==================== pa_decode
$ cat config.mk
export PLATFORM = sky130hd
export DESIGN_NAME = pa_decode
export DESIGN_NICKNAME = d
export VERILOG_FILES = /design/src/rtl/pa_decode.sv
export SDC_FILE = /design/constraint.sdc
export NUM_CORES = 2
export LEC_CHECK = 0
export CAP_MARGIN = 10
export CORE_MARGIN = 5
export CORE_UTILIZATION = 45
export CTS_BUF_LIST = sky130_fd_sc_hd__clkbuf_4 sky130_fd_sc_hd__clkbuf_8 sky130_fd_sc_hd__clkbuf_16
export DETAILED_ROUTE_END_ITERATION = 8
export PLACE_DENSITY = 0.74
export SLEW_MARGIN = 10
export SYNTH_ARGS = -nofsm -noshare
export SYNTH_HDL_FRONTEND = slang
export SYNTH_SLANG_ARGS = --single-unit
$ cat constraint.sdc
create_clock -name clk -period 3.3 [get_ports clk]
set_input_delay 0.66 -clock clk [delete_from_list [all_inputs] [get_ports clk]]
set_output_delay 0.66 -clock clk [all_outputs]
set_load 0.01 [all_outputs]
$ cat src/rtl/pa_decode.sv
// pa_decode: decode stage for a single-opcode (R-type add) pipeline.
// Holds the 32-entry register file with writeback bypass, tracks pending
// destinations in a scoreboard, stalls fetch on RAW hazards and registers
// the decoded operands for the next stage.
module pa_decode #(
    parameter logic [5:0] OPC_R     = 6'b000000,
    parameter logic [5:0] FUNCT_ADD = 6'b100000
) (
    input  logic        clk,
    input  logic        rst_n,
    input  logic [31:0] instr,
    input  logic [31:0] counter,
    input  logic        in_valid,
    input  logic        wb_en,
    input  logic [4:0]  wb_addr,
    input  logic [31:0] wb_data,
    output logic        stall,
    output logic        out_valid,
    output logic [31:0] out_pc,
    output logic [31:0] out_rs_val,
    output logic [31:0] out_rt_val,
    output logic [4:0]  out_rd,
    output logic        out_illegal
);

    // Instruction fields
    logic [5:0] opcode;
    logic [4:0] rs;
    logic [4:0] rt;
    logic [4:0] rd;
    logic [4:0] shamt;
    logic [5:0] funct;

    assign opcode = instr[31:26];
    assign rs     = instr[25:21];
    assign rt     = instr[20:16];
    assign rd     = instr[15:11];
    assign shamt  = instr[10:6];
    assign funct  = instr[5:0];

    logic [31:0] regs [32];
    logic [31:0] pending;
    logic [31:0] pending_nxt;
    logic        legal;
    logic        wb_hit_rs;
    logic        wb_hit_rt;
    logic        issue;
    logic [31:0] rs_val;
    logic [31:0] rt_val;

    assign legal     = (opcode == OPC_R) && (funct == FUNCT_ADD) && (shamt == 5'd0);
    // A same-cycle writeback to a nonzero address resolves the hazard and feeds the operand.
    assign wb_hit_rs = wb_en && (wb_addr == rs) && (rs != 5'd0);
    assign wb_hit_rt = wb_en && (wb_addr == rt) && (rt != 5'd0);

    // Hazard detection; illegal instructions never wait because they read nothing.
    always_comb begin
        stall = 1'b0;
        if (in_valid && legal) begin
            stall = (pending[rs] && (rs != 5'd0) && !wb_hit_rs) ||
                    (pending[rt] && (rt != 5'd0) && !wb_hit_rt);
        end
    end

    assign issue = in_valid && !stall;

    // Operand read with r0 forced to zero and writeback bypass.
    always_comb begin
        // NOTE: always_comb uses blocking assignments, with a default first so no latch is inferred.
        rs_val = regs[rs];
        rt_val = regs[rt];
        if (rs == 5'd0)  rs_val = 32'd0;
        else if (wb_hit_rs) rs_val = wb_data;
        if (rt == 5'd0)  rt_val = 32'd0;
        else if (wb_hit_rt) rt_val = wb_data;
    end

    // Scoreboard update: writeback clears, issue of a legal rd sets, and set is applied last so it wins.
    always_comb begin
        pending_nxt = pending;
        if (wb_en) pending_nxt[wb_addr] = 1'b0;
        if (issue && legal && (rd != 5'd0)) pending_nxt[rd] = 1'b1;
        pending_nxt[0] = 1'b0;
    end

    // Register file: reset to its own index, written by the final stage.
    always_ff @(posedge clk or negedge rst_n) begin
        // NOTE: this memory is deliberately reset (each entry to its index), so it maps to flops, not RAM.
        if (!rst_n) begin
            for (int i = 0; i < 32; i++) begin
                regs[i] <= 32'(i);
            end
        end else if (wb_en && (wb_addr != 5'd0)) begin
            // NOTE: sequential state uses non-blocking assignments only.
            regs[wb_addr] <= wb_data;
        end
    end

    // Scoreboard register.
    always_ff @(posedge clk or negedge rst_n) begin
        if (!rst_n) pending <= 32'd0;
        else        pending <= pending_nxt;
    end

    // Decode output register; payload holds during bubbles.
    always_ff @(posedge clk or negedge rst_n) begin
        if (!rst_n) begin
            out_valid   <= 1'b0;
            out_illegal <= 1'b0;
            out_pc      <= 32'd0;
            out_rs_val  <= 32'd0;
            out_rt_val  <= 32'd0;
            out_rd      <= 5'd0;
        end else if (issue) begin
            out_valid <= 1'b1;
            out_pc    <= counter;
            if (legal) begin
                out_illegal <= 1'b0;
                out_rs_val  <= rs_val;
                out_rt_val  <= rt_val;
                out_rd      <= rd;
            end else begin
                out_illegal <= 1'b1;
                out_rs_val  <= 32'd0;
                out_rt_val  <= 32'd0;
                out_rd      <= 5'd0;
            end
        end else begin
            out_valid   <= 1'b0;
            out_illegal <= 1'b0;
        end
    end

endmodule

==================== prog_sequencer
[src/rtl/proc_pkg.sv]
// Shared definitions for the simple processor and its program sequencer:
// opcode field values and the sequencer state encoding.
package proc_pkg;

  localparam logic [2:0] OP_MV   = 3'b000;
  localparam logic [2:0] OP_MVI  = 3'b001;
  localparam logic [2:0] OP_ADD  = 3'b010;
  localparam logic [2:0] OP_SUB  = 3'b011;
  localparam logic [2:0] OP_HALT = 3'b111;

  localparam logic [3:0] SEQ_IDLE      = 4'd0;
  localparam logic [3:0] SEQ_FETCH     = 4'd1;
  localparam logic [3:0] SEQ_DECODE    = 4'd2;
  localparam logic [3:0] SEQ_PRESENT   = 4'd3;
  localparam logic [3:0] SEQ_ISSUE     = 4'd4;
  localparam logic [3:0] SEQ_IMM_FETCH = 4'd5;
  localparam logic [3:0] SEQ_IMM_LOAD  = 4'd6;
  localparam logic [3:0] SEQ_IMM_ISSUE = 4'd7;
  localparam logic [3:0] SEQ_WAIT_DONE = 4'd8;
  localparam logic [3:0] SEQ_HALTED    = 4'd9;
  localparam logic [3:0] SEQ_ERR       = 4'd10;

  typedef enum logic [3:0] {
    S_IDLE      = SEQ_IDLE,
    S_FETCH     = SEQ_FETCH,
    S_DECODE    = SEQ_DECODE,
    S_PRESENT   = SEQ_PRESENT,
    S_ISSUE     = SEQ_ISSUE,
    S_IMM_FETCH = SEQ_IMM_FETCH,
    S_IMM_LOAD  = SEQ_IMM_LOAD,
    S_IMM_ISSUE = SEQ_IMM_ISSUE,
    S_WAIT_DONE = SEQ_WAIT_DONE,
    S_HALTED    = SEQ_HALTED,
    S_ERR       = SEQ_ERR
  } seq_state_t;

  function automatic logic op_is_legal(input logic [2:0] op);
    return op inside {OP_MV, OP_MVI, OP_ADD, OP_SUB, OP_HALT};
  endfunction

endpackage

[src/rtl/seq_watchdog.sv]
// Cycle counter that flags a timeout once MAX enabled cycles pass; clear
// restarts the count.
module seq_watchdog #(
  parameter int unsigned MAX = 15
) (
  input  logic clk,
  input  logic resetn,
  input  logic clear,
  input  logic enable,
  output logic timeout
);

  localparam int unsigned CW = $clog2(MAX + 1);

  logic [CW-1:0] count;

  always_ff @(posedge clk or negedge resetn) begin
    if (!resetn) begin
      count <= '0;
    end else if (clear) begin
      count <= '0;
    end else if (enable && !timeout) begin
      count <= count + 1'b1;
    end
  end

  // Asserted during the MAX-th enabled cycle so the owner leaves right after it.
  assign timeout = enable && (count == CW'(MAX - 1));

endmodule

[src/rtl/prog_sequencer.sv]
// Program sequencer: fetches ROM words, drives processor Din/run, waits for Done.
// Optional WAIT_DONE watchdog enabled by defining SEQ_WATCHDOG_EN.
module prog_sequencer
  import proc_pkg::*;
#(
  parameter int unsigned ADDR_W   = 5,
  parameter int unsigned WDOG_MAX = 15
) (
  input  logic              clk,
  input  logic              resetn,
  input  logic              start,
  output logic [ADDR_W-1:0] mem_addr,
  input  logic [8:0]        mem_rdata,
  output logic [8:0]        proc_din,
  output logic              proc_run,
  input  logic              proc_done,
  output logic              busy,
  output logic              halted,
  output logic              err,
  output logic [7:0]        icount
);

  seq_state_t        state;
  seq_state_t        state_nxt;
  logic [ADDR_W-1:0] pc;
  logic [8:0]        din_reg;
  logic [2:0]        rd_op;
  logic              timeout;

  assign rd_op = mem_rdata[8:6];

`ifdef SEQ_WATCHDOG_EN
  seq_watchdog #(.MAX(WDOG_MAX)) u_watchdog (
    .clk     (clk),
    .resetn  (resetn),
    .clear   (state != S_WAIT_DONE),
    .enable  (state == S_WAIT_DONE),
    .timeout (timeout)
  );
`else
  logic unused_wdog;
  assign unused_wdog = ^WDOG_MAX;
  assign timeout     = 1'b0;
`endif

  always_comb begin
    state_nxt = state;
    unique case (state)
      S_IDLE, S_HALTED, S_ERR: if (start) state_nxt = S_FETCH;
      S_FETCH:                 state_nxt = S_DECODE;
      S_DECODE: begin
        if (rd_op == OP_HALT)        state_nxt = S_HALTED;
        else if (!op_is_legal(rd_op)) state_nxt = S_ERR;
        else                          state_nxt = S_PRESENT;
      end
      S_PRESENT:               state_nxt = S_ISSUE;
      // pc already advanced past the opcode word; zero means the immediate would wrap.
      S_ISSUE: begin
        if (din_reg[8:6] == OP_MVI) state_nxt = (pc == '0) ? S_ERR : S_IMM_FETCH;
        else                        state_nxt = S_WAIT_DONE;
      end
      S_IMM_FETCH:             state_nxt = S_IMM_LOAD;
      S_IMM_LOAD:              state_nxt = S_IMM_ISSUE;
      S_IMM_ISSUE:             state_nxt = S_WAIT_DONE;
      S_WAIT_DONE: begin
        if (proc_done)    state_nxt = (pc == '0) ? S_HALTED : S_FETCH;
        else if (timeout) state_nxt = S_ERR;
      end
      default:                 state_nxt = S_IDLE;
    endcase
  end

  always_ff @(posedge clk or negedge resetn) begin
    if (!resetn) begin
      state   <= S_IDLE;
      pc      <= '0;
      din_reg <= '0;
      icount  <= '0;
    end else begin
      state <= state_nxt;
      case (state)
        S_IDLE, S_HALTED, S_ERR: begin
          if (start) begin
            pc     <= '0;
            icount <= '0;
          end
        end
        S_DECODE: begin
          if (op_is_legal(rd_op) && rd_op != OP_HALT) begin
            din_reg <= mem_rdata;
            pc      <= pc + 1'b1;
          end
        end
        S_IMM_LOAD: begin
          din_reg <= mem_rdata;
          pc      <= pc + 1'b1;
        end
        S_WAIT_DONE: begin
          if (proc_done && icount != '1) icount <= icount + 8'd1;
        end
        default: ;
      endcase
    end
  end

  assign mem_addr = pc;
  assign proc_din = din_reg;
  assign proc_run = (state == S_ISSUE) || (state == S_IMM_ISSUE);
  assign busy     = !(state inside {S_IDLE, S_HALTED, S_ERR});
  assign halted   = (state == S_HALTED);
  assign err      = (state == S_ERR);

endmodule

[config.mk]
export PLATFORM = sky130hd
export DESIGN_NAME = prog_sequencer
export DESIGN_NICKNAME = d
export VERILOG_FILES = /design/src/rtl/proc_pkg.sv /design/src/rtl/seq_watchdog.sv /design/src/rtl/prog_sequencer.sv
export SDC_FILE = /design/constraint.sdc
export NUM_CORES = 1
export LEC_CHECK = 0
export CAP_MARGIN = 20
export CORE_ASPECT_RATIO = 1.75
export CORE_MARGIN = 2
export CORE_UTILIZATION = 49
export DETAILED_ROUTE_END_ITERATION = 8
export GPL_TIMING_DRIVEN = 0
export PLACE_DENSITY = 0.79
export RECOVER_POWER = 50
export SLEW_MARGIN = 20
export SYNTH_ARGS = -nofsm -noshare
export SYNTH_HDL_FRONTEND = slang
export SYNTH_SLANG_ARGS = --single-unit
[constraint.sdc]
create_clock -name clk -period 2 [get_ports clk]
set_input_delay 0.4 -clock clk [delete_from_list [all_inputs] [get_ports clk]]
set_output_delay 0.4 -clock clk [all_outputs]
set_load 0.01 [all_outputs]
==================== datapath_sequencer_flat
--- config.mk ---
export PLATFORM = sky130hd
export DESIGN_NAME = datapath_sequencer_flat
export DESIGN_NICKNAME = d
export VERILOG_FILES = /design/src/rtl/datapath_sequencer_if.sv /design/src/rtl/datapath_sequencer.sv /design/src/flat_wrapper.sv
export SDC_FILE = /design/constraint.sdc
export NUM_CORES = 1
export LEC_CHECK = 0
export ABC_AREA = 1
export CAP_MARGIN = 15
export CORE_MARGIN = 2
export CORE_UTILIZATION = 40
export CTS_CLUSTER_DIAMETER = 30
export DETAILED_ROUTE_END_ITERATION = 10
export SLEW_MARGIN = 30
export SYNTH_ARGS = -nofsm -noshare
export SYNTH_HDL_FRONTEND = slang
export SYNTH_SLANG_ARGS = --single-unit
--- constraint.sdc ---
create_clock -name clk -period 2.65 [get_ports clk]
set_input_delay 0.265 -clock clk [delete_from_list [all_inputs] [get_ports clk]]
set_output_delay 0.265 -clock clk [all_outputs]
set_load 0.05 [all_outputs]
--- src/rtl/datapath_sequencer_if.sv ---
// Control/program/status bundle between the sequencer and whatever drives and observes it.
interface datapath_sequencer_if #(
  parameter int CW_WIDTH = 13,
  parameter int K_WIDTH  = 4,
  parameter int AW       = 4
);
  logic                        start;
  logic                        hold;
  logic                        prog_we;
  logic [AW-1:0]               prog_addr;
  logic [K_WIDTH+CW_WIDTH:0]   prog_data;
  logic [CW_WIDTH-1:0]         ControlWord;
  logic [K_WIDTH-1:0]          ConstantIn;
  logic                        busy;
  logic                        done;
  logic [AW-1:0]               pc;

  modport master (
    output start, hold, prog_we, prog_addr, prog_data,
    input  ControlWord, ConstantIn, busy, done, pc
  );

  modport slave (
    input  start, hold, prog_we, prog_addr, prog_data,
    output ControlWord, ConstantIn, busy, done, pc
  );
endinterface

--- src/rtl/datapath_sequencer.sv ---
// Microprogram sequencer: plays {last, constant, control word} entries to the datapath one per clock.
// Registered outputs, 1-cycle start latency; hold emits NOP, drops the stalled entry, then freezes pc.
module datapath_sequencer #(
  parameter int CW_WIDTH = 13,
  parameter int K_WIDTH  = 4,
  parameter int AW       = 4
) (
  input  logic                 clk,
  input  logic                 rst,
  datapath_sequencer_if.slave  bus
);
  localparam int DW    = 1 + K_WIDTH + CW_WIDTH;
  localparam int DEPTH = 1 << AW;

  typedef enum logic [1:0] {S_IDLE, S_RUN, S_DONE} state_t;

  logic [DW-1:0]       r_mem [DEPTH];
  state_t              r_state;
  logic [CW_WIDTH-1:0] r_cw;
  logic [K_WIDTH-1:0]  r_k;
  logic                r_last;
  logic                r_held;
  logic                r_busy;
  logic                r_done;
  logic [AW-1:0]       r_pc;

  logic [DW-1:0]       w_entry;
  logic [DW-1:0]       w_entry0;
  logic                w_end;

  assign w_entry  = r_mem[r_pc];
  assign w_entry0 = r_mem[0];
  // pc back at 0 while running means address 15 was the last one emitted
  assign w_end    = r_last || (r_pc == '0);

  always_ff @(posedge clk) begin
    if (bus.prog_we && (r_state == S_IDLE)) begin
      r_mem[bus.prog_addr] <= bus.prog_data;
    end
  end

  always_ff @(posedge clk) begin
    if (rst) begin
      r_state <= S_IDLE;
      r_cw    <= '0;
      r_k     <= '0;
      r_last  <= 1'b0;
      r_held  <= 1'b0;
      r_busy  <= 1'b0;
      r_done  <= 1'b0;
      r_pc    <= '0;
    end else begin
      case (r_state)
        S_IDLE: begin
          r_cw   <= '0;
          r_k    <= '0;
          r_done <= 1'b0;
          r_held <= 1'b0;
          if (bus.start) begin
            r_state <= S_RUN;
            r_busy  <= 1'b1;
            r_cw    <= w_entry0[CW_WIDTH-1:0];
            r_k     <= w_entry0[CW_WIDTH +: K_WIDTH];
            r_last  <= w_entry0[DW-1];
            r_pc    <= AW'(1);
          end
        end
        S_RUN: begin
          if (bus.hold) begin
            r_cw   <= '0;
            r_k    <= '0;
            r_held <= 1'b1;
            // First stalled cycle consumes the entry it replaces; later ones just freeze
            if (!r_held && !w_end) begin
              r_last <= w_entry[DW-1];
              r_pc   <= r_pc + 1'b1;
            end
          end else begin
            r_held <= 1'b0;
            if (w_end) begin
              r_cw    <= '0;
              r_k     <= '0;
              r_state <= S_DONE;
              r_busy  <= 1'b0;
              r_done  <= 1'b1;
            end else begin
              r_cw   <= w_entry[CW_WIDTH-1:0];
              r_k    <= w_entry[CW_WIDTH +: K_WIDTH];
              r_last <= w_entry[DW-1];
              r_pc   <= r_pc + 1'b1;
            end
          end
        end
        S_DONE: begin
          r_cw    <= '0;
          r_k     <= '0;
          r_done  <= 1'b0;
          r_pc    <= '0;
          r_state <= S_IDLE;
        end
        default: begin
          r_state <= S_IDLE;
          r_cw    <= '0;
          r_k     <= '0;
          r_busy  <= 1'b0;
          r_done  <= 1'b0;
          r_pc    <= '0;
        end
      endcase
    end
  end

  assign bus.ControlWord = r_cw;
  assign bus.ConstantIn  = r_k;
  assign bus.busy        = r_busy;
  assign bus.done        = r_done;
  assign bus.pc          = r_pc;
endmodule
--- src/flat_wrapper.sv ---
// flat-port wrapper written by rule: the top's interface ports become plain ports
module datapath_sequencer_flat 
#(
  parameter int CW_WIDTH = 13,
  parameter int K_WIDTH  = 4,
  parameter int AW       = 4
)
  (clk, rst, bus_start, bus_hold, bus_prog_we, bus_prog_addr, bus_prog_data, bus_ControlWord, bus_ConstantIn, bus_busy, bus_done, bus_pc);
  datapath_sequencer_if #(.CW_WIDTH(CW_WIDTH), .K_WIDTH(K_WIDTH), .AW(AW)) bus_i ();
  input  logic clk;
  input  logic rst;
  input wire logic [$bits(bus_i.start)-1:0] bus_start;
  input wire logic [$bits(bus_i.hold)-1:0] bus_hold;
  input wire logic [$bits(bus_i.prog_we)-1:0] bus_prog_we;
  input wire logic [$bits(bus_i.prog_addr)-1:0] bus_prog_addr;
  input wire logic [$bits(bus_i.prog_data)-1:0] bus_prog_data;
  output wire logic [$bits(bus_i.ControlWord)-1:0] bus_ControlWord;
  output wire logic [$bits(bus_i.ConstantIn)-1:0] bus_ConstantIn;
  output wire logic [$bits(bus_i.busy)-1:0] bus_busy;
  output wire logic [$bits(bus_i.done)-1:0] bus_done;
  output wire logic [$bits(bus_i.pc)-1:0] bus_pc;
  assign bus_i.start = bus_start;
  assign bus_i.hold = bus_hold;
  assign bus_i.prog_we = bus_prog_we;
  assign bus_i.prog_addr = bus_prog_addr;
  assign bus_i.prog_data = bus_prog_data;
  assign bus_ControlWord = bus_i.ControlWord;
  assign bus_ConstantIn = bus_i.ConstantIn;
  assign bus_busy = bus_i.busy;
  assign bus_done = bus_i.done;
  assign bus_pc = bus_i.pc;
  datapath_sequencer #(.CW_WIDTH(CW_WIDTH), .K_WIDTH(K_WIDTH), .AW(AW)) u_core (.clk(clk), .rst(rst), .bus(bus_i));
endmodule
==================== mc_ctrl
`config.mk`:
```
export PLATFORM = sky130hd
export DESIGN_NAME = mc_ctrl
export DESIGN_NICKNAME = d
export VERILOG_FILES = /design/src/rtl/mc_ctrl.sv
export SDC_FILE = /design/constraint.sdc
export NUM_CORES = 1
export LEC_CHECK = 0
export CORE_ASPECT_RATIO = 0.5
export CORE_UTILIZATION = 35
export DETAILED_ROUTE_END_ITERATION = 6
export PLACE_DENSITY = 0.62
export SLEW_MARGIN = 20
export SYNTH_ARGS = -nofsm -noshare
export SYNTH_HDL_FRONTEND = slang
export SYNTH_SLANG_ARGS = --single-unit
```
`constraint.sdc`:
```
create_clock -name clk -period 2.7 [get_ports clk]
set_input_delay 0.54 -clock clk [delete_from_list [all_inputs] [get_ports clk]]
set_output_delay 0.54 -clock clk [all_outputs]
set_load 0.1 [all_outputs]
```
`src/rtl/mc_ctrl.sv`:
```
// Multi-cycle FETCH/DECODE/EXEC/MEM/WB controller for the MIPS-subset CPU.
// Ports: clk, reset (async, active-low), opcode/funct/zero/mem_ready in;
// state, write strobes, datapath selects, retired count, sticky errors out.
module mc_ctrl #(
  parameter int unsigned TIMEOUT = 15
) (
  input  logic        clk,
  input  logic        reset,
  input  logic [5:0]  opcode,
  input  logic [5:0]  funct,
  input  logic        zero,
  input  logic        mem_ready,
  output logic [2:0]  state,
  output logic        PCWr,
  output logic        IRWr,
  output logic        RFWr,
  output logic        DMWr,
  output logic        mem_req,
  output logic [1:0]  NPCOp,
  output logic [1:0]  RegDst,
  output logic        ALUSrc,
  output logic [3:0]  ALUOp,
  output logic [2:0]  DMOp,
  output logic [1:0]  MemtoReg,
  output logic        EXTOp,
  output logic [31:0] retired,
  output logic        illegal,
  output logic        mem_err
);

  typedef enum logic [2:0] {
    S_FETCH  = 3'd0,
    S_DECODE = 3'd1,
    S_EXEC   = 3'd2,
    S_MEM    = 3'd3,
    S_WB     = 3'd4
  } state_t;

  typedef enum logic [2:0] {
    C_RTYPE, C_IMM, C_LOAD, C_STORE,
    C_BEQ, C_J, C_JAL, C_JR
  } cls_t;

  state_t      r_state;
  cls_t        r_cls;
  logic [1:0]  r_npc;
  logic [1:0]  r_regdst;
  logic        r_alusrc;
  logic [3:0]  r_aluop;
  logic [2:0]  r_dmop;
  logic [1:0]  r_m2r;
  logic        r_ext;
  logic [7:0]  r_wait;
  logic [31:0] r_retired;
  logic        r_illegal;
  logic        r_mem_err;

  cls_t        w_cls;
  logic        w_legal;
  logic [1:0]  w_npc;
  logic [1:0]  w_regdst;
  logic        w_alusrc;
  logic [3:0]  w_aluop;
  logic [2:0]  w_dmop;
  logic [1:0]  w_m2r;
  logic        w_ext;
  logic        w_rtype;
  logic        w_wait_last;

  assign w_rtype     = (opcode == 6'b000000);
  assign w_wait_last = (r_wait == 8'(TIMEOUT - 1));

  // Unrecognized encodings leave every select at 0 and clear w_legal.
  always_comb begin
    w_cls    = C_RTYPE;
    w_legal  = 1'b1;
    w_npc    = 2'd0;
    w_regdst = 2'd0;
    w_alusrc = 1'b0;
    w_aluop  = 4'd0;
    w_dmop   = 3'd0;
    w_m2r    = 2'd0;
    w_ext    = 1'b0;
    unique case (1'b1)
      (w_rtype && funct == 6'b100001): begin
        w_regdst = 2'd1;
      end
      (w_rtype && funct == 6'b100011): begin
        w_regdst = 2'd1;
        w_aluop  = 4'd1;
      end
      (w_rtype && funct == 6'b000000): begin
        w_regdst = 2'd1;
        w_aluop  = 4'd3;
      end
      (w_rtype && funct == 6'b001000): begin
        w_cls = C_JR;
        w_npc = 2'd3;
      end
      (opcode == 6'b001101): begin
        w_cls    = C_IMM;
        w_alusrc = 1'b1;
        w_aluop  = 4'd2;
      end
      (opcode == 6'b001111): begin
        w_cls    = C_IMM;
        w_alusrc = 1'b1;
        w_aluop  = 4'd4;
      end
      (opcode == 6'b000100): begin
        w_cls   = C_BEQ;
        w_npc   = 2'd1;
        w_aluop = 4'd1;
        w_ext   = 1'b1;
      end
      (opcode == 6'b000010): begin
        w_cls = C_J;
        w_npc = 2'd2;
      end
      (opcode == 6'b000011): begin
        w_cls    = C_JAL;
        w_npc    = 2'd2;
        w_regdst = 2'd2;
        w_m2r    = 2'd2;
      end
      (opcode == 6'b100011 || opcode == 6'b100001 ||
       opcode == 6'b100101 || opcode == 6'b100000 ||
       opcode == 6'b100100): begin
        w_cls    = C_LOAD;
        w_alusrc = 1'b1;
        w_m2r    = 2'd1;
        w_ext    = 1'b1;
        unique case (opcode)
          6'b100001: w_dmop = 3'd1;
          6'b100101: w_dmop = 3'd2;
          6'b100000: w_dmop = 3'd3;
          6'b100100: w_dmop = 3'd4;
          default:   w_dmop = 3'd0;
        endcase
      end
      (opcode == 6'b101011 || opcode == 6'b101001 ||
       opcode == 6'b101000): begin
        w_cls    = C_STORE;
        w_alusrc = 1'b1;
        w_ext    = 1'b1;
        unique case (opcode)
          6'b101001: w_dmop = 3'd1;
          6'b101000: w_dmop = 3'd3;
          default:   w_dmop = 3'd0;
        endcase
      end
      default: w_legal = 1'b0;
    endcase
  end

  always_ff @(posedge clk or negedge reset) begin
    if (!reset) begin
      r_state   <= S_FETCH;
      r_cls     <= C_RTYPE;
      r_npc     <= 2'd0;
      r_regdst  <= 2'd0;
      r_alusrc  <= 1'b0;
      r_aluop   <= 4'd0;
      r_dmop    <= 3'd0;
      r_m2r     <= 2'd0;
      r_ext     <= 1'b0;
      r_wait    <= 8'd0;
      r_retired <= 32'd0;
      r_illegal <= 1'b0;
      r_mem_err <= 1'b0;
    end else begin
      unique case (r_state)
        S_FETCH: r_state <= S_DECODE;
        S_DECODE: begin
          r_cls    <= w_cls;
          r_npc    <= w_npc;
          r_regdst <= w_regdst;
          r_alusrc <= w_alusrc;
          r_aluop  <= w_aluop;
          r_dmop   <= w_dmop;
          r_m2r    <= w_m2r;
          r_ext    <= w_ext;
          if (w_legal) begin
            r_state <= S_EXEC;
          end else begin
            r_illegal <= 1'b1;
            r_state   <= S_FETCH;
          end
        end
        S_EXEC: begin
          unique case (r_cls)
            C_RTYPE, C_IMM: r_state <= S_WB;
            C_LOAD, C_STORE: begin
              r_wait  <= 8'd0;
              r_state <= S_MEM;
            end
            default: begin
              r_retired <= r_retired + 32'd1;
              r_state   <= S_FETCH;
            end
          endcase
        end
        S_MEM: begin
          if (mem_ready) begin
            if (r_cls == C_STORE) begin
              r_retired <= r_retired + 32'd1;
              r_state   <= S_FETCH;
            end else begin
              r_state <= S_WB;
            end
          end else if (w_wait_last) begin
            r_mem_err <= 1'b1;
            r_state   <= S_FETCH;
          end else begin
            r_wait <= r_wait + 8'd1;
          end
        end
        S_WB: begin
          r_retired <= r_retired + 32'd1;
          r_state   <= S_FETCH;
        end
        default: r_state <= S_FETCH;
      endcase
    end
  end

  assign state    = r_state;
  assign IRWr     = (r_state == S_FETCH);
  assign mem_req  = (r_state == S_MEM);
  assign DMWr     = (r_state == S_MEM) && (r_cls == C_STORE);
  assign RFWr     = (r_state == S_WB) ||
                    ((r_state == S_EXEC) && (r_cls == C_JAL));
  assign PCWr     = (r_state == S_FETCH) ||
                    ((r_state == S_EXEC) &&
                     ((r_cls == C_BEQ && zero) ||
                      r_cls == C_J || r_cls == C_JAL ||
                      r_cls == C_JR));
  // FETCH always loads PC+4 regardless of the latched branch kind.
  assign NPCOp    = (r_state == S_FETCH) ? 2'd0 : r_npc;
  assign RegDst   = r_regdst;
  assign ALUSrc   = r_alusrc;
  assign ALUOp    = r_aluop;
  assign DMOp     = r_dmop;
  assign MemtoReg = r_m2r;
  assign EXTOp    = r_ext;
  assign retired  = r_retired;
  assign illegal  = r_illegal;
  assign mem_err  = r_mem_err;

endmodule

```
Fig. 1: datapath_sequencer_flat, PDN straps and rails
The bar under the picture is 50 um long. Pins as bars on the die edge.
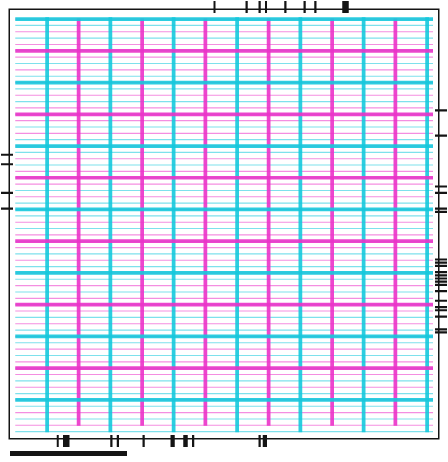
| net | colour |
|---|---|
| VSS | cyan |
| VDD | magenta |
met5 straps: 13
signal pins: 50

==> reports/results.ini, datapath_sequencer_flat <==
[worst_hold_path]
min_to = u_core.r_held

[drt]
top_layer_used = met4
drc = 0
wire_per_inst_um = 20.2
wl_met3_um = 1740

[critical_path]
startpoint_type = flop
required_ns = 2.38
r2r_end = u_core.bus.ControlWord[8]

[cells_and_area]
area_delta_synth_final_pct = 25.8
inv_count = 82
mi_logic_area_um2 = 2970
fillers = 2712
final_cell_mix = edfxtp_1 (288), nor2_1 (171), nand2_1 (145)

[yosys]
synth-main-ff-cell = edfxtp_1
syn_inst = 1093
top_area_frac = 0.672
simple_gate_share = 0.149
largest_area_cell = edfxtp_1
ys_sh_aoi = 0.0752
synth.avg_cell_area_um2 = 11.8
synthTopCellsByCount = edfxtp_1 (288), nor2_1 (187), nand2_1 (145), nand3_1 (120), inv_1 (76)
ys_cells = 1093

[timing]
finalClockSkew_ns = 0.0153
fin_hold_ws_ns = 0.453
relSlewSlack = 0.465
rsz0062_at_grt = false
tns_ns = 0

[grt]
first_global_vias = 8681
grtUsageMet3 = 0.0338
grt_most_used_layer = met2
met2_usage = 0.342

[outcome]
status = complete, no violations

[clock_network]
cts_tree = yes
htreeDepth = 2

[floorplanning]
rows = 65
die_h_um = 183
die_area_um2 = 33600
io_pins = 50
core_um2 = 31600

==> datapath_sequencer_flat: stage by stage <==
stage | utilization | instance area (um^2) | cells | power, uW | setup WS (ns)
3_5_place_dp | 0.448 | 14200 | 1535 | 6820 | 0.583
6_report | 0.512 | 16200 | 1648 | 14300 | 0.504
4_1_cts | 0.512 | 16200 | 1648 | 14400 | 0.495
5_1_grt | 0.512 | 16200 | 1648 | 14700 | 0.448
3_3_place_gp | 0.448 | 14200 | 1535 | 6810 | 0.577
2_1_floorplan | - | 12900 | 1093 | 6390 | 0.571
==> datapath_sequencer_flat: sequential cells by signal, indices dropped and copies added, names as in the netlist, named ones only <==
register / count
u_core.r_mem: 288
u_core.bus.pc: 4
u_core.r_state: 2
u_core.bus.ConstantIn: 4
u_core.bus.busy: 1
u_core.bus.ControlWord: 13
u_core.r_held: 1
u_core.r_last: 1
u_core.bus.done: 1
==> datapath_sequencer_flat: power breakdown <==
| group | internal, uW | switching [uW] |
|---|---|---|
| clock network | 5070 | 2470 |
| logic | 359 | 724 |
| registers | 5580 | 58.1 |
==> datapath_sequencer_flat: worst min-delay path: stages, from the launching register on <==
cell and delay (ns):
dfxtp_1 0.30, nand2_1 0.05, a21oi_1 0.05
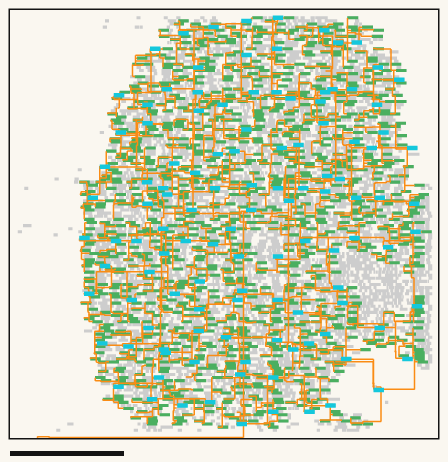
Fig. 2. Clock network drawn from the DEF (pa_decode).
The bar under the picture is 100 um long.
[clock wires] orange | length: 14600 um
[flip-flops] green | count: 1158
[clock-net drivers] cyan | count: 117
routed clock nets: 118

==> reports/results.ini, pa_decode <==
[outcome]
status = complete, no violations

[job]
maxCapViolations = 0

[timing]
tightest_slew_ns = 1.18
period_used_share = 0.975
relSlewSlack = 0.209
fin_hold_ws_ns = 0.400
fin_crit_ns = 3.22

[drt]
wire_per_inst_um = 29.6
vias = 41100
drc = 0
viasPerCell = 6.50

[cells_and_area]
n_all_buffers = 529
area_delta_synth_final_pct = 17.3
drive_above_1_share = 0.470
clock_cell_area_share = 0.0592
final_cell_mix = dfrtp_1 (1078), mux2_2 (1021), mux4_2 (426)
largestClassByArea = multi-input combinational cells

[place]
place_congestion = 0.869
post-dp-hpwl_um = 113000

[critical_path]
crit_cells = 7
worstRegToRegCells = 9
crit_fanout = 2
startpoint_type = flop
critPathCapture = stall
crit_slowest_cell = mux4_2
worstPathCellList = mux4_2, mux2_4, nor2_2, a31oi_1, a32oi_4, nor2_1, buf_2

[yosys]
synth_flops = 1158
ys_sh_aoi = 0.0603
synth-edff-count = 0
top_logic_kind = multiplexers

[power]
switching_power_uw = 10700
switching_share = 0.264

[floorplanning]
fp_util = 0.451
rows = 134

[worst_hold_path]
hp-class = reg2reg
min_to = regs[1012]

[grt]
overflow = 0

## pa_decode: synthesized netlist by cell type (6+ instances only)
library cell,count
a221oi_1,31
o21ai_0,113
nand2_1,200
nor2_1,127
a22o_1,69
mux4_2,426
a2111oi_0,32
o22ai_1,96
and2_1,35
mux2_2,1022
buf_2,85
dfstp_2,80
mux2i_1,233
nand3b_1,8
clkbuf_1,319
xnor2_1,8
buf_4,14
o2bb2ai_1,32
mux2_1,6
buf_1,50
dfrtp_1,1078
a211oi_1,99
a21oi_1,35
nand3_1,6
## pa_decode: power groups by stage
stage               logic [uW]  registers (uW)  clock network (uW)
CTS                       7700           18500               14400
floorplan                 5600           18100                   0
detailed placement        7650           18700                   0
global route              8260           18800               15000
global placement          7450           18500                   0
finish                    7700           18600               14300
## pa_decode: registers in the layout (all words and copies together), names as in the netlist
register     flops
out_rs_val      32
out_rt_val      32
out_pc          32
regs          1024
pending         31
out_rd           5
out_valid        1
out_illegal      1
## pa_decode: stage by stage
stage / area, um^2 / utilization
2_1_floorplan: 60100 / -
3_3_place_gp: 66200 / 0.498
3_5_place_dp: 66200 / 0.498
4_1_cts: 70500 / 0.530
5_1_grt: 70500 / 0.530
6_report: 70500 / 0.530
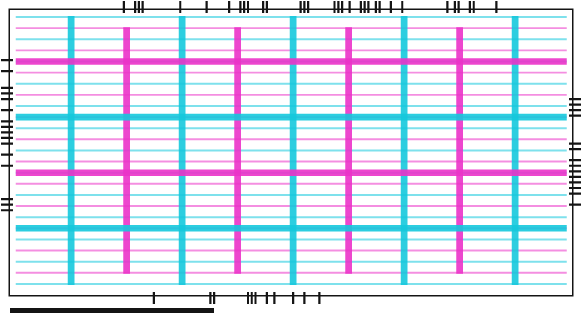
Fig. 3. PDN straps and rails (mc_ctrl).
The bar under the picture is 50 um long. Pins as bars on the die edge.
| net | colour |
|---|---|
| VSS | cyan |
| VDD | magenta |
rows: 24
signal pins: 73

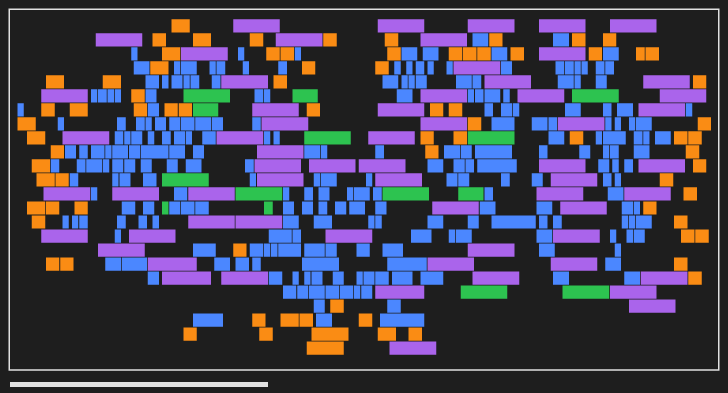
Fig. 4. Cells coloured by class (mc_ctrl).
The bar under the picture is 50 um long.
| class | colour | cells | share of their area |
|---|---|---|---|
| registers | purple | 62 | 38% |
| remaining buffers and delay cells | orange | 78 | 16% |
| clock drivers and dummy loads | green | 14 | 6.7% |
| remaining logic cells | blue | 245 | 40% |

==> reports/results.ini, mc_ctrl <==
[outcome]
status = complete, no violations

[job]
warnings = 28
maxCapViolations = 0

[power]
p_per_area_nw_per_um2 = 969
switching_power_uw = 1910
p_int_uw = 2200
ir_drop_mv = 0.748

[yosys]
ys_cells = 319
fp_nets = 338

[clock_network]
clock_sinks = 62
post_cts.repair.setup_buffers = 0

[floorplanning]
taps = 117

[cells_and_area]
stdcell_area_um2 = 4240
area_delta_synth_final_pct = 32.2
flops = 62
regArea_um2 = 1560
comb_share = 0.373
mi_logic_area_um2 = 1580
buffer_area_frac = 0.152
inv_count = 10
largestClassByArea = multi-input combinational cells
comb_cells = 235

[critical_path]
worstPathCellList = nor2b_1, nand4b_1, a21oi_2, buf_12
crit_slowest_cell = dfrtp_2
critPathBufInv = 1
criticalPathCategory = reg2out
crit_fanout = 12
r2r_start = state[0]
required_ns = 2.16

[grt]
grt_antenna_before_repair = 0
overflow = 0

[timing]
finalHoldViolCount = 0
setup_viol = 0

[place]
place_congestion = 0.874
dpl.cell_count = 502

-- mc_ctrl: layer usage --
metal | global-route usage | part of all wire
met1 | 0.219 | 0.46
met2 | 0.269 | 0.48
met3 | 0.0497 | 0.046
met4 | 0.0598 | 0.013
met5 | 0 | 0
-- mc_ctrl: logic make-up after synthesis --
kind of cell,Yosys count,share of synthesized area
other cells,1,0.00117
buf+inv,22,0.0327
simple gates,146,0.265
xor+xnor,36,0.0982
compound gates,48,0.104
fa+ha+maj,3,0.0117
mux,1,0.00351
flops,62,0.483
-- mc_ctrl: cell usage after synthesis (2+ instances only) --
cell,instances
a21boi_0,2
a21o_1,3
a21oi_1,9
a31oi_1,4
and3_1,8
buf_4,2
buf_6,2
clkbuf_1,8
dfrtp_1,62
ha_1,3
inv_1,10
nand2_1,29
nand2b_1,7
nand3_1,16
nand3b_4,2
nand4_1,11
nor2_1,31
nor2b_1,7
nor3_1,12
nor3b_1,2
nor4_1,3
nor4_2,2
o21a_1,4
o21ai_0,9
o21bai_1,2
o22ai_1,2
o31ai_1,3
o41ai_1,3
or3_1,2
xnor2_1,15
xor2_1,21
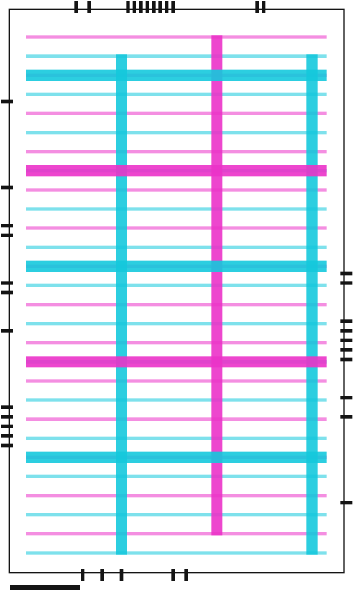
Fig. 5. PDN straps and rails (prog_sequencer).
The bar under the picture is 10 um long. Pins as bars on the die edge.
| net | colour |
|---|---|
| VDD | magenta |
| VSS | cyan |
met4 straps: 3
rows: 27
signal pins: 39

==> reports/results.ini, prog_sequencer <==
[critical_path]
startpoint = state[1]
worstRegToRegCells = 6
critPathBufInv = 2
required_ns = 1.60
critPathMaxStageDelay_ns = 0.40
path_common_cell = buf_6
crit_fanout = 5
startpoint_type = flop
regToRegSetupSlack_ns = 0.08

[yosys]
fp_nets = 188
synth-edff-count = 0
ys_types = 53
most_common_cell = dfrtp_1
ys_sh_aoi = 0.218
top_logic_kind = simple AND/OR/NAND/NOR gates
ys_seq_frac = 0.402
synth_flops = 26
simple_gate_share = 0.230
ys_cells = 172

[outcome]
status = complete, no violations

[clock_network]
htreeDepth = 1
ctsHoldBuffers = 0
path_clk_slew_ns = 0.09
cts_root_buffer = clkbuf_8
insertion_delay_ns = 0.28
cts_max_path_buffers = 2
cts_tree = yes
cts_buffers = 3
cts_resized = 23

[power]
ir_drop_mv = 1.06
switching_power_uw = 1330
powerComb_uw = 1920
seq_power_uw = 882
pg_clk_uw = 440
p_per_area_nw_per_um2 = 1470
power_leader = combinational cells
p_int_uw = 1910
combPwrFrac = 0.592

[cells_and_area]
drive_above_1_share = 0.223
diodes = 0
finalNonFillerCells = 258
final_cell_mix = dfrtp_1 (25), clkdlybuf4s50_1 (23), nand2_1 (13)

[timing]
rsz0062_at_grt = false
relSlewSlack = 0.0884
finalClockSkew_ns = 0.00476
period_used_share = 0.976

[worst_hold_path]
hp-class = in2async

[grt]
met2_usage = 0.507
grt_pass1_wl_um = 7580
grt_max_degree = 27
overflow = 0
use_met1 = 0.285

[floorplanning]
die_area_um2 = 3800
die_h_um = 80.0
core_um2 = 3140
rows = 27

[job]
maxCapViolations = 0

[drt]
wire_per_inst_um = 18.1
wl_met2_um = 2680
drc = 0

[place]
port_buffers = 38
dpl.cell_count = 253

[prog_sequencer: stage by stage]
stage | area (um^2) | TNS (ns) | utilization
3_3_place_gp | 2050 | -0.956 | 0.653
6_report | 2200 | 0 | 0.702
4_1_cts | 2160 | -0.0169 | 0.689
3_5_place_dp | 2050 | -1.52 | 0.652
2_1_floorplan | 1620 | 0 | -
5_1_grt | 2200 | 0 | 0.702
[prog_sequencer: cells by family after synthesis]
logic type | count (synthesis)
compound gates | 50
mux | 10
buf+inv | 17
simple gates | 65
xor+xnor | 1
fa+ha+maj | 3
flops | 26
[prog_sequencer: cell type report]
type,count,area (um^2)
clock inverters,1,30.0
plain buffers,9,83.8
well taps,43,53.8
inverters,7,27.5
clock buffers,3,41.3
repair buffers,40,377
flip-flops and latches,26,652
multi-input cells,129,940
fillers,245,937
[prog_sequencer: how the worst min path moves through the flow]
stage | to | slack, ns | depth (start not counted)
floorplan | icount[0] | 0.10 | 0
global placement | proc_din[3] | 0.49 | 1
detailed placement | icount[5] | 0.44 | 1
CTS | icount[5] | 0.14 | 1
global route | proc_din[0] | 0.53 | 1
finish | icount[6] | 0.41 | 1

==================== timer_dev
Fig. 6: timer_dev, routed metal, one colour a layer
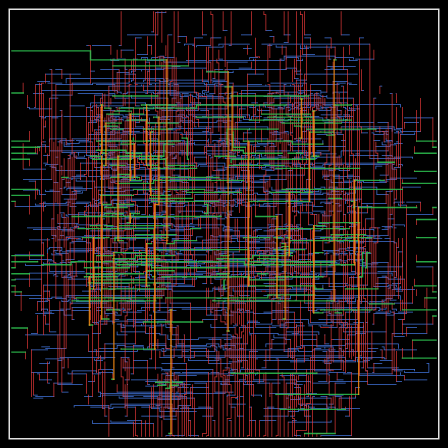

$ cat src/rtl/timer_pkg.sv
// Shared definitions for the memory-mapped countdown timer: register map,
// CTRL field positions, FSM state encoding and the byte-lane merge helper.
package timer_pkg;

  localparam logic [1:0] CTRL_OFF   = 2'd0;
  localparam logic [1:0] PRESET_OFF = 2'd1;
  localparam logic [1:0] COUNT_OFF  = 2'd2;

  localparam int CTRL_W       = 4;
  localparam int CTRL_EN      = 0;
  localparam int CTRL_MODE_LO = 1;
  localparam int CTRL_MODE_HI = 2;
  localparam int CTRL_IM      = 3;

  typedef enum logic [1:0] {IDLE, LOAD, CNT, INT} state_t;

  function automatic logic [31:0] byte_merge(input logic [31:0] old_w,
                                             input logic [31:0] new_w,
                                             input logic [3:0]  be);
    logic [31:0] m;
    m = old_w;
    for (int i = 0; i < 4; i++) begin
      if (be[i]) m[8*i +: 8] = new_w[8*i +: 8];
    end
    return m;
  endfunction

endpackage

$ cat src/rtl/timer_dev.sv
// 32-bit countdown timer on the data bus with one-shot and auto-reload modes
// and a level interrupt gated by CTRL.IM.
module timer_dev
  import timer_pkg::*;
#(
  parameter logic [31:0] BASE_ADDR = 32'h0000_7F00
) (
  input  logic        clk,
  input  logic        reset,
  input  logic [31:0] addr,
  input  logic [3:0]  byteen,
  input  logic [31:0] wdata,
  output logic [31:0] rdata,
  output logic        irq
);

  state_t              state_q, state_d;
  logic [CTRL_W-1:0]   ctrl_q;
  logic [CTRL_W-1:0]   ctrl_base;
  logic [31:0]         preset_q;
  logic [31:0]         count_q, count_d;
  logic                irq_pend_q;
  logic                sel, wr, wr_ctrl, wr_preset;
  logic                pend_set, pend_fsm_clr, en_clr;
  logic [1:0]          widx;
  logic [1:0]          mode;
  logic [31:0]         ctrl_merged;
  logic                unused_bits;

  assign widx      = addr[3:2];
  assign sel       = (addr[31:4] == BASE_ADDR[31:4]) && (widx != 2'b11);
  assign wr        = sel && (byteen != 4'b0000);
  assign wr_ctrl   = wr && (widx == CTRL_OFF);
  assign wr_preset = wr && (widx == PRESET_OFF);
  assign mode      = ctrl_q[CTRL_MODE_HI:CTRL_MODE_LO];

  // Next state computed purely from pre-edge register values
  always_comb begin
    state_d      = state_q;
    count_d      = count_q;
    pend_set     = 1'b0;
    pend_fsm_clr = 1'b0;
    en_clr       = 1'b0;
    unique case (state_q)
      IDLE: if (ctrl_q[CTRL_EN]) state_d = LOAD;
      LOAD: begin
        count_d = preset_q;
        state_d = CNT;
      end
      CNT: begin
        if (!ctrl_q[CTRL_EN]) begin
          state_d = IDLE;
        end else if (count_q > 32'd1) begin
          count_d = count_q - 32'd1;
        end else begin
          count_d  = '0;
          pend_set = 1'b1;
          state_d  = INT;
        end
      end
      INT: begin
        if (mode == 2'd1) begin
          state_d      = LOAD;
          pend_fsm_clr = 1'b1;
        end else begin
          state_d = IDLE;
          en_clr  = 1'b1;
        end
      end
    endcase
  end

  always_ff @(posedge clk) begin
    if (reset) begin
      state_q    <= IDLE;
      count_q    <= '0;
      irq_pend_q <= 1'b0;
    end else begin
      state_q <= state_d;
      count_q <= count_d;
      if (pend_set)                    irq_pend_q <= 1'b1;
      else if (pend_fsm_clr)           irq_pend_q <= 1'b0;
      else if (wr_ctrl || wr_preset)   irq_pend_q <= 1'b0;
    end
  end

  // A bus write to CTRL byte 0 overrides the FSM's EN clear on the same edge
  always_comb begin
    ctrl_base = ctrl_q;
    if (en_clr) ctrl_base[CTRL_EN] = 1'b0;
    ctrl_merged = byte_merge({28'b0, ctrl_base}, wdata, wr_ctrl ? byteen : 4'b0000);
  end

  always_ff @(posedge clk) begin
    if (reset) begin
      ctrl_q   <= '0;
      preset_q <= '0;
    end else begin
      ctrl_q <= ctrl_merged[CTRL_W-1:0];
      if (wr_preset) preset_q <= byte_merge(preset_q, wdata, byteen);
    end
  end

  always_comb begin
    rdata = '0;
    if (sel) begin
      unique case (widx)
        CTRL_OFF:   rdata = {28'b0, ctrl_q};
        PRESET_OFF: rdata = preset_q;
        COUNT_OFF:  rdata = count_q;
        default:    rdata = '0;
      endcase
    end
  end

  assign irq = irq_pend_q & ctrl_q[CTRL_IM];

  assign unused_bits = ^{addr[1:0], ctrl_merged[31:CTRL_W]};

endmodule

$ cat config.mk
export PLATFORM = sky130hd
export DESIGN_NAME = timer_dev
export DESIGN_NICKNAME = d
export VERILOG_FILES = /design/src/rtl/timer_pkg.sv /design/src/rtl/timer_dev.sv
export SDC_FILE = /design/constraint.sdc
export NUM_CORES = 1
export LEC_CHECK = 0
export CORE_MARGIN = 2
export CORE_UTILIZATION = 51
export CTS_CLUSTER_SIZE = 40
export DETAILED_ROUTE_END_ITERATION = 8
export GPL_ROUTABILITY_DRIVEN = 0
export GPL_TIMING_DRIVEN = 0
export HOLD_SLACK_MARGIN = 0.02
export PLACE_DENSITY = 0.81
export SETUP_SLACK_MARGIN = 0.4
export SLEW_MARGIN = 20
export SYNTH_ARGS = -nofsm -noshare
export SYNTH_HDL_FRONTEND = slang
export SYNTH_SLANG_ARGS = --single-unit
$ cat constraint.sdc
create_clock -name clk -period 3.8 [get_ports clk]
set_clock_uncertainty 0.15 [all_clocks]
set_input_delay 0.57 -clock clk [delete_from_list [all_inputs] [get_ports clk]]
set_output_delay 0.57 -clock clk [all_outputs]
set_load 0.02 [all_outputs]
==================== alu_result_buffer
**src/rtl/alu_result_buffer.sv**
```systemverilog
// ============================================================================
// Module      : alu_result_buffer
// Description : Circular buffer of ALU results and flags, with sticky
//               carry/overflow flags and a saturating overflow counter.
// Revision    : 1.0 - initial release
// ============================================================================
`default_nettype none

module alu_result_buffer #(
    parameter int WIDTH = 16,
    parameter int DEPTH = 4
) (
    input  logic                     clk,
    input  logic                     reset,
    input  logic                     in_valid,
    output logic                     in_ready,
    input  logic [WIDTH-1:0]         result,
    input  logic [2:0]               opcode,
    input  logic                     carryout,
    input  logic                     overflow,
    input  logic                     zero,
    output logic                     out_valid,
    input  logic                     out_ready,
    output logic [WIDTH-1:0]         out_data,
    output logic [2:0]               out_opcode,
    output logic [2:0]               out_flags,
    output logic [$clog2(DEPTH):0]   count,
    input  logic                     clear_sticky,
    output logic                     sticky_carry,
    output logic                     sticky_overflow,
    output logic [7:0]               ovf_count
);

    localparam int              AW          = $clog2(DEPTH);
    localparam int              EW          = WIDTH + 6;
    localparam logic [AW:0]     C_FULL      = (AW+1)'(DEPTH);
    localparam logic [AW:0]     C_CNT_ONE   = (AW+1)'(1);
    localparam logic [AW-1:0]   C_PTR_ONE   = AW'(1);
    localparam logic [7:0]      C_OVF_MAX   = 8'hFF;

    logic [EW-1:0]  mem_q [DEPTH];
    logic [AW-1:0]  wr_ptr_q, wr_ptr_d;
    logic [AW-1:0]  rd_ptr_q, rd_ptr_d;
    logic [AW:0]    count_q, count_d;
    logic           rdy_q;
    logic           sticky_carry_q, sticky_carry_d;
    logic           sticky_ovf_q, sticky_ovf_d;
    logic [7:0]     ovf_count_q, ovf_count_d;
    logic           push;
    logic           pop;
    logic [EW-1:0]  head;

    // rdy_q keeps in_ready low while reset is held and until the first edge after release.
    assign in_ready  = rdy_q && (count_q < C_FULL);
    assign out_valid = (count_q != '0);
    assign push      = in_valid && in_ready;
    assign pop       = out_valid && out_ready;

    assign head       = mem_q[rd_ptr_q];
    assign out_data   = head[EW-1 -: WIDTH];
    assign out_opcode = head[5:3];
    assign out_flags  = head[2:0];

    assign count           = count_q;
    assign sticky_carry    = sticky_carry_q;
    assign sticky_overflow = sticky_ovf_q;
    assign ovf_count       = ovf_count_q;

    always_comb begin
        wr_ptr_d       = wr_ptr_q;
        rd_ptr_d       = rd_ptr_q;
        count_d        = count_q;
        sticky_carry_d = sticky_carry_q && !clear_sticky;
        sticky_ovf_d   = sticky_ovf_q && !clear_sticky;
        ovf_count_d    = clear_sticky ? 8'd0 : ovf_count_q;

        if (push) begin
            wr_ptr_d = wr_ptr_q + C_PTR_ONE;
        end
        if (pop) begin
            rd_ptr_d = rd_ptr_q + C_PTR_ONE;
        end
        case ({push, pop})
            2'b10:   count_d = count_q + C_CNT_ONE;
            2'b01:   count_d = count_q - C_CNT_ONE;
            default: count_d = count_q;
        endcase

        // An accepted setting push overrides a same-cycle clear.
        if (push && carryout) begin
            sticky_carry_d = 1'b1;
        end
        if (push && overflow) begin
            sticky_ovf_d = 1'b1;
            if (clear_sticky) begin
                ovf_count_d = 8'd1;
            end else if (ovf_count_q != C_OVF_MAX) begin
                ovf_count_d = ovf_count_q + 8'd1;
            end
        end
    end

    always_ff @(posedge clk or posedge reset) begin
        if (reset) begin
            for (int i = 0; i < DEPTH; i++) begin
                mem_q[i] <= '0;
            end
            wr_ptr_q       <= '0;
            rd_ptr_q       <= '0;
            count_q        <= '0;
            rdy_q          <= 1'b0;
            sticky_carry_q <= 1'b0;
            sticky_ovf_q   <= 1'b0;
            ovf_count_q    <= '0;
        end else begin
            if (push) begin
                mem_q[wr_ptr_q] <= {result, opcode, carryout, overflow, zero};
            end
            wr_ptr_q       <= wr_ptr_d;
            rd_ptr_q       <= rd_ptr_d;
            count_q        <= count_d;
            rdy_q          <= 1'b1;
            sticky_carry_q <= sticky_carry_d;
            sticky_ovf_q   <= sticky_ovf_d;
            ovf_count_q    <= ovf_count_d;
        end
    end

endmodule

`default_nettype wire

```
**config.mk**
```make
export PLATFORM = sky130hd
export DESIGN_NAME = alu_result_buffer
export DESIGN_NICKNAME = d
export VERILOG_FILES = /design/src/rtl/alu_result_buffer.sv
export SDC_FILE = /design/constraint.sdc
export NUM_CORES = 1
export LEC_CHECK = 0
export CAP_MARGIN = 20
export CORE_ASPECT_RATIO = 1.2
export CORE_MARGIN = 2
export CORE_UTILIZATION = 50
export CTS_BUF_LIST = sky130_fd_sc_hd__clkbuf_2
export DETAILED_ROUTE_END_ITERATION = 10
export PLACE_DENSITY = 0.76
export SETUP_SLACK_MARGIN = 0.05
export SLEW_MARGIN = 5
export SYNTH_ARGS = -nofsm -noshare
export SYNTH_HDL_FRONTEND = slang
export SYNTH_SLANG_ARGS = --single-unit
```
**constraint.sdc**
```tcl
create_clock -name clk -period 3.4 [get_ports clk]
set_clock_uncertainty 0.05 [all_clocks]
set_input_delay 0.51 -clock clk [delete_from_list [all_inputs] [get_ports clk]]
set_output_delay 0.51 -clock clk [all_outputs]
set_load 0.03 [all_outputs]
```

==> layout pictures side by side <==
Clock network drawn from the DEF.
The bar under the picture is 20 um long.
shot_01.png
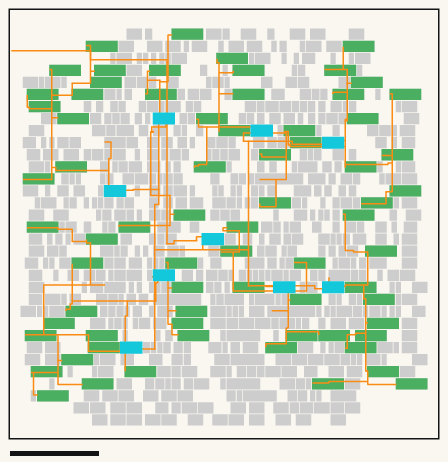
shot_02.png
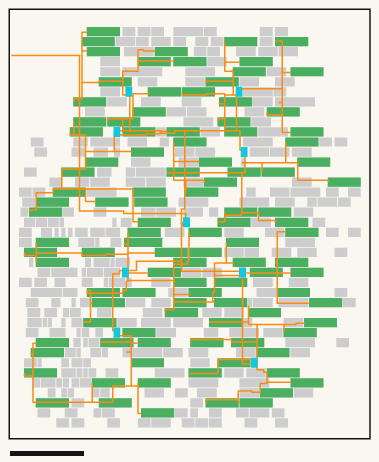
- largest die: shot_02.png
For timer_dev, see shot_01.png.
For alu_result_buffer, see shot_02.png.

Fig. 7: timer_dev, routing congestion map
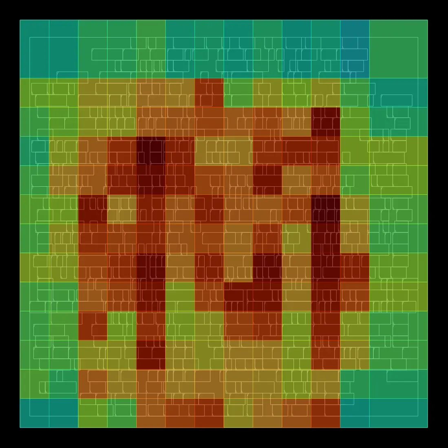
GR Util All Layers: 0.334
Util after Layout: 0.695
grt met2 use: 0.548
wire per inst: 19.1 um

About Fig. 6:
| layer | colour | wire length |
|---|---|---|
| M2 | red | 6930 um |
| M3 | green | 1600 um |
| M1 | blue | 5900 um |
| M4 | orange | 637 um |

==> reports/results.ini, timer_dev <==
[cells_and_area]
finalNonFillerCells = 789

[grt]
use_met1 = 0.418
grt_max_degree = 13

[critical_path]
crit_fanout = 6
crit_slowest_cell = clkdlybuf4s50_1
startpoint = addr[14]
required_ns = 3.08
criticalPathCategory = in2out
critPathMaxStageDelay_ns = 0.63

[timing]
relSlewSlack = 0.314
finalHoldViolCount = 0
tightest_slew_ns = 1.02
setup_viol = 0
rsz0062_at_grt = true

[clock_network]
cts_max_path_buffers = 2
insertion_delay_ns = 0.36
htreeDepth = 3

[power]
power.total_uw = 1670

[worst_hold_path]
min_to = irq_pend_q

[yosys]
most_common_cell = nor2_1
ys_sh_aoi = 0.232
synth.avg_cell_area_um2 = 7.67
largest_area_cell = dfxtp_1
top_area_frac = 0.325
adder_share = 0.00572
synth-main-ff-cell = dfxtp_1

[floorplanning]
die_x_um = 96.6
io_pins = 103
rows = 33

[drt]
wl_met3_um = 1600
drt-initial-drc-count = 675

[outcome]
status = complete, no violations

[job]
maxCapViolations = 0

[place]
place_area_um2 = 5490

## timer_dev: state kept, by name, summed over array words and instances, names as in the netlist
| register | cells |
|---|---|
| count_q | 32 |
| ctrl_q | 4 |
| irq_pend_q | 1 |
| preset_q | 32 |
| state_q | 2 |
## timer_dev: cell type report
class,instances,area [um^2],area share
clock buffers,12,165,0.0288
clock inverters,4,98.8,0.0172
well taps,105,131,0.0229
inverters,12,45.0,0.00785
flip-flops and latches,71,1420,0.248
multi-input cells,438,2750,0.478
plain buffers,49,208,0.0362
repair buffers,98,926,0.161
## timer_dev: through the flow
step / TNS [ns] / hold slack (ns) / setup WS [ns] / utilization
2_1_floorplan: 0 / 0.312 / 1.09 / -
3_3_place_gp: 0 / 0.330 / 0.0303 / 0.663
3_5_place_dp: -0.0112 / 0.352 / -0.0112 / 0.665
4_1_cts: 0 / 0.365 / 0.473 / 0.694
5_1_grt: 0 / 0.401 / 0.381 / 0.695
6_report: 0 / 0.360 / 0.509 / 0.695
## timer_dev: tightest hold or removal path: stages (launching register included)
cell      delay [ns]
dfxtp_1         0.31
o311ai_0        0.09
a21oi_1         0.07
## timer_dev: where the power goes
group,internal [uW],switching (uW)
sequential,743,0.000000310
combinational,68.8,52.2
clock,493,311
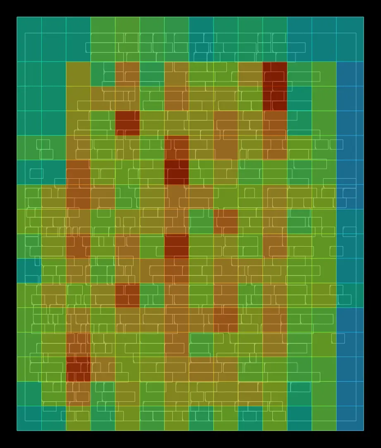
Fig. 8. Routing congestion map (alu_result_buffer).
GR Util All Layers: 0.182
Util after Layout: 0.596
GRT Max-Usage Layer: met2
met1 Use GR: 0.252

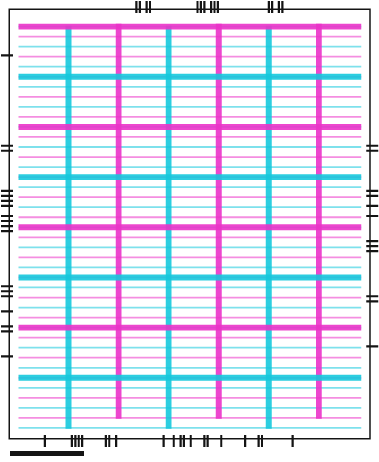
Fig. 9. PDN straps and rails (alu_result_buffer).
The bar under the picture is 20 um long. Pins as bars on the die edge.
| net | colour |
|---|---|
| VSS | cyan |
| VDD | magenta |
met4 straps: 6
met5 straps: 8
met1 rails: 41
signal pins: 64

==> reports/results.ini, alu_result_buffer <==
[grt]
first_global_vias = 3022
overflow = 0
met2_usage = 0.291

[clock_network]
cts_tree = yes
cts_resized = 0
ctsHoldBuffers = 0
post_cts.repair.setup_buffers = 0

[floorplanning]
fp_util = 0.517
io_pins = 64
die_h_um = 116

[critical_path]
critPathCapture = out_data[10]
required_ns = 2.84
regToRegSetupSlack_ns = 1.17
r2r_end = count[2]
crit_cells = 3
crit_fanout = 13
startpoint = rd_ptr_q[0]
path_delay_family = buffers and inverters
critPathBufInv = 2
criticalPathCategory = reg2out
cp_data_arrival_time_ns = 2.59

[timing]
tightest_slew_ns = 0.700
tns_ns = 0
fin_crit_ns = 3.15
setup_viol = 0
relSlewSlack = 0.533

[power]
switching_power_uw = 2010
p_per_area_nw_per_um2 = 970
combPwrFrac = 0.501
power_leader = combinational cells
p_int_uw = 3830

[drt]
drt-initial-drc-count = 98
wl_met2_um = 4640
drtAntennaViolNets = 0
top_layer_used = met4
viasPerCell = 5.50

[place]
place_congestion = 0.806

[yosys]
synthArstFlopShare = 1.00
top_logic_kind = multiplexers
synth_chip_area_um2 = 5230
fp_nets = 343
ys_seq_frac = 0.507
synth-xor-area-share = 0.0101
simple_gate_share = 0.0450
ys_sh_aoi = 0.0230
ys_cells = 309

[outcome]
status = complete, no violations

[cells_and_area]
finalNonFillerCells = 505
layout_top_cell = dfrtp_1

## alu_result_buffer: final cells by class
cell class	count	area, um^2
Clock buffer	9	45.0
Clock inverter	7	108
Multi-Input combinational cell	178	2340
Tap cell	126	158
Timing Repair Buffer	70	683
Inverter	9	36.3
Fill cell	784	4090
Sequential cell	106	2660
## alu_result_buffer: flip-flops by register name, indices dropped and copies added (netlist names)
register         count
mem_q               88
ovf_count            8
count                3
rd_ptr_q             2
wr_ptr_q             2
rdy_q                1
sticky_carry         1
sticky_overflow      1
## alu_result_buffer: synth_stat cells (2+ instances only)
library cell	n	area share
a21oi_1	3	0.0029
a31oi_1	2	0.0024
and3_1	3	0.0036
and4_1	2	0.0034
buf_12	8	0.031
buf_2	4	0.0038
dfrtp_1	106	0.51
ha_1	6	0.014
inv_1	9	0.0065
mux2_2	10	0.022
mux2_4	80	0.23
mux2i_1	2	0.0038
mux4_2	22	0.095
nand2_1	7	0.0050
nand2_4	4	0.0086
nor2_1	3	0.0022
nor2b_1	3	0.0036
nor3_1	3	0.0029
xnor2_1	3	0.0050
xor2_1	3	0.0050

==================== inst_loader
File: src/rtl/inst_loader.sv
// rtl/inst_loader.sv - boot-time instruction memory loader fed by a framed byte stream
//
// Receives a program image frame {CNT_HI, CNT_LO, 4*N data bytes, CHK} and writes
// big-endian 32-bit words into instruction memory at BASE_ADDR + 4*index. The CPU is
// held in reset until the whole frame has been received and its XOR checksum matched.
//
// Ports:
//   clk, rst       clock; synchronous active-high reset
//   byte_valid     byte_data carries a stream byte
//   byte_data      stream byte
//   byte_ready     loader accepts a byte this cycle (combinational)
//   mem_we         instruction memory write strobe, one-cycle pulse
//   mem_addr       byte address of the write (holds when mem_we=0)
//   mem_wdata      write data (holds when mem_we=0)
//   cpu_rst        CPU reset, high until a successful load completes
//   done           sticky: load completed successfully
//   error          sticky: load failed (bad count, checksum or timeout)
//   words_loaded   number of words written so far

module inst_loader #(
  parameter logic [31:0] BASE_ADDR = 32'h0,
  parameter int unsigned MAX_WORDS = 1024,
  parameter int unsigned TIMEOUT   = 1000,
  parameter int unsigned CNT_W     = 11
) (
  input  logic             clk,
  input  logic             rst,
  input  logic             byte_valid,
  input  logic [7:0]       byte_data,
  output logic             byte_ready,
  output logic             mem_we,
  output logic [31:0]      mem_addr,
  output logic [31:0]      mem_wdata,
  output logic             cpu_rst,
  output logic             done,
  output logic             error,
  output logic [CNT_W-1:0] words_loaded
);

  typedef enum logic [2:0] {
    S_HDR_HI = 3'd0,
    S_HDR_LO = 3'd1,
    S_DATA   = 3'd2,
    S_CHK    = 3'd3,
    S_DONE   = 3'd4,
    S_ERROR  = 3'd5
  } state_t;

  state_t           state_q, state_d;
  logic [15:0]      cnt_q, cnt_d;          // word count N from the header
  logic [7:0]       chk_q, chk_d;          // running XOR of accepted frame bytes
  logic [23:0]      shift_q, shift_d;      // first three bytes of the word in flight
  logic [1:0]       byte_idx_q, byte_idx_d;
  logic [31:0]      idle_q, idle_d;
  logic             mem_we_q, mem_we_d;
  logic [31:0]      mem_addr_q, mem_addr_d;
  logic [31:0]      mem_wdata_q, mem_wdata_d;
  logic             cpu_rst_q, cpu_rst_d;
  logic             done_q, done_d;
  logic             error_q, error_d;
  logic [CNT_W-1:0] words_q, words_d;

  logic             xfer;
  logic [15:0]      n_hdr;
  logic             last_word;
  logic             in_frame;

  // Ready only in the receiving states; forced low during reset.
  always_comb begin
    byte_ready = 1'b0;
    if (!rst) begin
      byte_ready = (state_q == S_HDR_HI) || (state_q == S_HDR_LO) ||
                   (state_q == S_DATA)   || (state_q == S_CHK);
    end
  end

  assign xfer      = byte_valid && byte_ready;
  assign n_hdr     = {cnt_q[15:8], byte_data};
  // words_q counts completed writes, so it is also the index of the word being assembled.
  assign last_word = ((32'(words_q) + 32'd1) == 32'(cnt_q));
  assign in_frame  = (state_q == S_HDR_LO) || (state_q == S_DATA) || (state_q == S_CHK);

  always_comb begin
    state_d     = state_q;
    cnt_d       = cnt_q;
    chk_d       = chk_q;
    shift_d     = shift_q;
    byte_idx_d  = byte_idx_q;
    idle_d      = idle_q;
    mem_we_d    = 1'b0;
    mem_addr_d  = mem_addr_q;
    mem_wdata_d = mem_wdata_q;
    words_d     = words_q;

    case (state_q)
      S_HDR_HI: begin
        if (xfer) begin
          cnt_d   = {byte_data, 8'h00};
          chk_d   = chk_q ^ byte_data;
          state_d = S_HDR_LO;
        end
      end
      S_HDR_LO: begin
        if (xfer) begin
          cnt_d = n_hdr;
          chk_d = chk_q ^ byte_data;
          if (n_hdr == 16'd0) begin
            state_d = S_CHK;
          end else if (32'(n_hdr) > MAX_WORDS) begin
            state_d = S_ERROR;
          end else begin
            state_d = S_DATA;
          end
        end
      end
      S_DATA: begin
        if (xfer) begin
          chk_d      = chk_q ^ byte_data;
          shift_d    = {shift_q[15:0], byte_data};
          byte_idx_d = byte_idx_q + 2'd1;
          if (byte_idx_q == 2'd3) begin
            // The write is registered, so the next word's first byte can be
            // accepted during the write cycle without disturbing it.
            mem_we_d    = 1'b1;
            mem_wdata_d = {shift_q, byte_data};
            mem_addr_d  = BASE_ADDR + (32'(words_q) << 2);
            words_d     = words_q + CNT_W'(1);
            if (last_word) begin
              state_d = S_CHK;
            end
          end
        end
      end
      S_CHK: begin
        if (xfer) begin
          state_d = (byte_data == chk_q) ? S_DONE : S_ERROR;
        end
      end
      default: begin
      end
    endcase

    // Inter-byte timeout once a frame has started; HDR_HI waits forever.
    if (in_frame) begin
      if (xfer) begin
        idle_d = 32'd0;
      end else if ((TIMEOUT != 0) && ((idle_q + 32'd1) >= TIMEOUT)) begin
        state_d = S_ERROR;
      end else begin
        idle_d = idle_q + 32'd1;
      end
    end

    // Terminal states are exclusive, so done and error can never both be set.
    done_d    = (state_d == S_DONE);
    error_d   = (state_d == S_ERROR);
    cpu_rst_d = (state_d != S_DONE);
  end

  always_ff @(posedge clk) begin
    if (rst) begin
      state_q     <= S_HDR_HI;
      cnt_q       <= 16'd0;
      chk_q       <= 8'd0;
      shift_q     <= 24'd0;
      byte_idx_q  <= 2'd0;
      idle_q      <= 32'd0;
      mem_we_q    <= 1'b0;
      mem_addr_q  <= BASE_ADDR;
      mem_wdata_q <= 32'd0;
      cpu_rst_q   <= 1'b1;
      done_q      <= 1'b0;
      error_q     <= 1'b0;
      words_q     <= '0;
    end else begin
      state_q     <= state_d;
      cnt_q       <= cnt_d;
      chk_q       <= chk_d;
      shift_q     <= shift_d;
      byte_idx_q  <= byte_idx_d;
      idle_q      <= idle_d;
      mem_we_q    <= mem_we_d;
      mem_addr_q  <= mem_addr_d;
      mem_wdata_q <= mem_wdata_d;
      cpu_rst_q   <= cpu_rst_d;
      done_q      <= done_d;
      error_q     <= error_d;
      words_q     <= words_d;
    end
  end

  assign mem_we       = mem_we_q;
  assign mem_addr     = mem_addr_q;
  assign mem_wdata    = mem_wdata_q;
  assign cpu_rst      = cpu_rst_q;
  assign done         = done_q;
  assign error        = error_q;
  assign words_loaded = words_q;

endmodule
File: config.mk
export PLATFORM = sky130hd
export DESIGN_NAME = inst_loader
export DESIGN_NICKNAME = d
export VERILOG_FILES = /design/src/rtl/inst_loader.sv
export SDC_FILE = /design/constraint.sdc
export NUM_CORES = 1
export LEC_CHECK = 0
export CORE_AREA = 2 2 132 134
export DETAILED_ROUTE_END_ITERATION = 8
export DIE_AREA = 0 0 134 136
export PLACE_DENSITY = 0.58
export SLEW_MARGIN = 20
export SYNTH_ARGS = -nofsm -noshare
export SYNTH_HDL_FRONTEND = slang
export SYNTH_SLANG_ARGS = --single-unit
File: constraint.sdc
create_clock -name clk -period 7.4 [get_ports clk]
set_input_delay 1.11 -clock clk [delete_from_list [all_inputs] [get_ports clk]]
set_output_delay 1.11 -clock clk [all_outputs]
set_load 0.1 [all_outputs]
==================== ps2_scan_filter
==> src/rtl/ps2_scan_filter.sv <==
`default_nettype none
// ============================================================================
//  Module      : ps2_scan_filter
//  Description : Turns the raw PS/2 scan-code byte stream (set 2) into clean
//                key-press events. Handles the E0 (extended) and F0 (break)
//                prefixes, suppresses typematic repeats of the key that is
//                currently held, tracks the held key, and abandons a
//                dangling prefix after TIMEOUT_CYCLES idle cycles.
//  Revision    : 1.0 - initial release
// ============================================================================
module ps2_scan_filter #(
  parameter int unsigned TIMEOUT_CYCLES = 1000000
) (
  input  logic       CLOCK_50,
  input  logic       resetn,
  input  logic [7:0] rx_data,
  input  logic       rx_data_en,
  output logic [7:0] key_code,
  output logic       key_extended,
  output logic       key_valid,
  output logic       key_held
);

  // Prefix bytes of scan-code set 2.
  localparam logic [7:0]  C_PREFIX_EXT = 8'hE0;
  localparam logic [7:0]  C_PREFIX_BRK = 8'hF0;

  // Counter value at which a pending prefix is abandoned.
  localparam logic [31:0] C_TIMEOUT_LAST = 32'(TIMEOUT_CYCLES - 1);

  // Decoder position within a multi-byte scan-code sequence.
  typedef enum logic [1:0] {
    ST_IDLE    = 2'd0,  // no prefix pending
    ST_EXT     = 2'd1,  // E0 seen
    ST_BRK     = 2'd2,  // F0 seen
    ST_EXT_BRK = 2'd3   // E0 F0 seen
  } state_t;

  state_t      state_q, state_d;
  logic [31:0] cnt_q, cnt_d;

  // Registered outputs.
  logic [7:0]  code_q, code_d;
  logic        ext_q, ext_d;
  logic        valid_q, valid_d;

  // Held-key register: the key most recently pressed and its valid flag.
  logic [7:0]  held_code_q, held_code_d;
  logic        held_ext_q, held_ext_d;
  logic        held_q, held_d;

  // Per-byte decode results, valid only in the cycle of rx_data_en.
  logic        make_w;      // byte completes a make code
  logic        brk_w;       // byte completes a break code
  logic        seq_ext_w;   // completed code carried the E0 prefix
  logic        timeout_w;   // pending prefix has gone stale
  logic        match_w;     // completed code equals the held key
  logic        new_make_w;  // make that is not a typematic repeat
  logic        release_w;   // break that releases the held key

  // A prefix only times out on a cycle with no incoming byte; a byte that
  // arrives on the expiry cycle is still decoded against the prefix.
  assign timeout_w = (state_q != ST_IDLE) && !rx_data_en &&
                     (cnt_q == C_TIMEOUT_LAST);

  // Next-state decode of the scan-code sequence.
  always_comb begin
    state_d   = state_q;
    make_w    = 1'b0;
    brk_w     = 1'b0;
    seq_ext_w = 1'b0;
    if (rx_data_en) begin
      case (state_q)
        ST_IDLE: begin
          if (rx_data == C_PREFIX_EXT) begin
            state_d = ST_EXT;
          end else if (rx_data == C_PREFIX_BRK) begin
            state_d = ST_BRK;
          end else begin
            make_w  = 1'b1;
          end
        end
        ST_EXT: begin
          seq_ext_w = 1'b1;
          if (rx_data == C_PREFIX_BRK) begin
            state_d = ST_EXT_BRK;
          end else if (rx_data == C_PREFIX_EXT) begin
            // Repeated E0 is harmless: keep waiting for the code byte.
            state_d = ST_EXT;
          end else begin
            make_w  = 1'b1;
            state_d = ST_IDLE;
          end
        end
        ST_BRK: begin
          // Whatever follows F0 is the released key, even a prefix value.
          brk_w   = 1'b1;
          state_d = ST_IDLE;
        end
        ST_EXT_BRK: begin
          brk_w     = 1'b1;
          seq_ext_w = 1'b1;
          state_d   = ST_IDLE;
        end
        default: begin
          state_d = ST_IDLE;
        end
      endcase
    end else if (timeout_w) begin
      state_d = ST_IDLE;
    end
  end

  // Idle-gap counter: runs only while a prefix is pending.
  always_comb begin
    cnt_d = cnt_q;
    if (rx_data_en || (state_q == ST_IDLE) || timeout_w) begin
      cnt_d = 32'd0;
    end else begin
      cnt_d = cnt_q + 32'd1;
    end
  end

  // Classify a completed code against the held key.
  always_comb begin
    match_w    = held_q && (held_code_q == rx_data) && (held_ext_q == seq_ext_w);
    new_make_w = make_w && !match_w;
    release_w  = brk_w && match_w;
  end

  // Next values of the event outputs and the held-key register.
  always_comb begin
    valid_d     = new_make_w;
    code_d      = code_q;
    ext_d       = ext_q;
    held_code_d = held_code_q;
    held_ext_d  = held_ext_q;
    held_d      = held_q;
    if (new_make_w) begin
      code_d      = rx_data;
      ext_d       = seq_ext_w;
      held_code_d = rx_data;
      held_ext_d  = seq_ext_w;
      held_d      = 1'b1;
    end else if (release_w) begin
      // Only the flag drops; key_code keeps showing the last press.
      held_d = 1'b0;
    end
  end

  // Decoder state and idle-gap counter registers.
  always_ff @(posedge CLOCK_50 or negedge resetn) begin
    if (!resetn) begin
      state_q <= ST_IDLE;
      cnt_q   <= 32'd0;
    end else begin
      state_q <= state_d;
      cnt_q   <= cnt_d;
    end
  end

  // Output and held-key registers.
  always_ff @(posedge CLOCK_50 or negedge resetn) begin
    if (!resetn) begin
      code_q      <= 8'h00;
      ext_q       <= 1'b0;
      valid_q     <= 1'b0;
      held_code_q <= 8'h00;
      held_ext_q  <= 1'b0;
      held_q      <= 1'b0;
    end else begin
      code_q      <= code_d;
      ext_q       <= ext_d;
      valid_q     <= valid_d;
      held_code_q <= held_code_d;
      held_ext_q  <= held_ext_d;
      held_q      <= held_d;
    end
  end

  assign key_code     = code_q;
  assign key_extended = ext_q;
  assign key_valid    = valid_q;
  assign key_held     = held_q;

endmodule
`default_nettype wire

==> config.mk <==
export PLATFORM = sky130hd
export DESIGN_NAME = ps2_scan_filter
export DESIGN_NICKNAME = d
export VERILOG_FILES = /design/src/rtl/ps2_scan_filter.sv
export SDC_FILE = /design/constraint.sdc
export NUM_CORES = 1
export LEC_CHECK = 0
export CAP_MARGIN = 10
export CELL_PAD_IN_SITES_DETAIL_PLACEMENT = 1
export CELL_PAD_IN_SITES_GLOBAL_PLACEMENT = 2
export CORE_ASPECT_RATIO = 1.1
export CORE_UTILIZATION = 38
export CTS_BUF_LIST = sky130_fd_sc_hd__clkbuf_4 sky130_fd_sc_hd__clkbuf_8
export DETAILED_ROUTE_END_ITERATION = 16
export PLACE_DENSITY_LB_ADDON = 0.1
export SLEW_MARGIN = 20
export SYNTH_ARGS = -nofsm -noshare
export SYNTH_HDL_FRONTEND = slang
export SYNTH_SLANG_ARGS = --single-unit
==> constraint.sdc <==
create_clock -name CLOCK_50 -period 2.25 [get_ports CLOCK_50]
set_clock_uncertainty 0.2 [all_clocks]
set_input_delay 0.3375 -clock CLOCK_50 [delete_from_list [all_inputs] [get_ports CLOCK_50]]
set_output_delay 0.3375 -clock CLOCK_50 [all_outputs]
set_load 0.03 [all_outputs]
==================== exu_oitf
### config.mk
export PLATFORM = sky130hd
export DESIGN_NAME = exu_oitf
export DESIGN_NICKNAME = d
export VERILOG_FILES = /design/src/rtl/exu_oitf_pkg.sv /design/src/rtl/exu_oitf_ptr.sv /design/src/rtl/exu_oitf.sv
export SDC_FILE = /design/constraint.sdc
export NUM_CORES = 1
export LEC_CHECK = 0
export CAP_MARGIN = 20
export CORE_MARGIN = 4
export CORE_UTILIZATION = 53
export CTS_CLUSTER_SIZE = 24
export DETAILED_ROUTE_END_ITERATION = 7
export PLACE_DENSITY = 0.88
export SLEW_MARGIN = 20
export SYNTH_ARGS = -nofsm -noshare
export SYNTH_HDL_FRONTEND = slang
export SYNTH_SLANG_ARGS = --single-unit
### constraint.sdc
create_clock -name clk -period 2.2 [get_ports clk]
set_input_delay 0.44 -clock clk [delete_from_list [all_inputs] [get_ports clk]]
set_output_delay 0.44 -clock clk [all_outputs]
set_load 0.02 [all_outputs]
### src/rtl/exu_oitf_pkg.sv
// exu_oitf_pkg: shared sizing and entry type for the outstanding instruction
// track FIFO (OITF).
//   ITAG_WIDTH  : bits of an OITF entry tag (index into the FIFO)
//   RFIDX_WIDTH : register-file index width
//   OITF_DEPTH  : entry count, always 2**ITAG_WIDTH so pointers wrap naturally
package exu_oitf_pkg;
  localparam int ITAG_WIDTH  = 2;
  localparam int RFIDX_WIDTH = 5;
  localparam int OITF_DEPTH  = 1 << ITAG_WIDTH;

  // Destination info tracked per in-flight long-pipe instruction.
  typedef struct packed {
    logic                   rdwen;
    logic [RFIDX_WIDTH-1:0] rdidx;
  } oitf_ent_t;
endpackage

### src/rtl/exu_oitf_ptr.sv
// exu_oitf_ptr: circular FIFO pointer with a wrap bit.
//   clk, rst_n : clock, synchronous active-low reset (pointer -> 0)
//   inc_i      : advance pointer this cycle
//   idx_o      : entry index
//   wrap_o     : toggles every time idx_o wraps back to 0
module exu_oitf_ptr #(
  parameter int W = 2
) (
  input  logic         clk,
  input  logic         rst_n,
  input  logic         inc_i,
  output logic [W-1:0] idx_o,
  output logic         wrap_o
);
  logic [W-1:0] idx_q, idx_d;
  logic         wrap_q, wrap_d;

  // Depth is a power of two, so carrying out of the index into the wrap
  // bit is exactly "index wraps to 0, wrap toggles".
  always_comb begin
    {wrap_d, idx_d} = {wrap_q, idx_q};
    if (inc_i) {wrap_d, idx_d} = {wrap_q, idx_q} + (W+1)'(1);
  end

  always_ff @(posedge clk) begin
    if (!rst_n) begin
      idx_q  <= '0;
      wrap_q <= 1'b0;
    end else begin
      idx_q  <= idx_d;
      wrap_q <= wrap_d;
    end
  end

  assign idx_o  = idx_q;
  assign wrap_o = wrap_q;
endmodule

### src/rtl/exu_oitf.sv
// exu_oitf: in-order tracker for outstanding long-pipe (load/store) instrs.
//   clk, rst_n          : clock, synchronous active-low reset
//   dis_ena/dis_ready   : allocate an entry / FIFO not full
//   dis_ptr             : itag handed to the allocating instruction
//   dis_rdwen/dis_rdidx : destination info stored in the new entry
//   oitf_empty          : no entries in flight
//   oitf_ret_*          : oldest entry, presented to the write-back arbiter
//   oitf_ret_ena        : retire (free) the oldest entry
//   disp_i_*            : operand/dest info of the instr being dispatched
//   oitfrd_match_*      : RAW (rs1/rs2) and WAW (rd) hazard flags
module exu_oitf
  import exu_oitf_pkg::*;
(
  input  logic                   clk,
  input  logic                   rst_n,
  input  logic                   dis_ena,
  output logic                   dis_ready,
  output logic [ITAG_WIDTH-1:0]  dis_ptr,
  input  logic                   dis_rdwen,
  input  logic [RFIDX_WIDTH-1:0] dis_rdidx,
  output logic                   oitf_empty,
  output logic [ITAG_WIDTH-1:0]  oitf_ret_ptr,
  output logic                   oitf_ret_rdwen,
  output logic [RFIDX_WIDTH-1:0] oitf_ret_rdidx,
  input  logic                   oitf_ret_ena,
  input  logic                   disp_i_rs1en,
  input  logic                   disp_i_rs2en,
  input  logic                   disp_i_rdwen,
  input  logic [RFIDX_WIDTH-1:0] disp_i_rs1idx,
  input  logic [RFIDX_WIDTH-1:0] disp_i_rs2idx,
  input  logic [RFIDX_WIDTH-1:0] disp_i_rdidx,
  output logic                   oitfrd_match_disprs1,
  output logic                   oitfrd_match_disprs2,
  output logic                   oitfrd_match_disprd
);
  logic [ITAG_WIDTH-1:0] alc_idx, ret_idx;
  logic                  alc_wrap, ret_wrap;
  logic                  full, empty, alc, ret;

  oitf_ent_t [OITF_DEPTH-1:0] ent_q;
  logic      [OITF_DEPTH-1:0] vld_q;

  // Status uses current-cycle state only: a retire does not free a slot
  // for an alloc in the same cycle, and a fresh alloc is not retirable yet.
  assign empty = (alc_idx == ret_idx) && (alc_wrap == ret_wrap);
  assign full  = (alc_idx == ret_idx) && (alc_wrap != ret_wrap);
  assign alc   = dis_ena && !full;
  assign ret   = oitf_ret_ena && !empty;

  exu_oitf_ptr #(.W(ITAG_WIDTH)) u_alc_ptr (
    .clk(clk), .rst_n(rst_n), .inc_i(alc), .idx_o(alc_idx), .wrap_o(alc_wrap)
  );
  exu_oitf_ptr #(.W(ITAG_WIDTH)) u_ret_ptr (
    .clk(clk), .rst_n(rst_n), .inc_i(ret), .idx_o(ret_idx), .wrap_o(ret_wrap)
  );

  // alc and ret never target the same slot in one cycle: equal indices
  // means empty (ret blocked) or full (alc blocked).
  always_ff @(posedge clk) begin
    if (!rst_n) begin
      vld_q <= '0;
      ent_q <= '0;
    end else begin
      for (int i = 0; i < OITF_DEPTH; i++) begin
        if (alc && (alc_idx == ITAG_WIDTH'(i))) begin
          vld_q[i]       <= 1'b1;
          ent_q[i].rdwen <= dis_rdwen;
          ent_q[i].rdidx <= dis_rdidx;
        end else if (ret && (ret_idx == ITAG_WIDTH'(i))) begin
          vld_q[i] <= 1'b0;
        end
      end
    end
  end

  // Hazard match: any live, rd-writing entry targeting the same nonzero reg.
  logic [OITF_DEPTH-1:0] hit_rs1, hit_rs2, hit_rd;
  always_comb begin
    hit_rs1 = '0;
    hit_rs2 = '0;
    hit_rd  = '0;
    for (int i = 0; i < OITF_DEPTH; i++) begin
      hit_rs1[i] = vld_q[i] && ent_q[i].rdwen && (ent_q[i].rdidx == disp_i_rs1idx)
                   && (disp_i_rs1idx != '0);
      hit_rs2[i] = vld_q[i] && ent_q[i].rdwen && (ent_q[i].rdidx == disp_i_rs2idx)
                   && (disp_i_rs2idx != '0);
      hit_rd[i]  = vld_q[i] && ent_q[i].rdwen && (ent_q[i].rdidx == disp_i_rdidx)
                   && (disp_i_rdidx != '0);
    end
  end

  assign oitfrd_match_disprs1 = disp_i_rs1en && (|hit_rs1);
  assign oitfrd_match_disprs2 = disp_i_rs2en && (|hit_rs2);
  assign oitfrd_match_disprd  = disp_i_rdwen && (|hit_rd);

  assign dis_ready      = !full;
  assign dis_ptr        = alc_idx;
  assign oitf_empty     = empty;
  assign oitf_ret_ptr   = ret_idx;
  assign oitf_ret_rdwen = !empty && ent_q[ret_idx].rdwen;
  assign oitf_ret_rdidx = empty ? '0 : ent_q[ret_idx].rdidx;
endmodule

==================== video_timing_gen
**config.mk**
```make
export PLATFORM = sky130hd
export DESIGN_NAME = video_timing_gen
export DESIGN_NICKNAME = d
export VERILOG_FILES = /design/src/rtl/video_timing_gen.sv
export SDC_FILE = /design/constraint.sdc
export NUM_CORES = 1
export LEC_CHECK = 0
export CAP_MARGIN = 20
export CORE_ASPECT_RATIO = 0.6
export CORE_MARGIN = 4
export CORE_UTILIZATION = 45
export CTS_CLUSTER_DIAMETER = 150
export CTS_CLUSTER_SIZE = 10
export DETAILED_ROUTE_END_ITERATION = 7
export MAX_ROUTING_LAYER = met4
export PLACE_DENSITY = 0.72
export SETUP_SLACK_MARGIN = 0.3
export SLEW_MARGIN = 40
export SYNTH_ARGS = -nofsm -noshare
export SYNTH_HDL_FRONTEND = slang
export SYNTH_SLANG_ARGS = --single-unit
export TNS_END_PERCENT = 1
```
**constraint.sdc**
```tcl
create_clock -name clk_vga -period 4.6 [get_ports clk_vga]
set_input_delay 0.92 -clock clk_vga [delete_from_list [all_inputs] [get_ports clk_vga]]
set_output_delay 0.92 -clock clk_vga [all_outputs]
set_load 0.05 [all_outputs]
```
**src/rtl/video_timing_gen.sv**
```systemverilog
// Parametrised VGA raster timing generator with pixel clock-enable and registered outputs.
// Optional frame counter output enabled by defining VIDEO_TIMING_GEN_FRAME_CNT_EN.
module video_timing_gen #(
  parameter int H_VISIBLE = 640,
  parameter int H_FRONT   = 16,
  parameter int H_SYNC    = 96,
  parameter int H_BACK    = 48,
  parameter int V_VISIBLE = 480,
  parameter int V_FRONT   = 10,
  parameter int V_SYNC    = 2,
  parameter int V_BACK    = 33,
  parameter int HS_ACTIVE = 0,
  parameter int VS_ACTIVE = 0,
  parameter int X_W       = 10,
  parameter int Y_W       = 9
) (
  input  logic           clk_vga,
  input  logic           rst,
  input  logic           pix_ce,
  output logic           VGA_HS,
  output logic           VGA_VS,
  output logic           VGA_BLANK_N,
  output logic [X_W-1:0] x,
  output logic [Y_W-1:0] y,
  output logic           line_start,
  output logic           frame_start,
  output logic           vblank
`ifdef VIDEO_TIMING_GEN_FRAME_CNT_EN
  ,
  output logic [15:0]    frame_cnt
`endif
);

  localparam int H_TOTAL = H_SYNC + H_BACK + H_VISIBLE + H_FRONT;
  localparam int V_TOTAL = V_SYNC + V_BACK + V_VISIBLE + V_FRONT;
  localparam int H_START = H_SYNC + H_BACK;
  localparam int V_START = V_SYNC + V_BACK;
  localparam int H_END   = H_START + H_VISIBLE;
  localparam int V_END   = V_START + V_VISIBLE;
  localparam int H_W     = (H_TOTAL > 1) ? $clog2(H_TOTAL) : 1;
  localparam int V_W     = (V_TOTAL > 1) ? $clog2(V_TOTAL) : 1;
  localparam logic HS_ON = HS_ACTIVE[0];
  localparam logic VS_ON = VS_ACTIVE[0];

  generate
    if (X_W < 1 || Y_W < 1 || H_TOTAL < 2 || V_TOTAL < 2 ||
        H_VISIBLE < 1 || V_VISIBLE < 1 ||
        (64'd1 << X_W) < 64'(H_VISIBLE) || (64'd1 << Y_W) < 64'(V_VISIBLE)) begin : g_bad_params
      $error("video_timing_gen: illegal geometry or output width parameters");
    end
  endgenerate

  logic [H_W-1:0] h_cnt_q, h_cnt_d;
  logic [V_W-1:0] v_cnt_q, v_cnt_d;
  logic           hs_q, hs_d, vs_q, vs_d;
  logic           blank_n_q, blank_n_d, vblank_q, vblank_d;
  logic           line_start_q, line_start_d, frame_start_q, frame_start_d;
  logic [X_W-1:0] x_q, x_d;
  logic [Y_W-1:0] y_q, y_d;
  logic           h_vis, v_vis;
  int             h_i, v_i;
`ifdef VIDEO_TIMING_GEN_FRAME_CNT_EN
  logic [15:0]    frame_cnt_q, frame_cnt_d;
`endif

  // pix_ce qualifies every counter and level output; strobes are re-evaluated
  // each clk_vga cycle so they last exactly one cycle even with a divided pix_ce.
  always_comb begin
    h_i           = int'(h_cnt_q);
    v_i           = int'(v_cnt_q);
    h_vis         = (h_i >= H_START) && (h_i < H_END);
    v_vis         = (v_i >= V_START) && (v_i < V_END);
    h_cnt_d       = h_cnt_q;
    v_cnt_d       = v_cnt_q;
    hs_d          = hs_q;
    vs_d          = vs_q;
    blank_n_d     = blank_n_q;
    vblank_d      = vblank_q;
    x_d           = x_q;
    y_d           = y_q;
    line_start_d  = pix_ce && (h_i == 0);
    frame_start_d = pix_ce && (h_i == 0) && (v_i == 0);
    if (pix_ce) begin
      if (h_i == H_TOTAL - 1) begin
        h_cnt_d = '0;
        v_cnt_d = (v_i == V_TOTAL - 1) ? '0 : v_cnt_q + V_W'(1);
      end else begin
        h_cnt_d = h_cnt_q + H_W'(1);
      end
      hs_d      = (h_i < H_SYNC) ? HS_ON : ~HS_ON;
      vs_d      = (v_i < V_SYNC) ? VS_ON : ~VS_ON;
      blank_n_d = h_vis && v_vis;
      vblank_d  = !v_vis;
      x_d       = (h_vis && v_vis) ? X_W'(h_i - H_START) : '0;
      y_d       = (h_vis && v_vis) ? Y_W'(v_i - V_START) : '0;
    end
`ifdef VIDEO_TIMING_GEN_FRAME_CNT_EN
    frame_cnt_d = frame_start_d ? frame_cnt_q + 16'd1 : frame_cnt_q;
`endif
  end

  always_ff @(posedge clk_vga or posedge rst) begin
    if (rst) begin
      h_cnt_q       <= '0;
      v_cnt_q       <= '0;
      hs_q          <= ~HS_ON;
      vs_q          <= ~VS_ON;
      blank_n_q     <= 1'b0;
      vblank_q      <= 1'b1;
      x_q           <= '0;
      y_q           <= '0;
      line_start_q  <= 1'b0;
      frame_start_q <= 1'b0;
`ifdef VIDEO_TIMING_GEN_FRAME_CNT_EN
      frame_cnt_q   <= '0;
`endif
    end else begin
      h_cnt_q       <= h_cnt_d;
      v_cnt_q       <= v_cnt_d;
      hs_q          <= hs_d;
      vs_q          <= vs_d;
      blank_n_q     <= blank_n_d;
      vblank_q      <= vblank_d;
      x_q           <= x_d;
      y_q           <= y_d;
      line_start_q  <= line_start_d;
      frame_start_q <= frame_start_d;
`ifdef VIDEO_TIMING_GEN_FRAME_CNT_EN
      frame_cnt_q   <= frame_cnt_d;
`endif
    end
  end

  assign VGA_HS      = hs_q;
  assign VGA_VS      = vs_q;
  assign VGA_BLANK_N = blank_n_q;
  assign vblank      = vblank_q;
  assign x           = x_q;
  assign y           = y_q;
  assign line_start  = line_start_q;
  assign frame_start = frame_start_q;
`ifdef VIDEO_TIMING_GEN_FRAME_CNT_EN
  assign frame_cnt   = frame_cnt_q;
`endif

endmodule

```
Fig. 10: ps2_scan_filter, clock network drawn from the DEF
The bar under the picture is 20 um long.
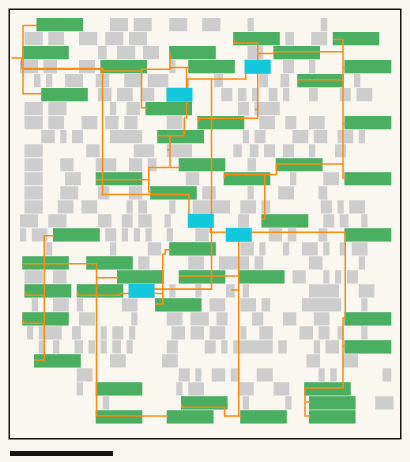
[clock wires] orange | length: 645 um
[clock-net drivers] cyan | count: 5
[flip-flops] green | count: 45
routed clock nets: 6
flops lie: spread over the die

==> reports/results.ini, ps2_scan_filter <==
[yosys]
synth-main-ff-cell = dfrtp_1
largest_area_cell = dfrtp_1
ys_cells = 226

[cells_and_area]
largestClassByArea = sequential cells
diodes = 0
final_cell_mix = dfrtp_1 (45), nor2_1 (38), buf_4 (26)
buffer_area_frac = 0.150
seq-cell-share = 0.392
clock_cell_area_share = 0.0353

[critical_path]
r2r_end = cnt_q[2]
cp_data_arrival_time_ns = 2.14
crit_cells = 6
path_delay_family = simple AND/OR/NAND/NOR gates
worstPathCellList = or4_1, nor4_4, a41oi_2, o21ai_2, buf_12, nor2_1
crit_slowest_cell = or4_1
criticalPathCategory = reg2reg

[timing]
finalHoldViolCount = 0
fin_crit_ns = 2.15

[place]
port_buffers = 21
place_congestion = 0.703

[grt]
grtUsageMet3 = 0.0364
grt_pass1_wl_um = 9360
first_global_vias = 1984
grt_most_used_layer = met2

[drt]
drtAntennaViolNets = 0
viasPerCell = 5.15
wirelength_um = 5410

[outcome]
status = complete, no violations

[clock_network]
cts_max_path_buffers = 2

[power]
power_leader = sequential cells
leakage_uw = 0.00119
switching_share = 0.245

[floorplanning]
die_area_um2 = 6290

## ps2_scan_filter: registers in the layout, summed over array words and instances, names as in the netlist
register     count
held_code_q      8
cnt_q           32
held_ext_q       1
key_held         1
state_q          2
key_valid        1
## ps2_scan_filter: cell families after synthesis
group / synth area share
and+or+nand+nor: 0.248
buffers and inverters: 0.0375
adders and majority gates: 0.00551
xor gates and xnor gates: 0.139
AOI/OAI and AO/OA: 0.0595
muxes: 0.0149
DFF: 0.496
## ps2_scan_filter: metrics by stage
stage          utilization  setup slack (ns)  cells  hold WS [ns]  setup TNS, ns
3_5_place_dp         0.475            -0.218    345        0.0460          -1.86
6_report             0.498             0.100    354         0.252              0
3_3_place_gp         0.475            -0.196    345        0.0421          -1.61
2_1_floorplan            -            0.0619    226        -0.158              0
4_1_cts              0.494           0.00183    354         0.246              0
5_1_grt              0.498            0.0110    354         0.294              0
## ps2_scan_filter: timing repair
| action | CTS | global route |
|---|---|---|
| setup endpoints to repair | 0 | 32 |
| hold buffers | 1 | 0 |
| setup buffers | 0 | 0 |
| endpoints found under the hold margin | 11 | 0 |
| gates resized | 0 | 3 |
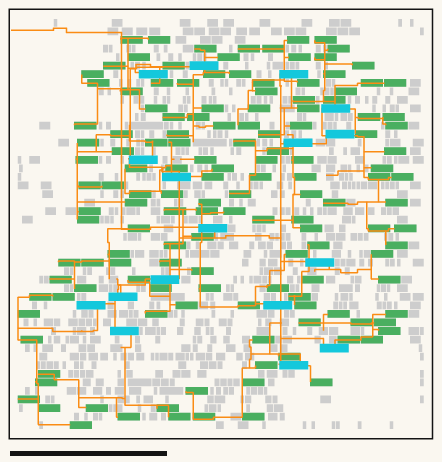
Fig. 11. Clock network drawn from the DEF (inst_loader).
The bar under the picture is 50 um long.
[clock-net drivers] cyan | count: 17
[clock wires] orange | length: 1890 um
[flip-flops] green | count: 143
flops lie: spread over the die
routed clock nets: 18

==> reports/results.ini, inst_loader <==
[cells_and_area]
finalNonFillerCells = 1128
fin_util = 0.470
final_cell_mix = nand2_1 (229), dfxtp_1 (143), a21oi_1 (116)
drive_above_1_share = 0.0498
buffer_area_frac = 0.0915
regArea_um2 = 2860
fillers = 1713
final_nets = 904
clockBufferCount = 18
comb_cells = 646

[clock_network]
cts_tree = yes
cts_resized = 0
insertion_delay_ns = 0.42
cts_max_path_buffers = 2
cts_root_buffer = clkbuf_16

[grt]
grtUsageTotal = 0.180
grt_pass1_wl_um = 26300

[drt]
top_layer_used = met4
drt-initial-drc-count = 332
wl_met2_um = 7340
wire_per_inst_um = 14.5
wirelength_um = 16400
met1Wirelength_um = 8060

[yosys]
syn_inst = 863
ys_seq_frac = 0.431
largest_area_cell = dfxtp_1
syn_area_um2 = 6640
top_area_frac = 0.431

[power]
clkPwrFrac = 0.495
p_int_uw = 1350
p_seq_frac = 0.433

[timing]
relSlewSlack = 0.298
fin_hold_ws_ns = 0.450
fin_ws_ns = 3.53
setup_viol = 0
period_used_share = 0.523
rsz0062_at_grt = false
fin_crit_ns = 3.87

[outcome]
status = complete, no violations

[place]
dp_slack_ns = 3.35
port_buffers = 69
dpl.cell_count = 1096
post-dp-hpwl_um = 10600
place_area_um2 = 7310

[critical_path]
critPathCapture = byte_ready
worstRegToRegCells = 8
worstPathCellList = buf_4, nor2_1, clkdlybuf4s50_1

[floorplanning]
die_area_um2 = 18200
io_pins = 91
core_um2 = 16900

inst_loader: how the worst min path moves through the flow:
| stage | from | end | slack [ns] | cells after the start |
|---|---|---|---|---|
| 6_report | cnt_q[15] | cnt_q[15] | 0.45 | 2 |
| 2_1_floorplan | cnt_q[15] | cnt_q[15] | 0.43 | 2 |
| 3_5_place_dp | cnt_q[15] | cnt_q[15] | 0.44 | 2 |
| 4_1_cts | cnt_q[15] | cnt_q[15] | 0.45 | 2 |
| 5_1_grt | cnt_q[15] | cnt_q[15] | 0.47 | 2 |
| 3_3_place_gp | cnt_q[15] | cnt_q[15] | 0.44 | 2 |
inst_loader: worst reg2reg max path, cell delays in order, from the launching register on:
cell and delay, ns:
dfxtp_1 0.42, ha_1 0.34, nand3_1 0.39, nor4_1 0.35
xnor2_1 0.16, o221ai_1 0.15, or4_1 0.77, o21ai_2 0.84
a211oi_1 0.25
inst_loader: logic make-up after synthesis:
group                      after synthesis  share of synthesized area
other                                    1                   0.000565
xor gates and xnor gates                49                     0.0647
and+or+nand+nor                        386                      0.265
AOI/OAI and AO/OA                      186                      0.163
muxes                                    1                    0.00151
DFF                                    143                      0.431
adders and majority gates                3                    0.00566
buffers and inverters                   94                     0.0679
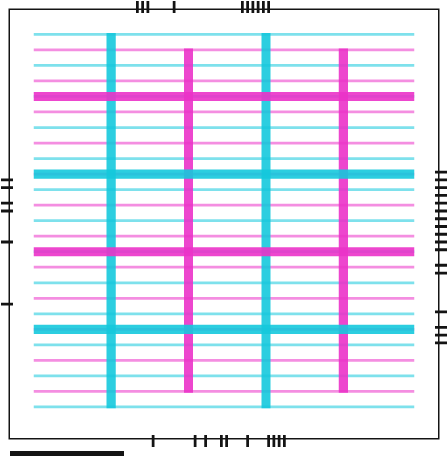
Fig. 12. PDN straps and rails (exu_oitf).
The bar under the picture is 20 um long. Pins as bars on the die edge.
| net | colour |
|---|---|
| VDD | magenta |
| VSS | cyan |
met4 straps: 4
signal pins: 43
rows: 24
met1 rails: 25

==> reports/results.ini, exu_oitf <==
[job]
maxCapViolations = 0

[cells_and_area]
fillers = 301
drive_above_1_share = 0.336
area_delta_synth_final_pct = 34.5
final_nets = 371
clockBufferCount = 7
layout_top_cell = buf_4
comb_cells = 204
largest_register_ffs = 24

[critical_path]
criticalPathCategory = in2out
critPathBufInv = 3
regToRegSetupSlack_ns = 0.49
crit_fanout = 4
path_common_cell = buf_4
startpoint_type = input pin
critPathMaxStageDelay_ns = 0.51
r2r_start = u_ret_ptr.idx_o[1]
startpoint = disp_i_rdidx[2]

[timing]
tightest_slew_ns = 0.334
setup_viol = 0

[floorplanning]
fp_util = 0.546

[yosys]
syn_area_um2 = 2380
ys_sh_aoi = 0.0978
fp_nets = 305
yosysWarnings = 0

[drt]
drtAntennaViolNets = 0
met1Wirelength_um = 2980

[clock_network]
ctsHoldBuffers = 0
htreeDepth = 2
path_clk_slew_ns = 0.07
cts_max_path_buffers = 2

[power]
seq_power_uw = 715
powerComb_uw = 665
p_per_area_nw_per_um2 = 583
switching_share = 0.337
leakage_uw = 0.00132

[outcome]
status = complete, no violations

[place]
post-dp-hpwl_um = 5160

[exu_oitf: synthesized netlist by cell type]
| cell type | count | area share |
|---|---|---|
| xnor2_1 | 26 | 0.096 |
| nand3_2 | 3 | 0.013 |
| buf_6 | 6 | 0.028 |
| o21ai_1 | 1 | 0.0021 |
| nor3b_1 | 1 | 0.0032 |
| a41oi_1 | 3 | 0.011 |
| nor2b_1 | 8 | 0.021 |
| nor4_1 | 9 | 0.024 |
| ha_1 | 8 | 0.042 |
| nor3_1 | 3 | 0.0063 |
| mux4_2 | 6 | 0.057 |
| nand3_4 | 1 | 0.0074 |
| inv_1 | 4 | 0.0063 |
| a31oi_1 | 3 | 0.0079 |
| nand3_1 | 25 | 0.053 |
| or3_1 | 1 | 0.0026 |
| clkbuf_1 | 18 | 0.028 |
| and2_1 | 4 | 0.011 |
| nand2_1 | 13 | 0.021 |
| nand3b_1 | 1 | 0.0032 |
| xor2_1 | 41 | 0.15 |
| or4_1 | 3 | 0.0095 |
| dfxtp_1 | 34 | 0.29 |
| buf_2 | 3 | 0.0063 |
| a21boi_0 | 5 | 0.016 |
| mux2i_1 | 1 | 0.0042 |
| nand4_1 | 9 | 0.024 |
| o21ai_0 | 29 | 0.061 |
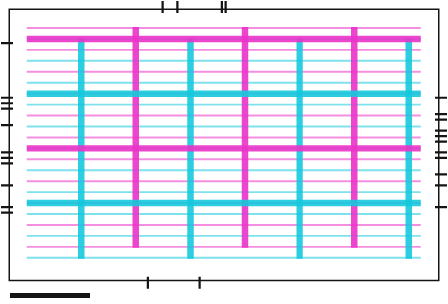
Fig. 13. PDN straps and rails (video_timing_gen).
The bar under the picture is 20 um long. Pins as bars on the die edge.
| net | colour |
|---|---|
| VDD | magenta |
| VSS | cyan |
met5 straps: 4
met1 rails: 22
met4 straps: 7

==> reports/results.ini, video_timing_gen <==
[yosys]
synth-xor-area-share = 0.0603
syn_area_um2 = 2610
ys_types = 52
top_logic_kind = AND-OR/OR-AND gates
syn_inst = 238
ys_cells = 238

[timing]
fin_hold_ws_ns = 0.511
finalHoldViolCount = 0
fin_crit_ns = 2.72
setup_viol = 0
finalClockSkew_ns = 0.0105
rsz0062_at_grt = false
tns_ns = 0

[floorplanning]
die_h_um = 67.0
die_area_um2 = 7130
taps = 80
die_x_um = 106
fp_util = 0.467

[clock_network]
cts_tree = yes
ctsHoldBuffers = 0
htreeDepth = 2
post_cts.repair.setup_buffers = 0
insertion_delay_ns = 0.30

[job]
maxCapViolations = 0
warnings = 31

[power]
p_int_uw = 873
leakage_uw = 0.00124
clkPwrFrac = 0.216
combPwrFrac = 0.407
ir_drop_mv = 0.352
powerComb_uw = 591

[cells_and_area]
clock_cell_area_share = 0.0386
layout_top_cell = dfrtp_1
final_nets = 271
stdcell_area_um2 = 3010
finalNonFillerCells = 341
fin_util = 0.538
comb_cells = 143
clockBufferCount = 7

[worst_hold_path]
hp-class = reg2reg
whs_path_depth = 2

[drt]
top_layer_used = met4
drt-initial-drc-count = 111
drtAntennaViolNets = 0
met1Wirelength_um = 2890
viasPerCell = 5.46

[critical_path]
worstPathCellList = clkdlybuf4s50_1, and4_1, and3_1, o21ai_0, mux2_2
r2r_start = h_cnt_q[4]
regToRegSetupSlack_ns = 2.23
worstRegToRegCells = 7

[place]
dp_slack_ns = 1.58
place_congestion = 0.842
post-dp-hpwl_um = 3810

[grt]
use_met1 = 0.260
grt_max_degree = 46
grt_most_used_layer = met1

[outcome]
status = complete, no violations

video_timing_gen: synth_stat cells (all sizes together):
library cell / count / share of area
a41oi: 1 / 0.0034
and2: 1 / 0.0024
ha: 8 / 0.038
inv: 33 / 0.047
nand4: 6 / 0.017
nor2: 11 / 0.016
a32oi: 1 / 0.0034
dfrtp: 42 / 0.40
a2111o: 1 / 0.0043
and4b: 1 / 0.0038
and4bb: 1 / 0.0062
o31a: 1 / 0.0034
o41ai: 1 / 0.011
xnor2: 14 / 0.047
a31oi: 3 / 0.0096
nor3b: 1 / 0.0048
dfstp: 3 / 0.030
a311o: 1 / 0.0038
o2bb2ai: 1 / 0.0034
or4: 1 / 0.0029
mux2: 3 / 0.013
xor2: 4 / 0.013
buf: 15 / 0.045
nand2: 13 / 0.019
o32ai: 19 / 0.12
and3: 3 / 0.0077
o21ai: 15 / 0.029
a22o: 1 / 0.0034
or3: 2 / 0.0048
a21oi: 5 / 0.011
a21o: 2 / 0.0057
nor3: 7 / 0.013
and4: 2 / 0.0067
nor2b: 1 / 0.0024
o21ba: 1 / 0.0038
clkbuf: 2 / 0.0033
nor4b: 1 / 0.0034
nor4: 5 / 0.022
nand3: 4 / 0.012
nand4b: 1 / 0.0034


==> screenshots <==
PDN straps and rails.
Plate I
The bar under the picture is 100 um long. Pins as bars on the die edge.
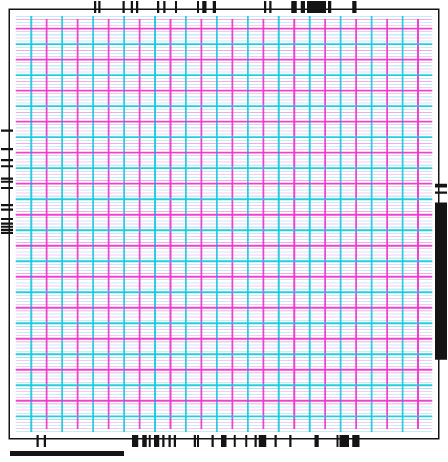
Plate II
The bar under the picture is 50 um long. Pins as bars on the die edge.
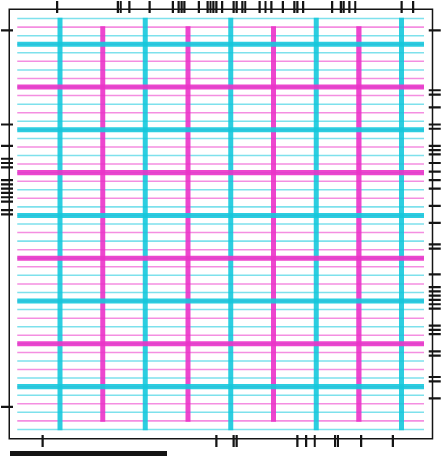
Plate III
The bar under the picture is 20 um long. Pins as bars on the die edge.
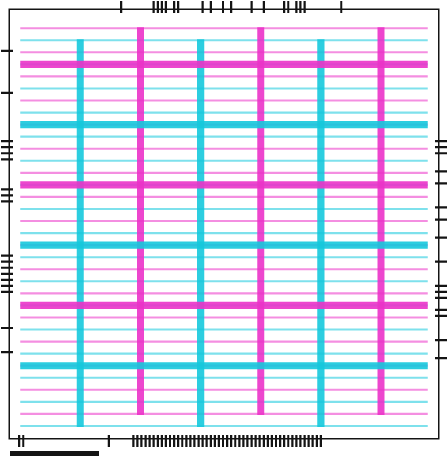
Plate IV
The bar under the picture is 20 um long. Pins as bars on the die edge.
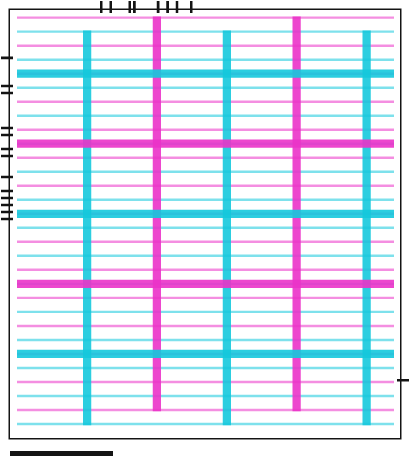
For pa_decode, see Plate I.
For ps2_scan_filter, see Plate IV.
For inst_loader, see Plate II.
For timer_dev, see Plate III.


==> notes/layouts.md <==
Pictures saved along the way, in no particular order.

Cells coloured by class.
panel A
The bar under the picture is 20 um long.
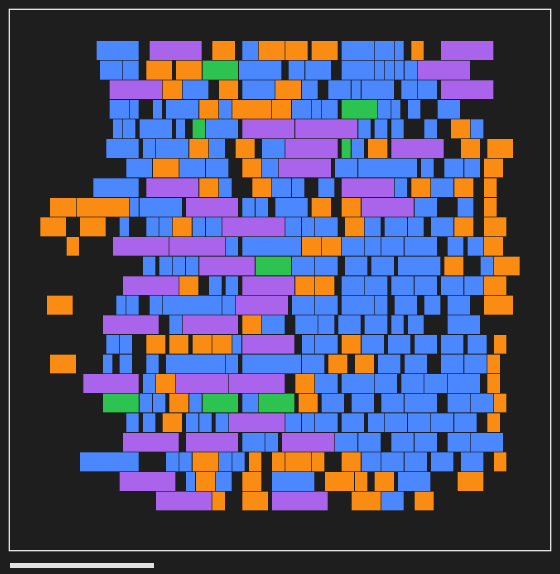
panel B
The bar under the picture is 20 um long.
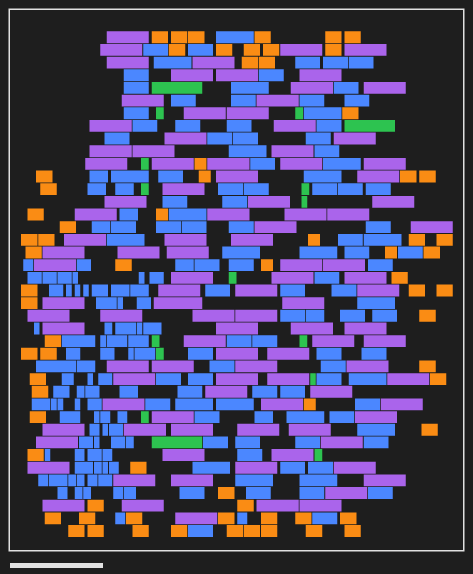
panel C
The bar under the picture is 20 um long.
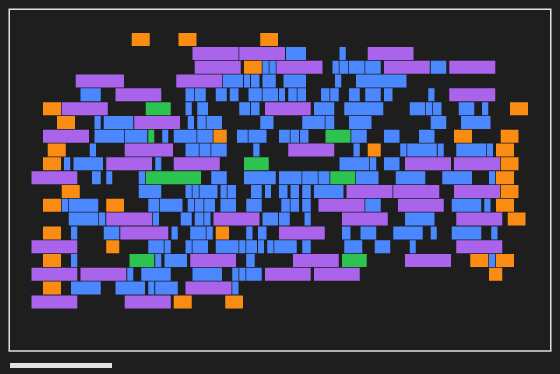
panel D
The bar under the picture is 10 um long.
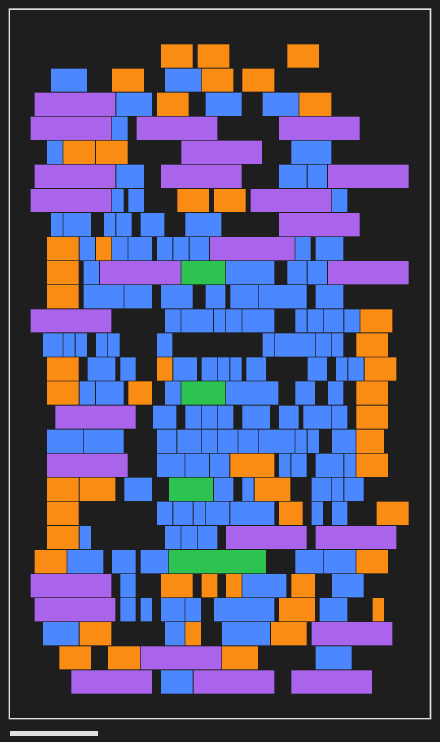
panel E
The bar under the picture is 20 um long.
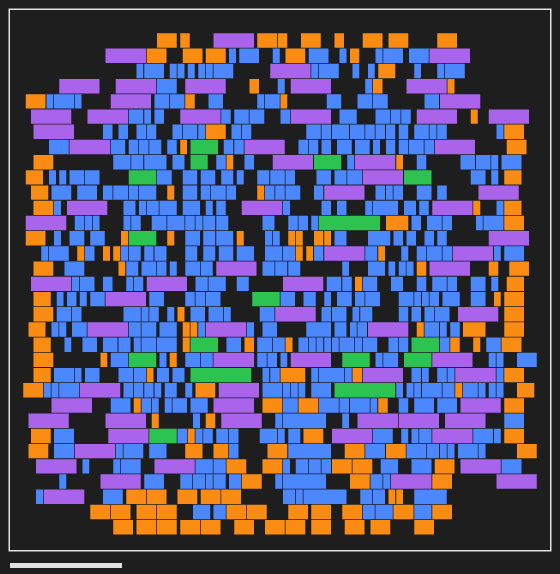
panel F
The bar under the picture is 20 um long.
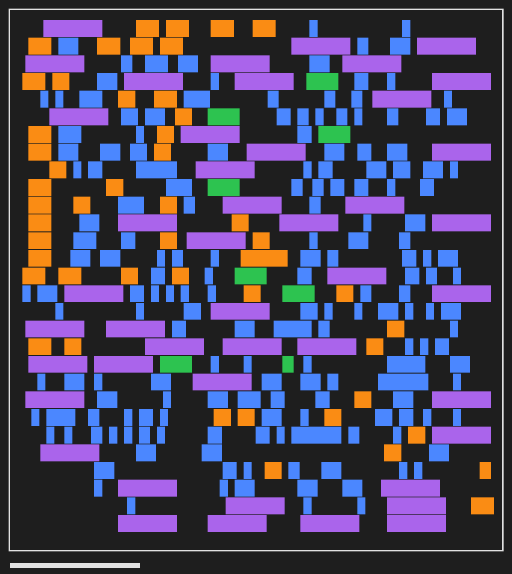
- fewest cells: panel D
panel E -> timer_dev
panel D -> prog_sequencer
panel A -> exu_oitf
panel C -> video_timing_gen
panel F -> ps2_scan_filter
panel B -> alu_result_buffer

Power figures rest on the tool's default switching activity, not on a simulated workload.
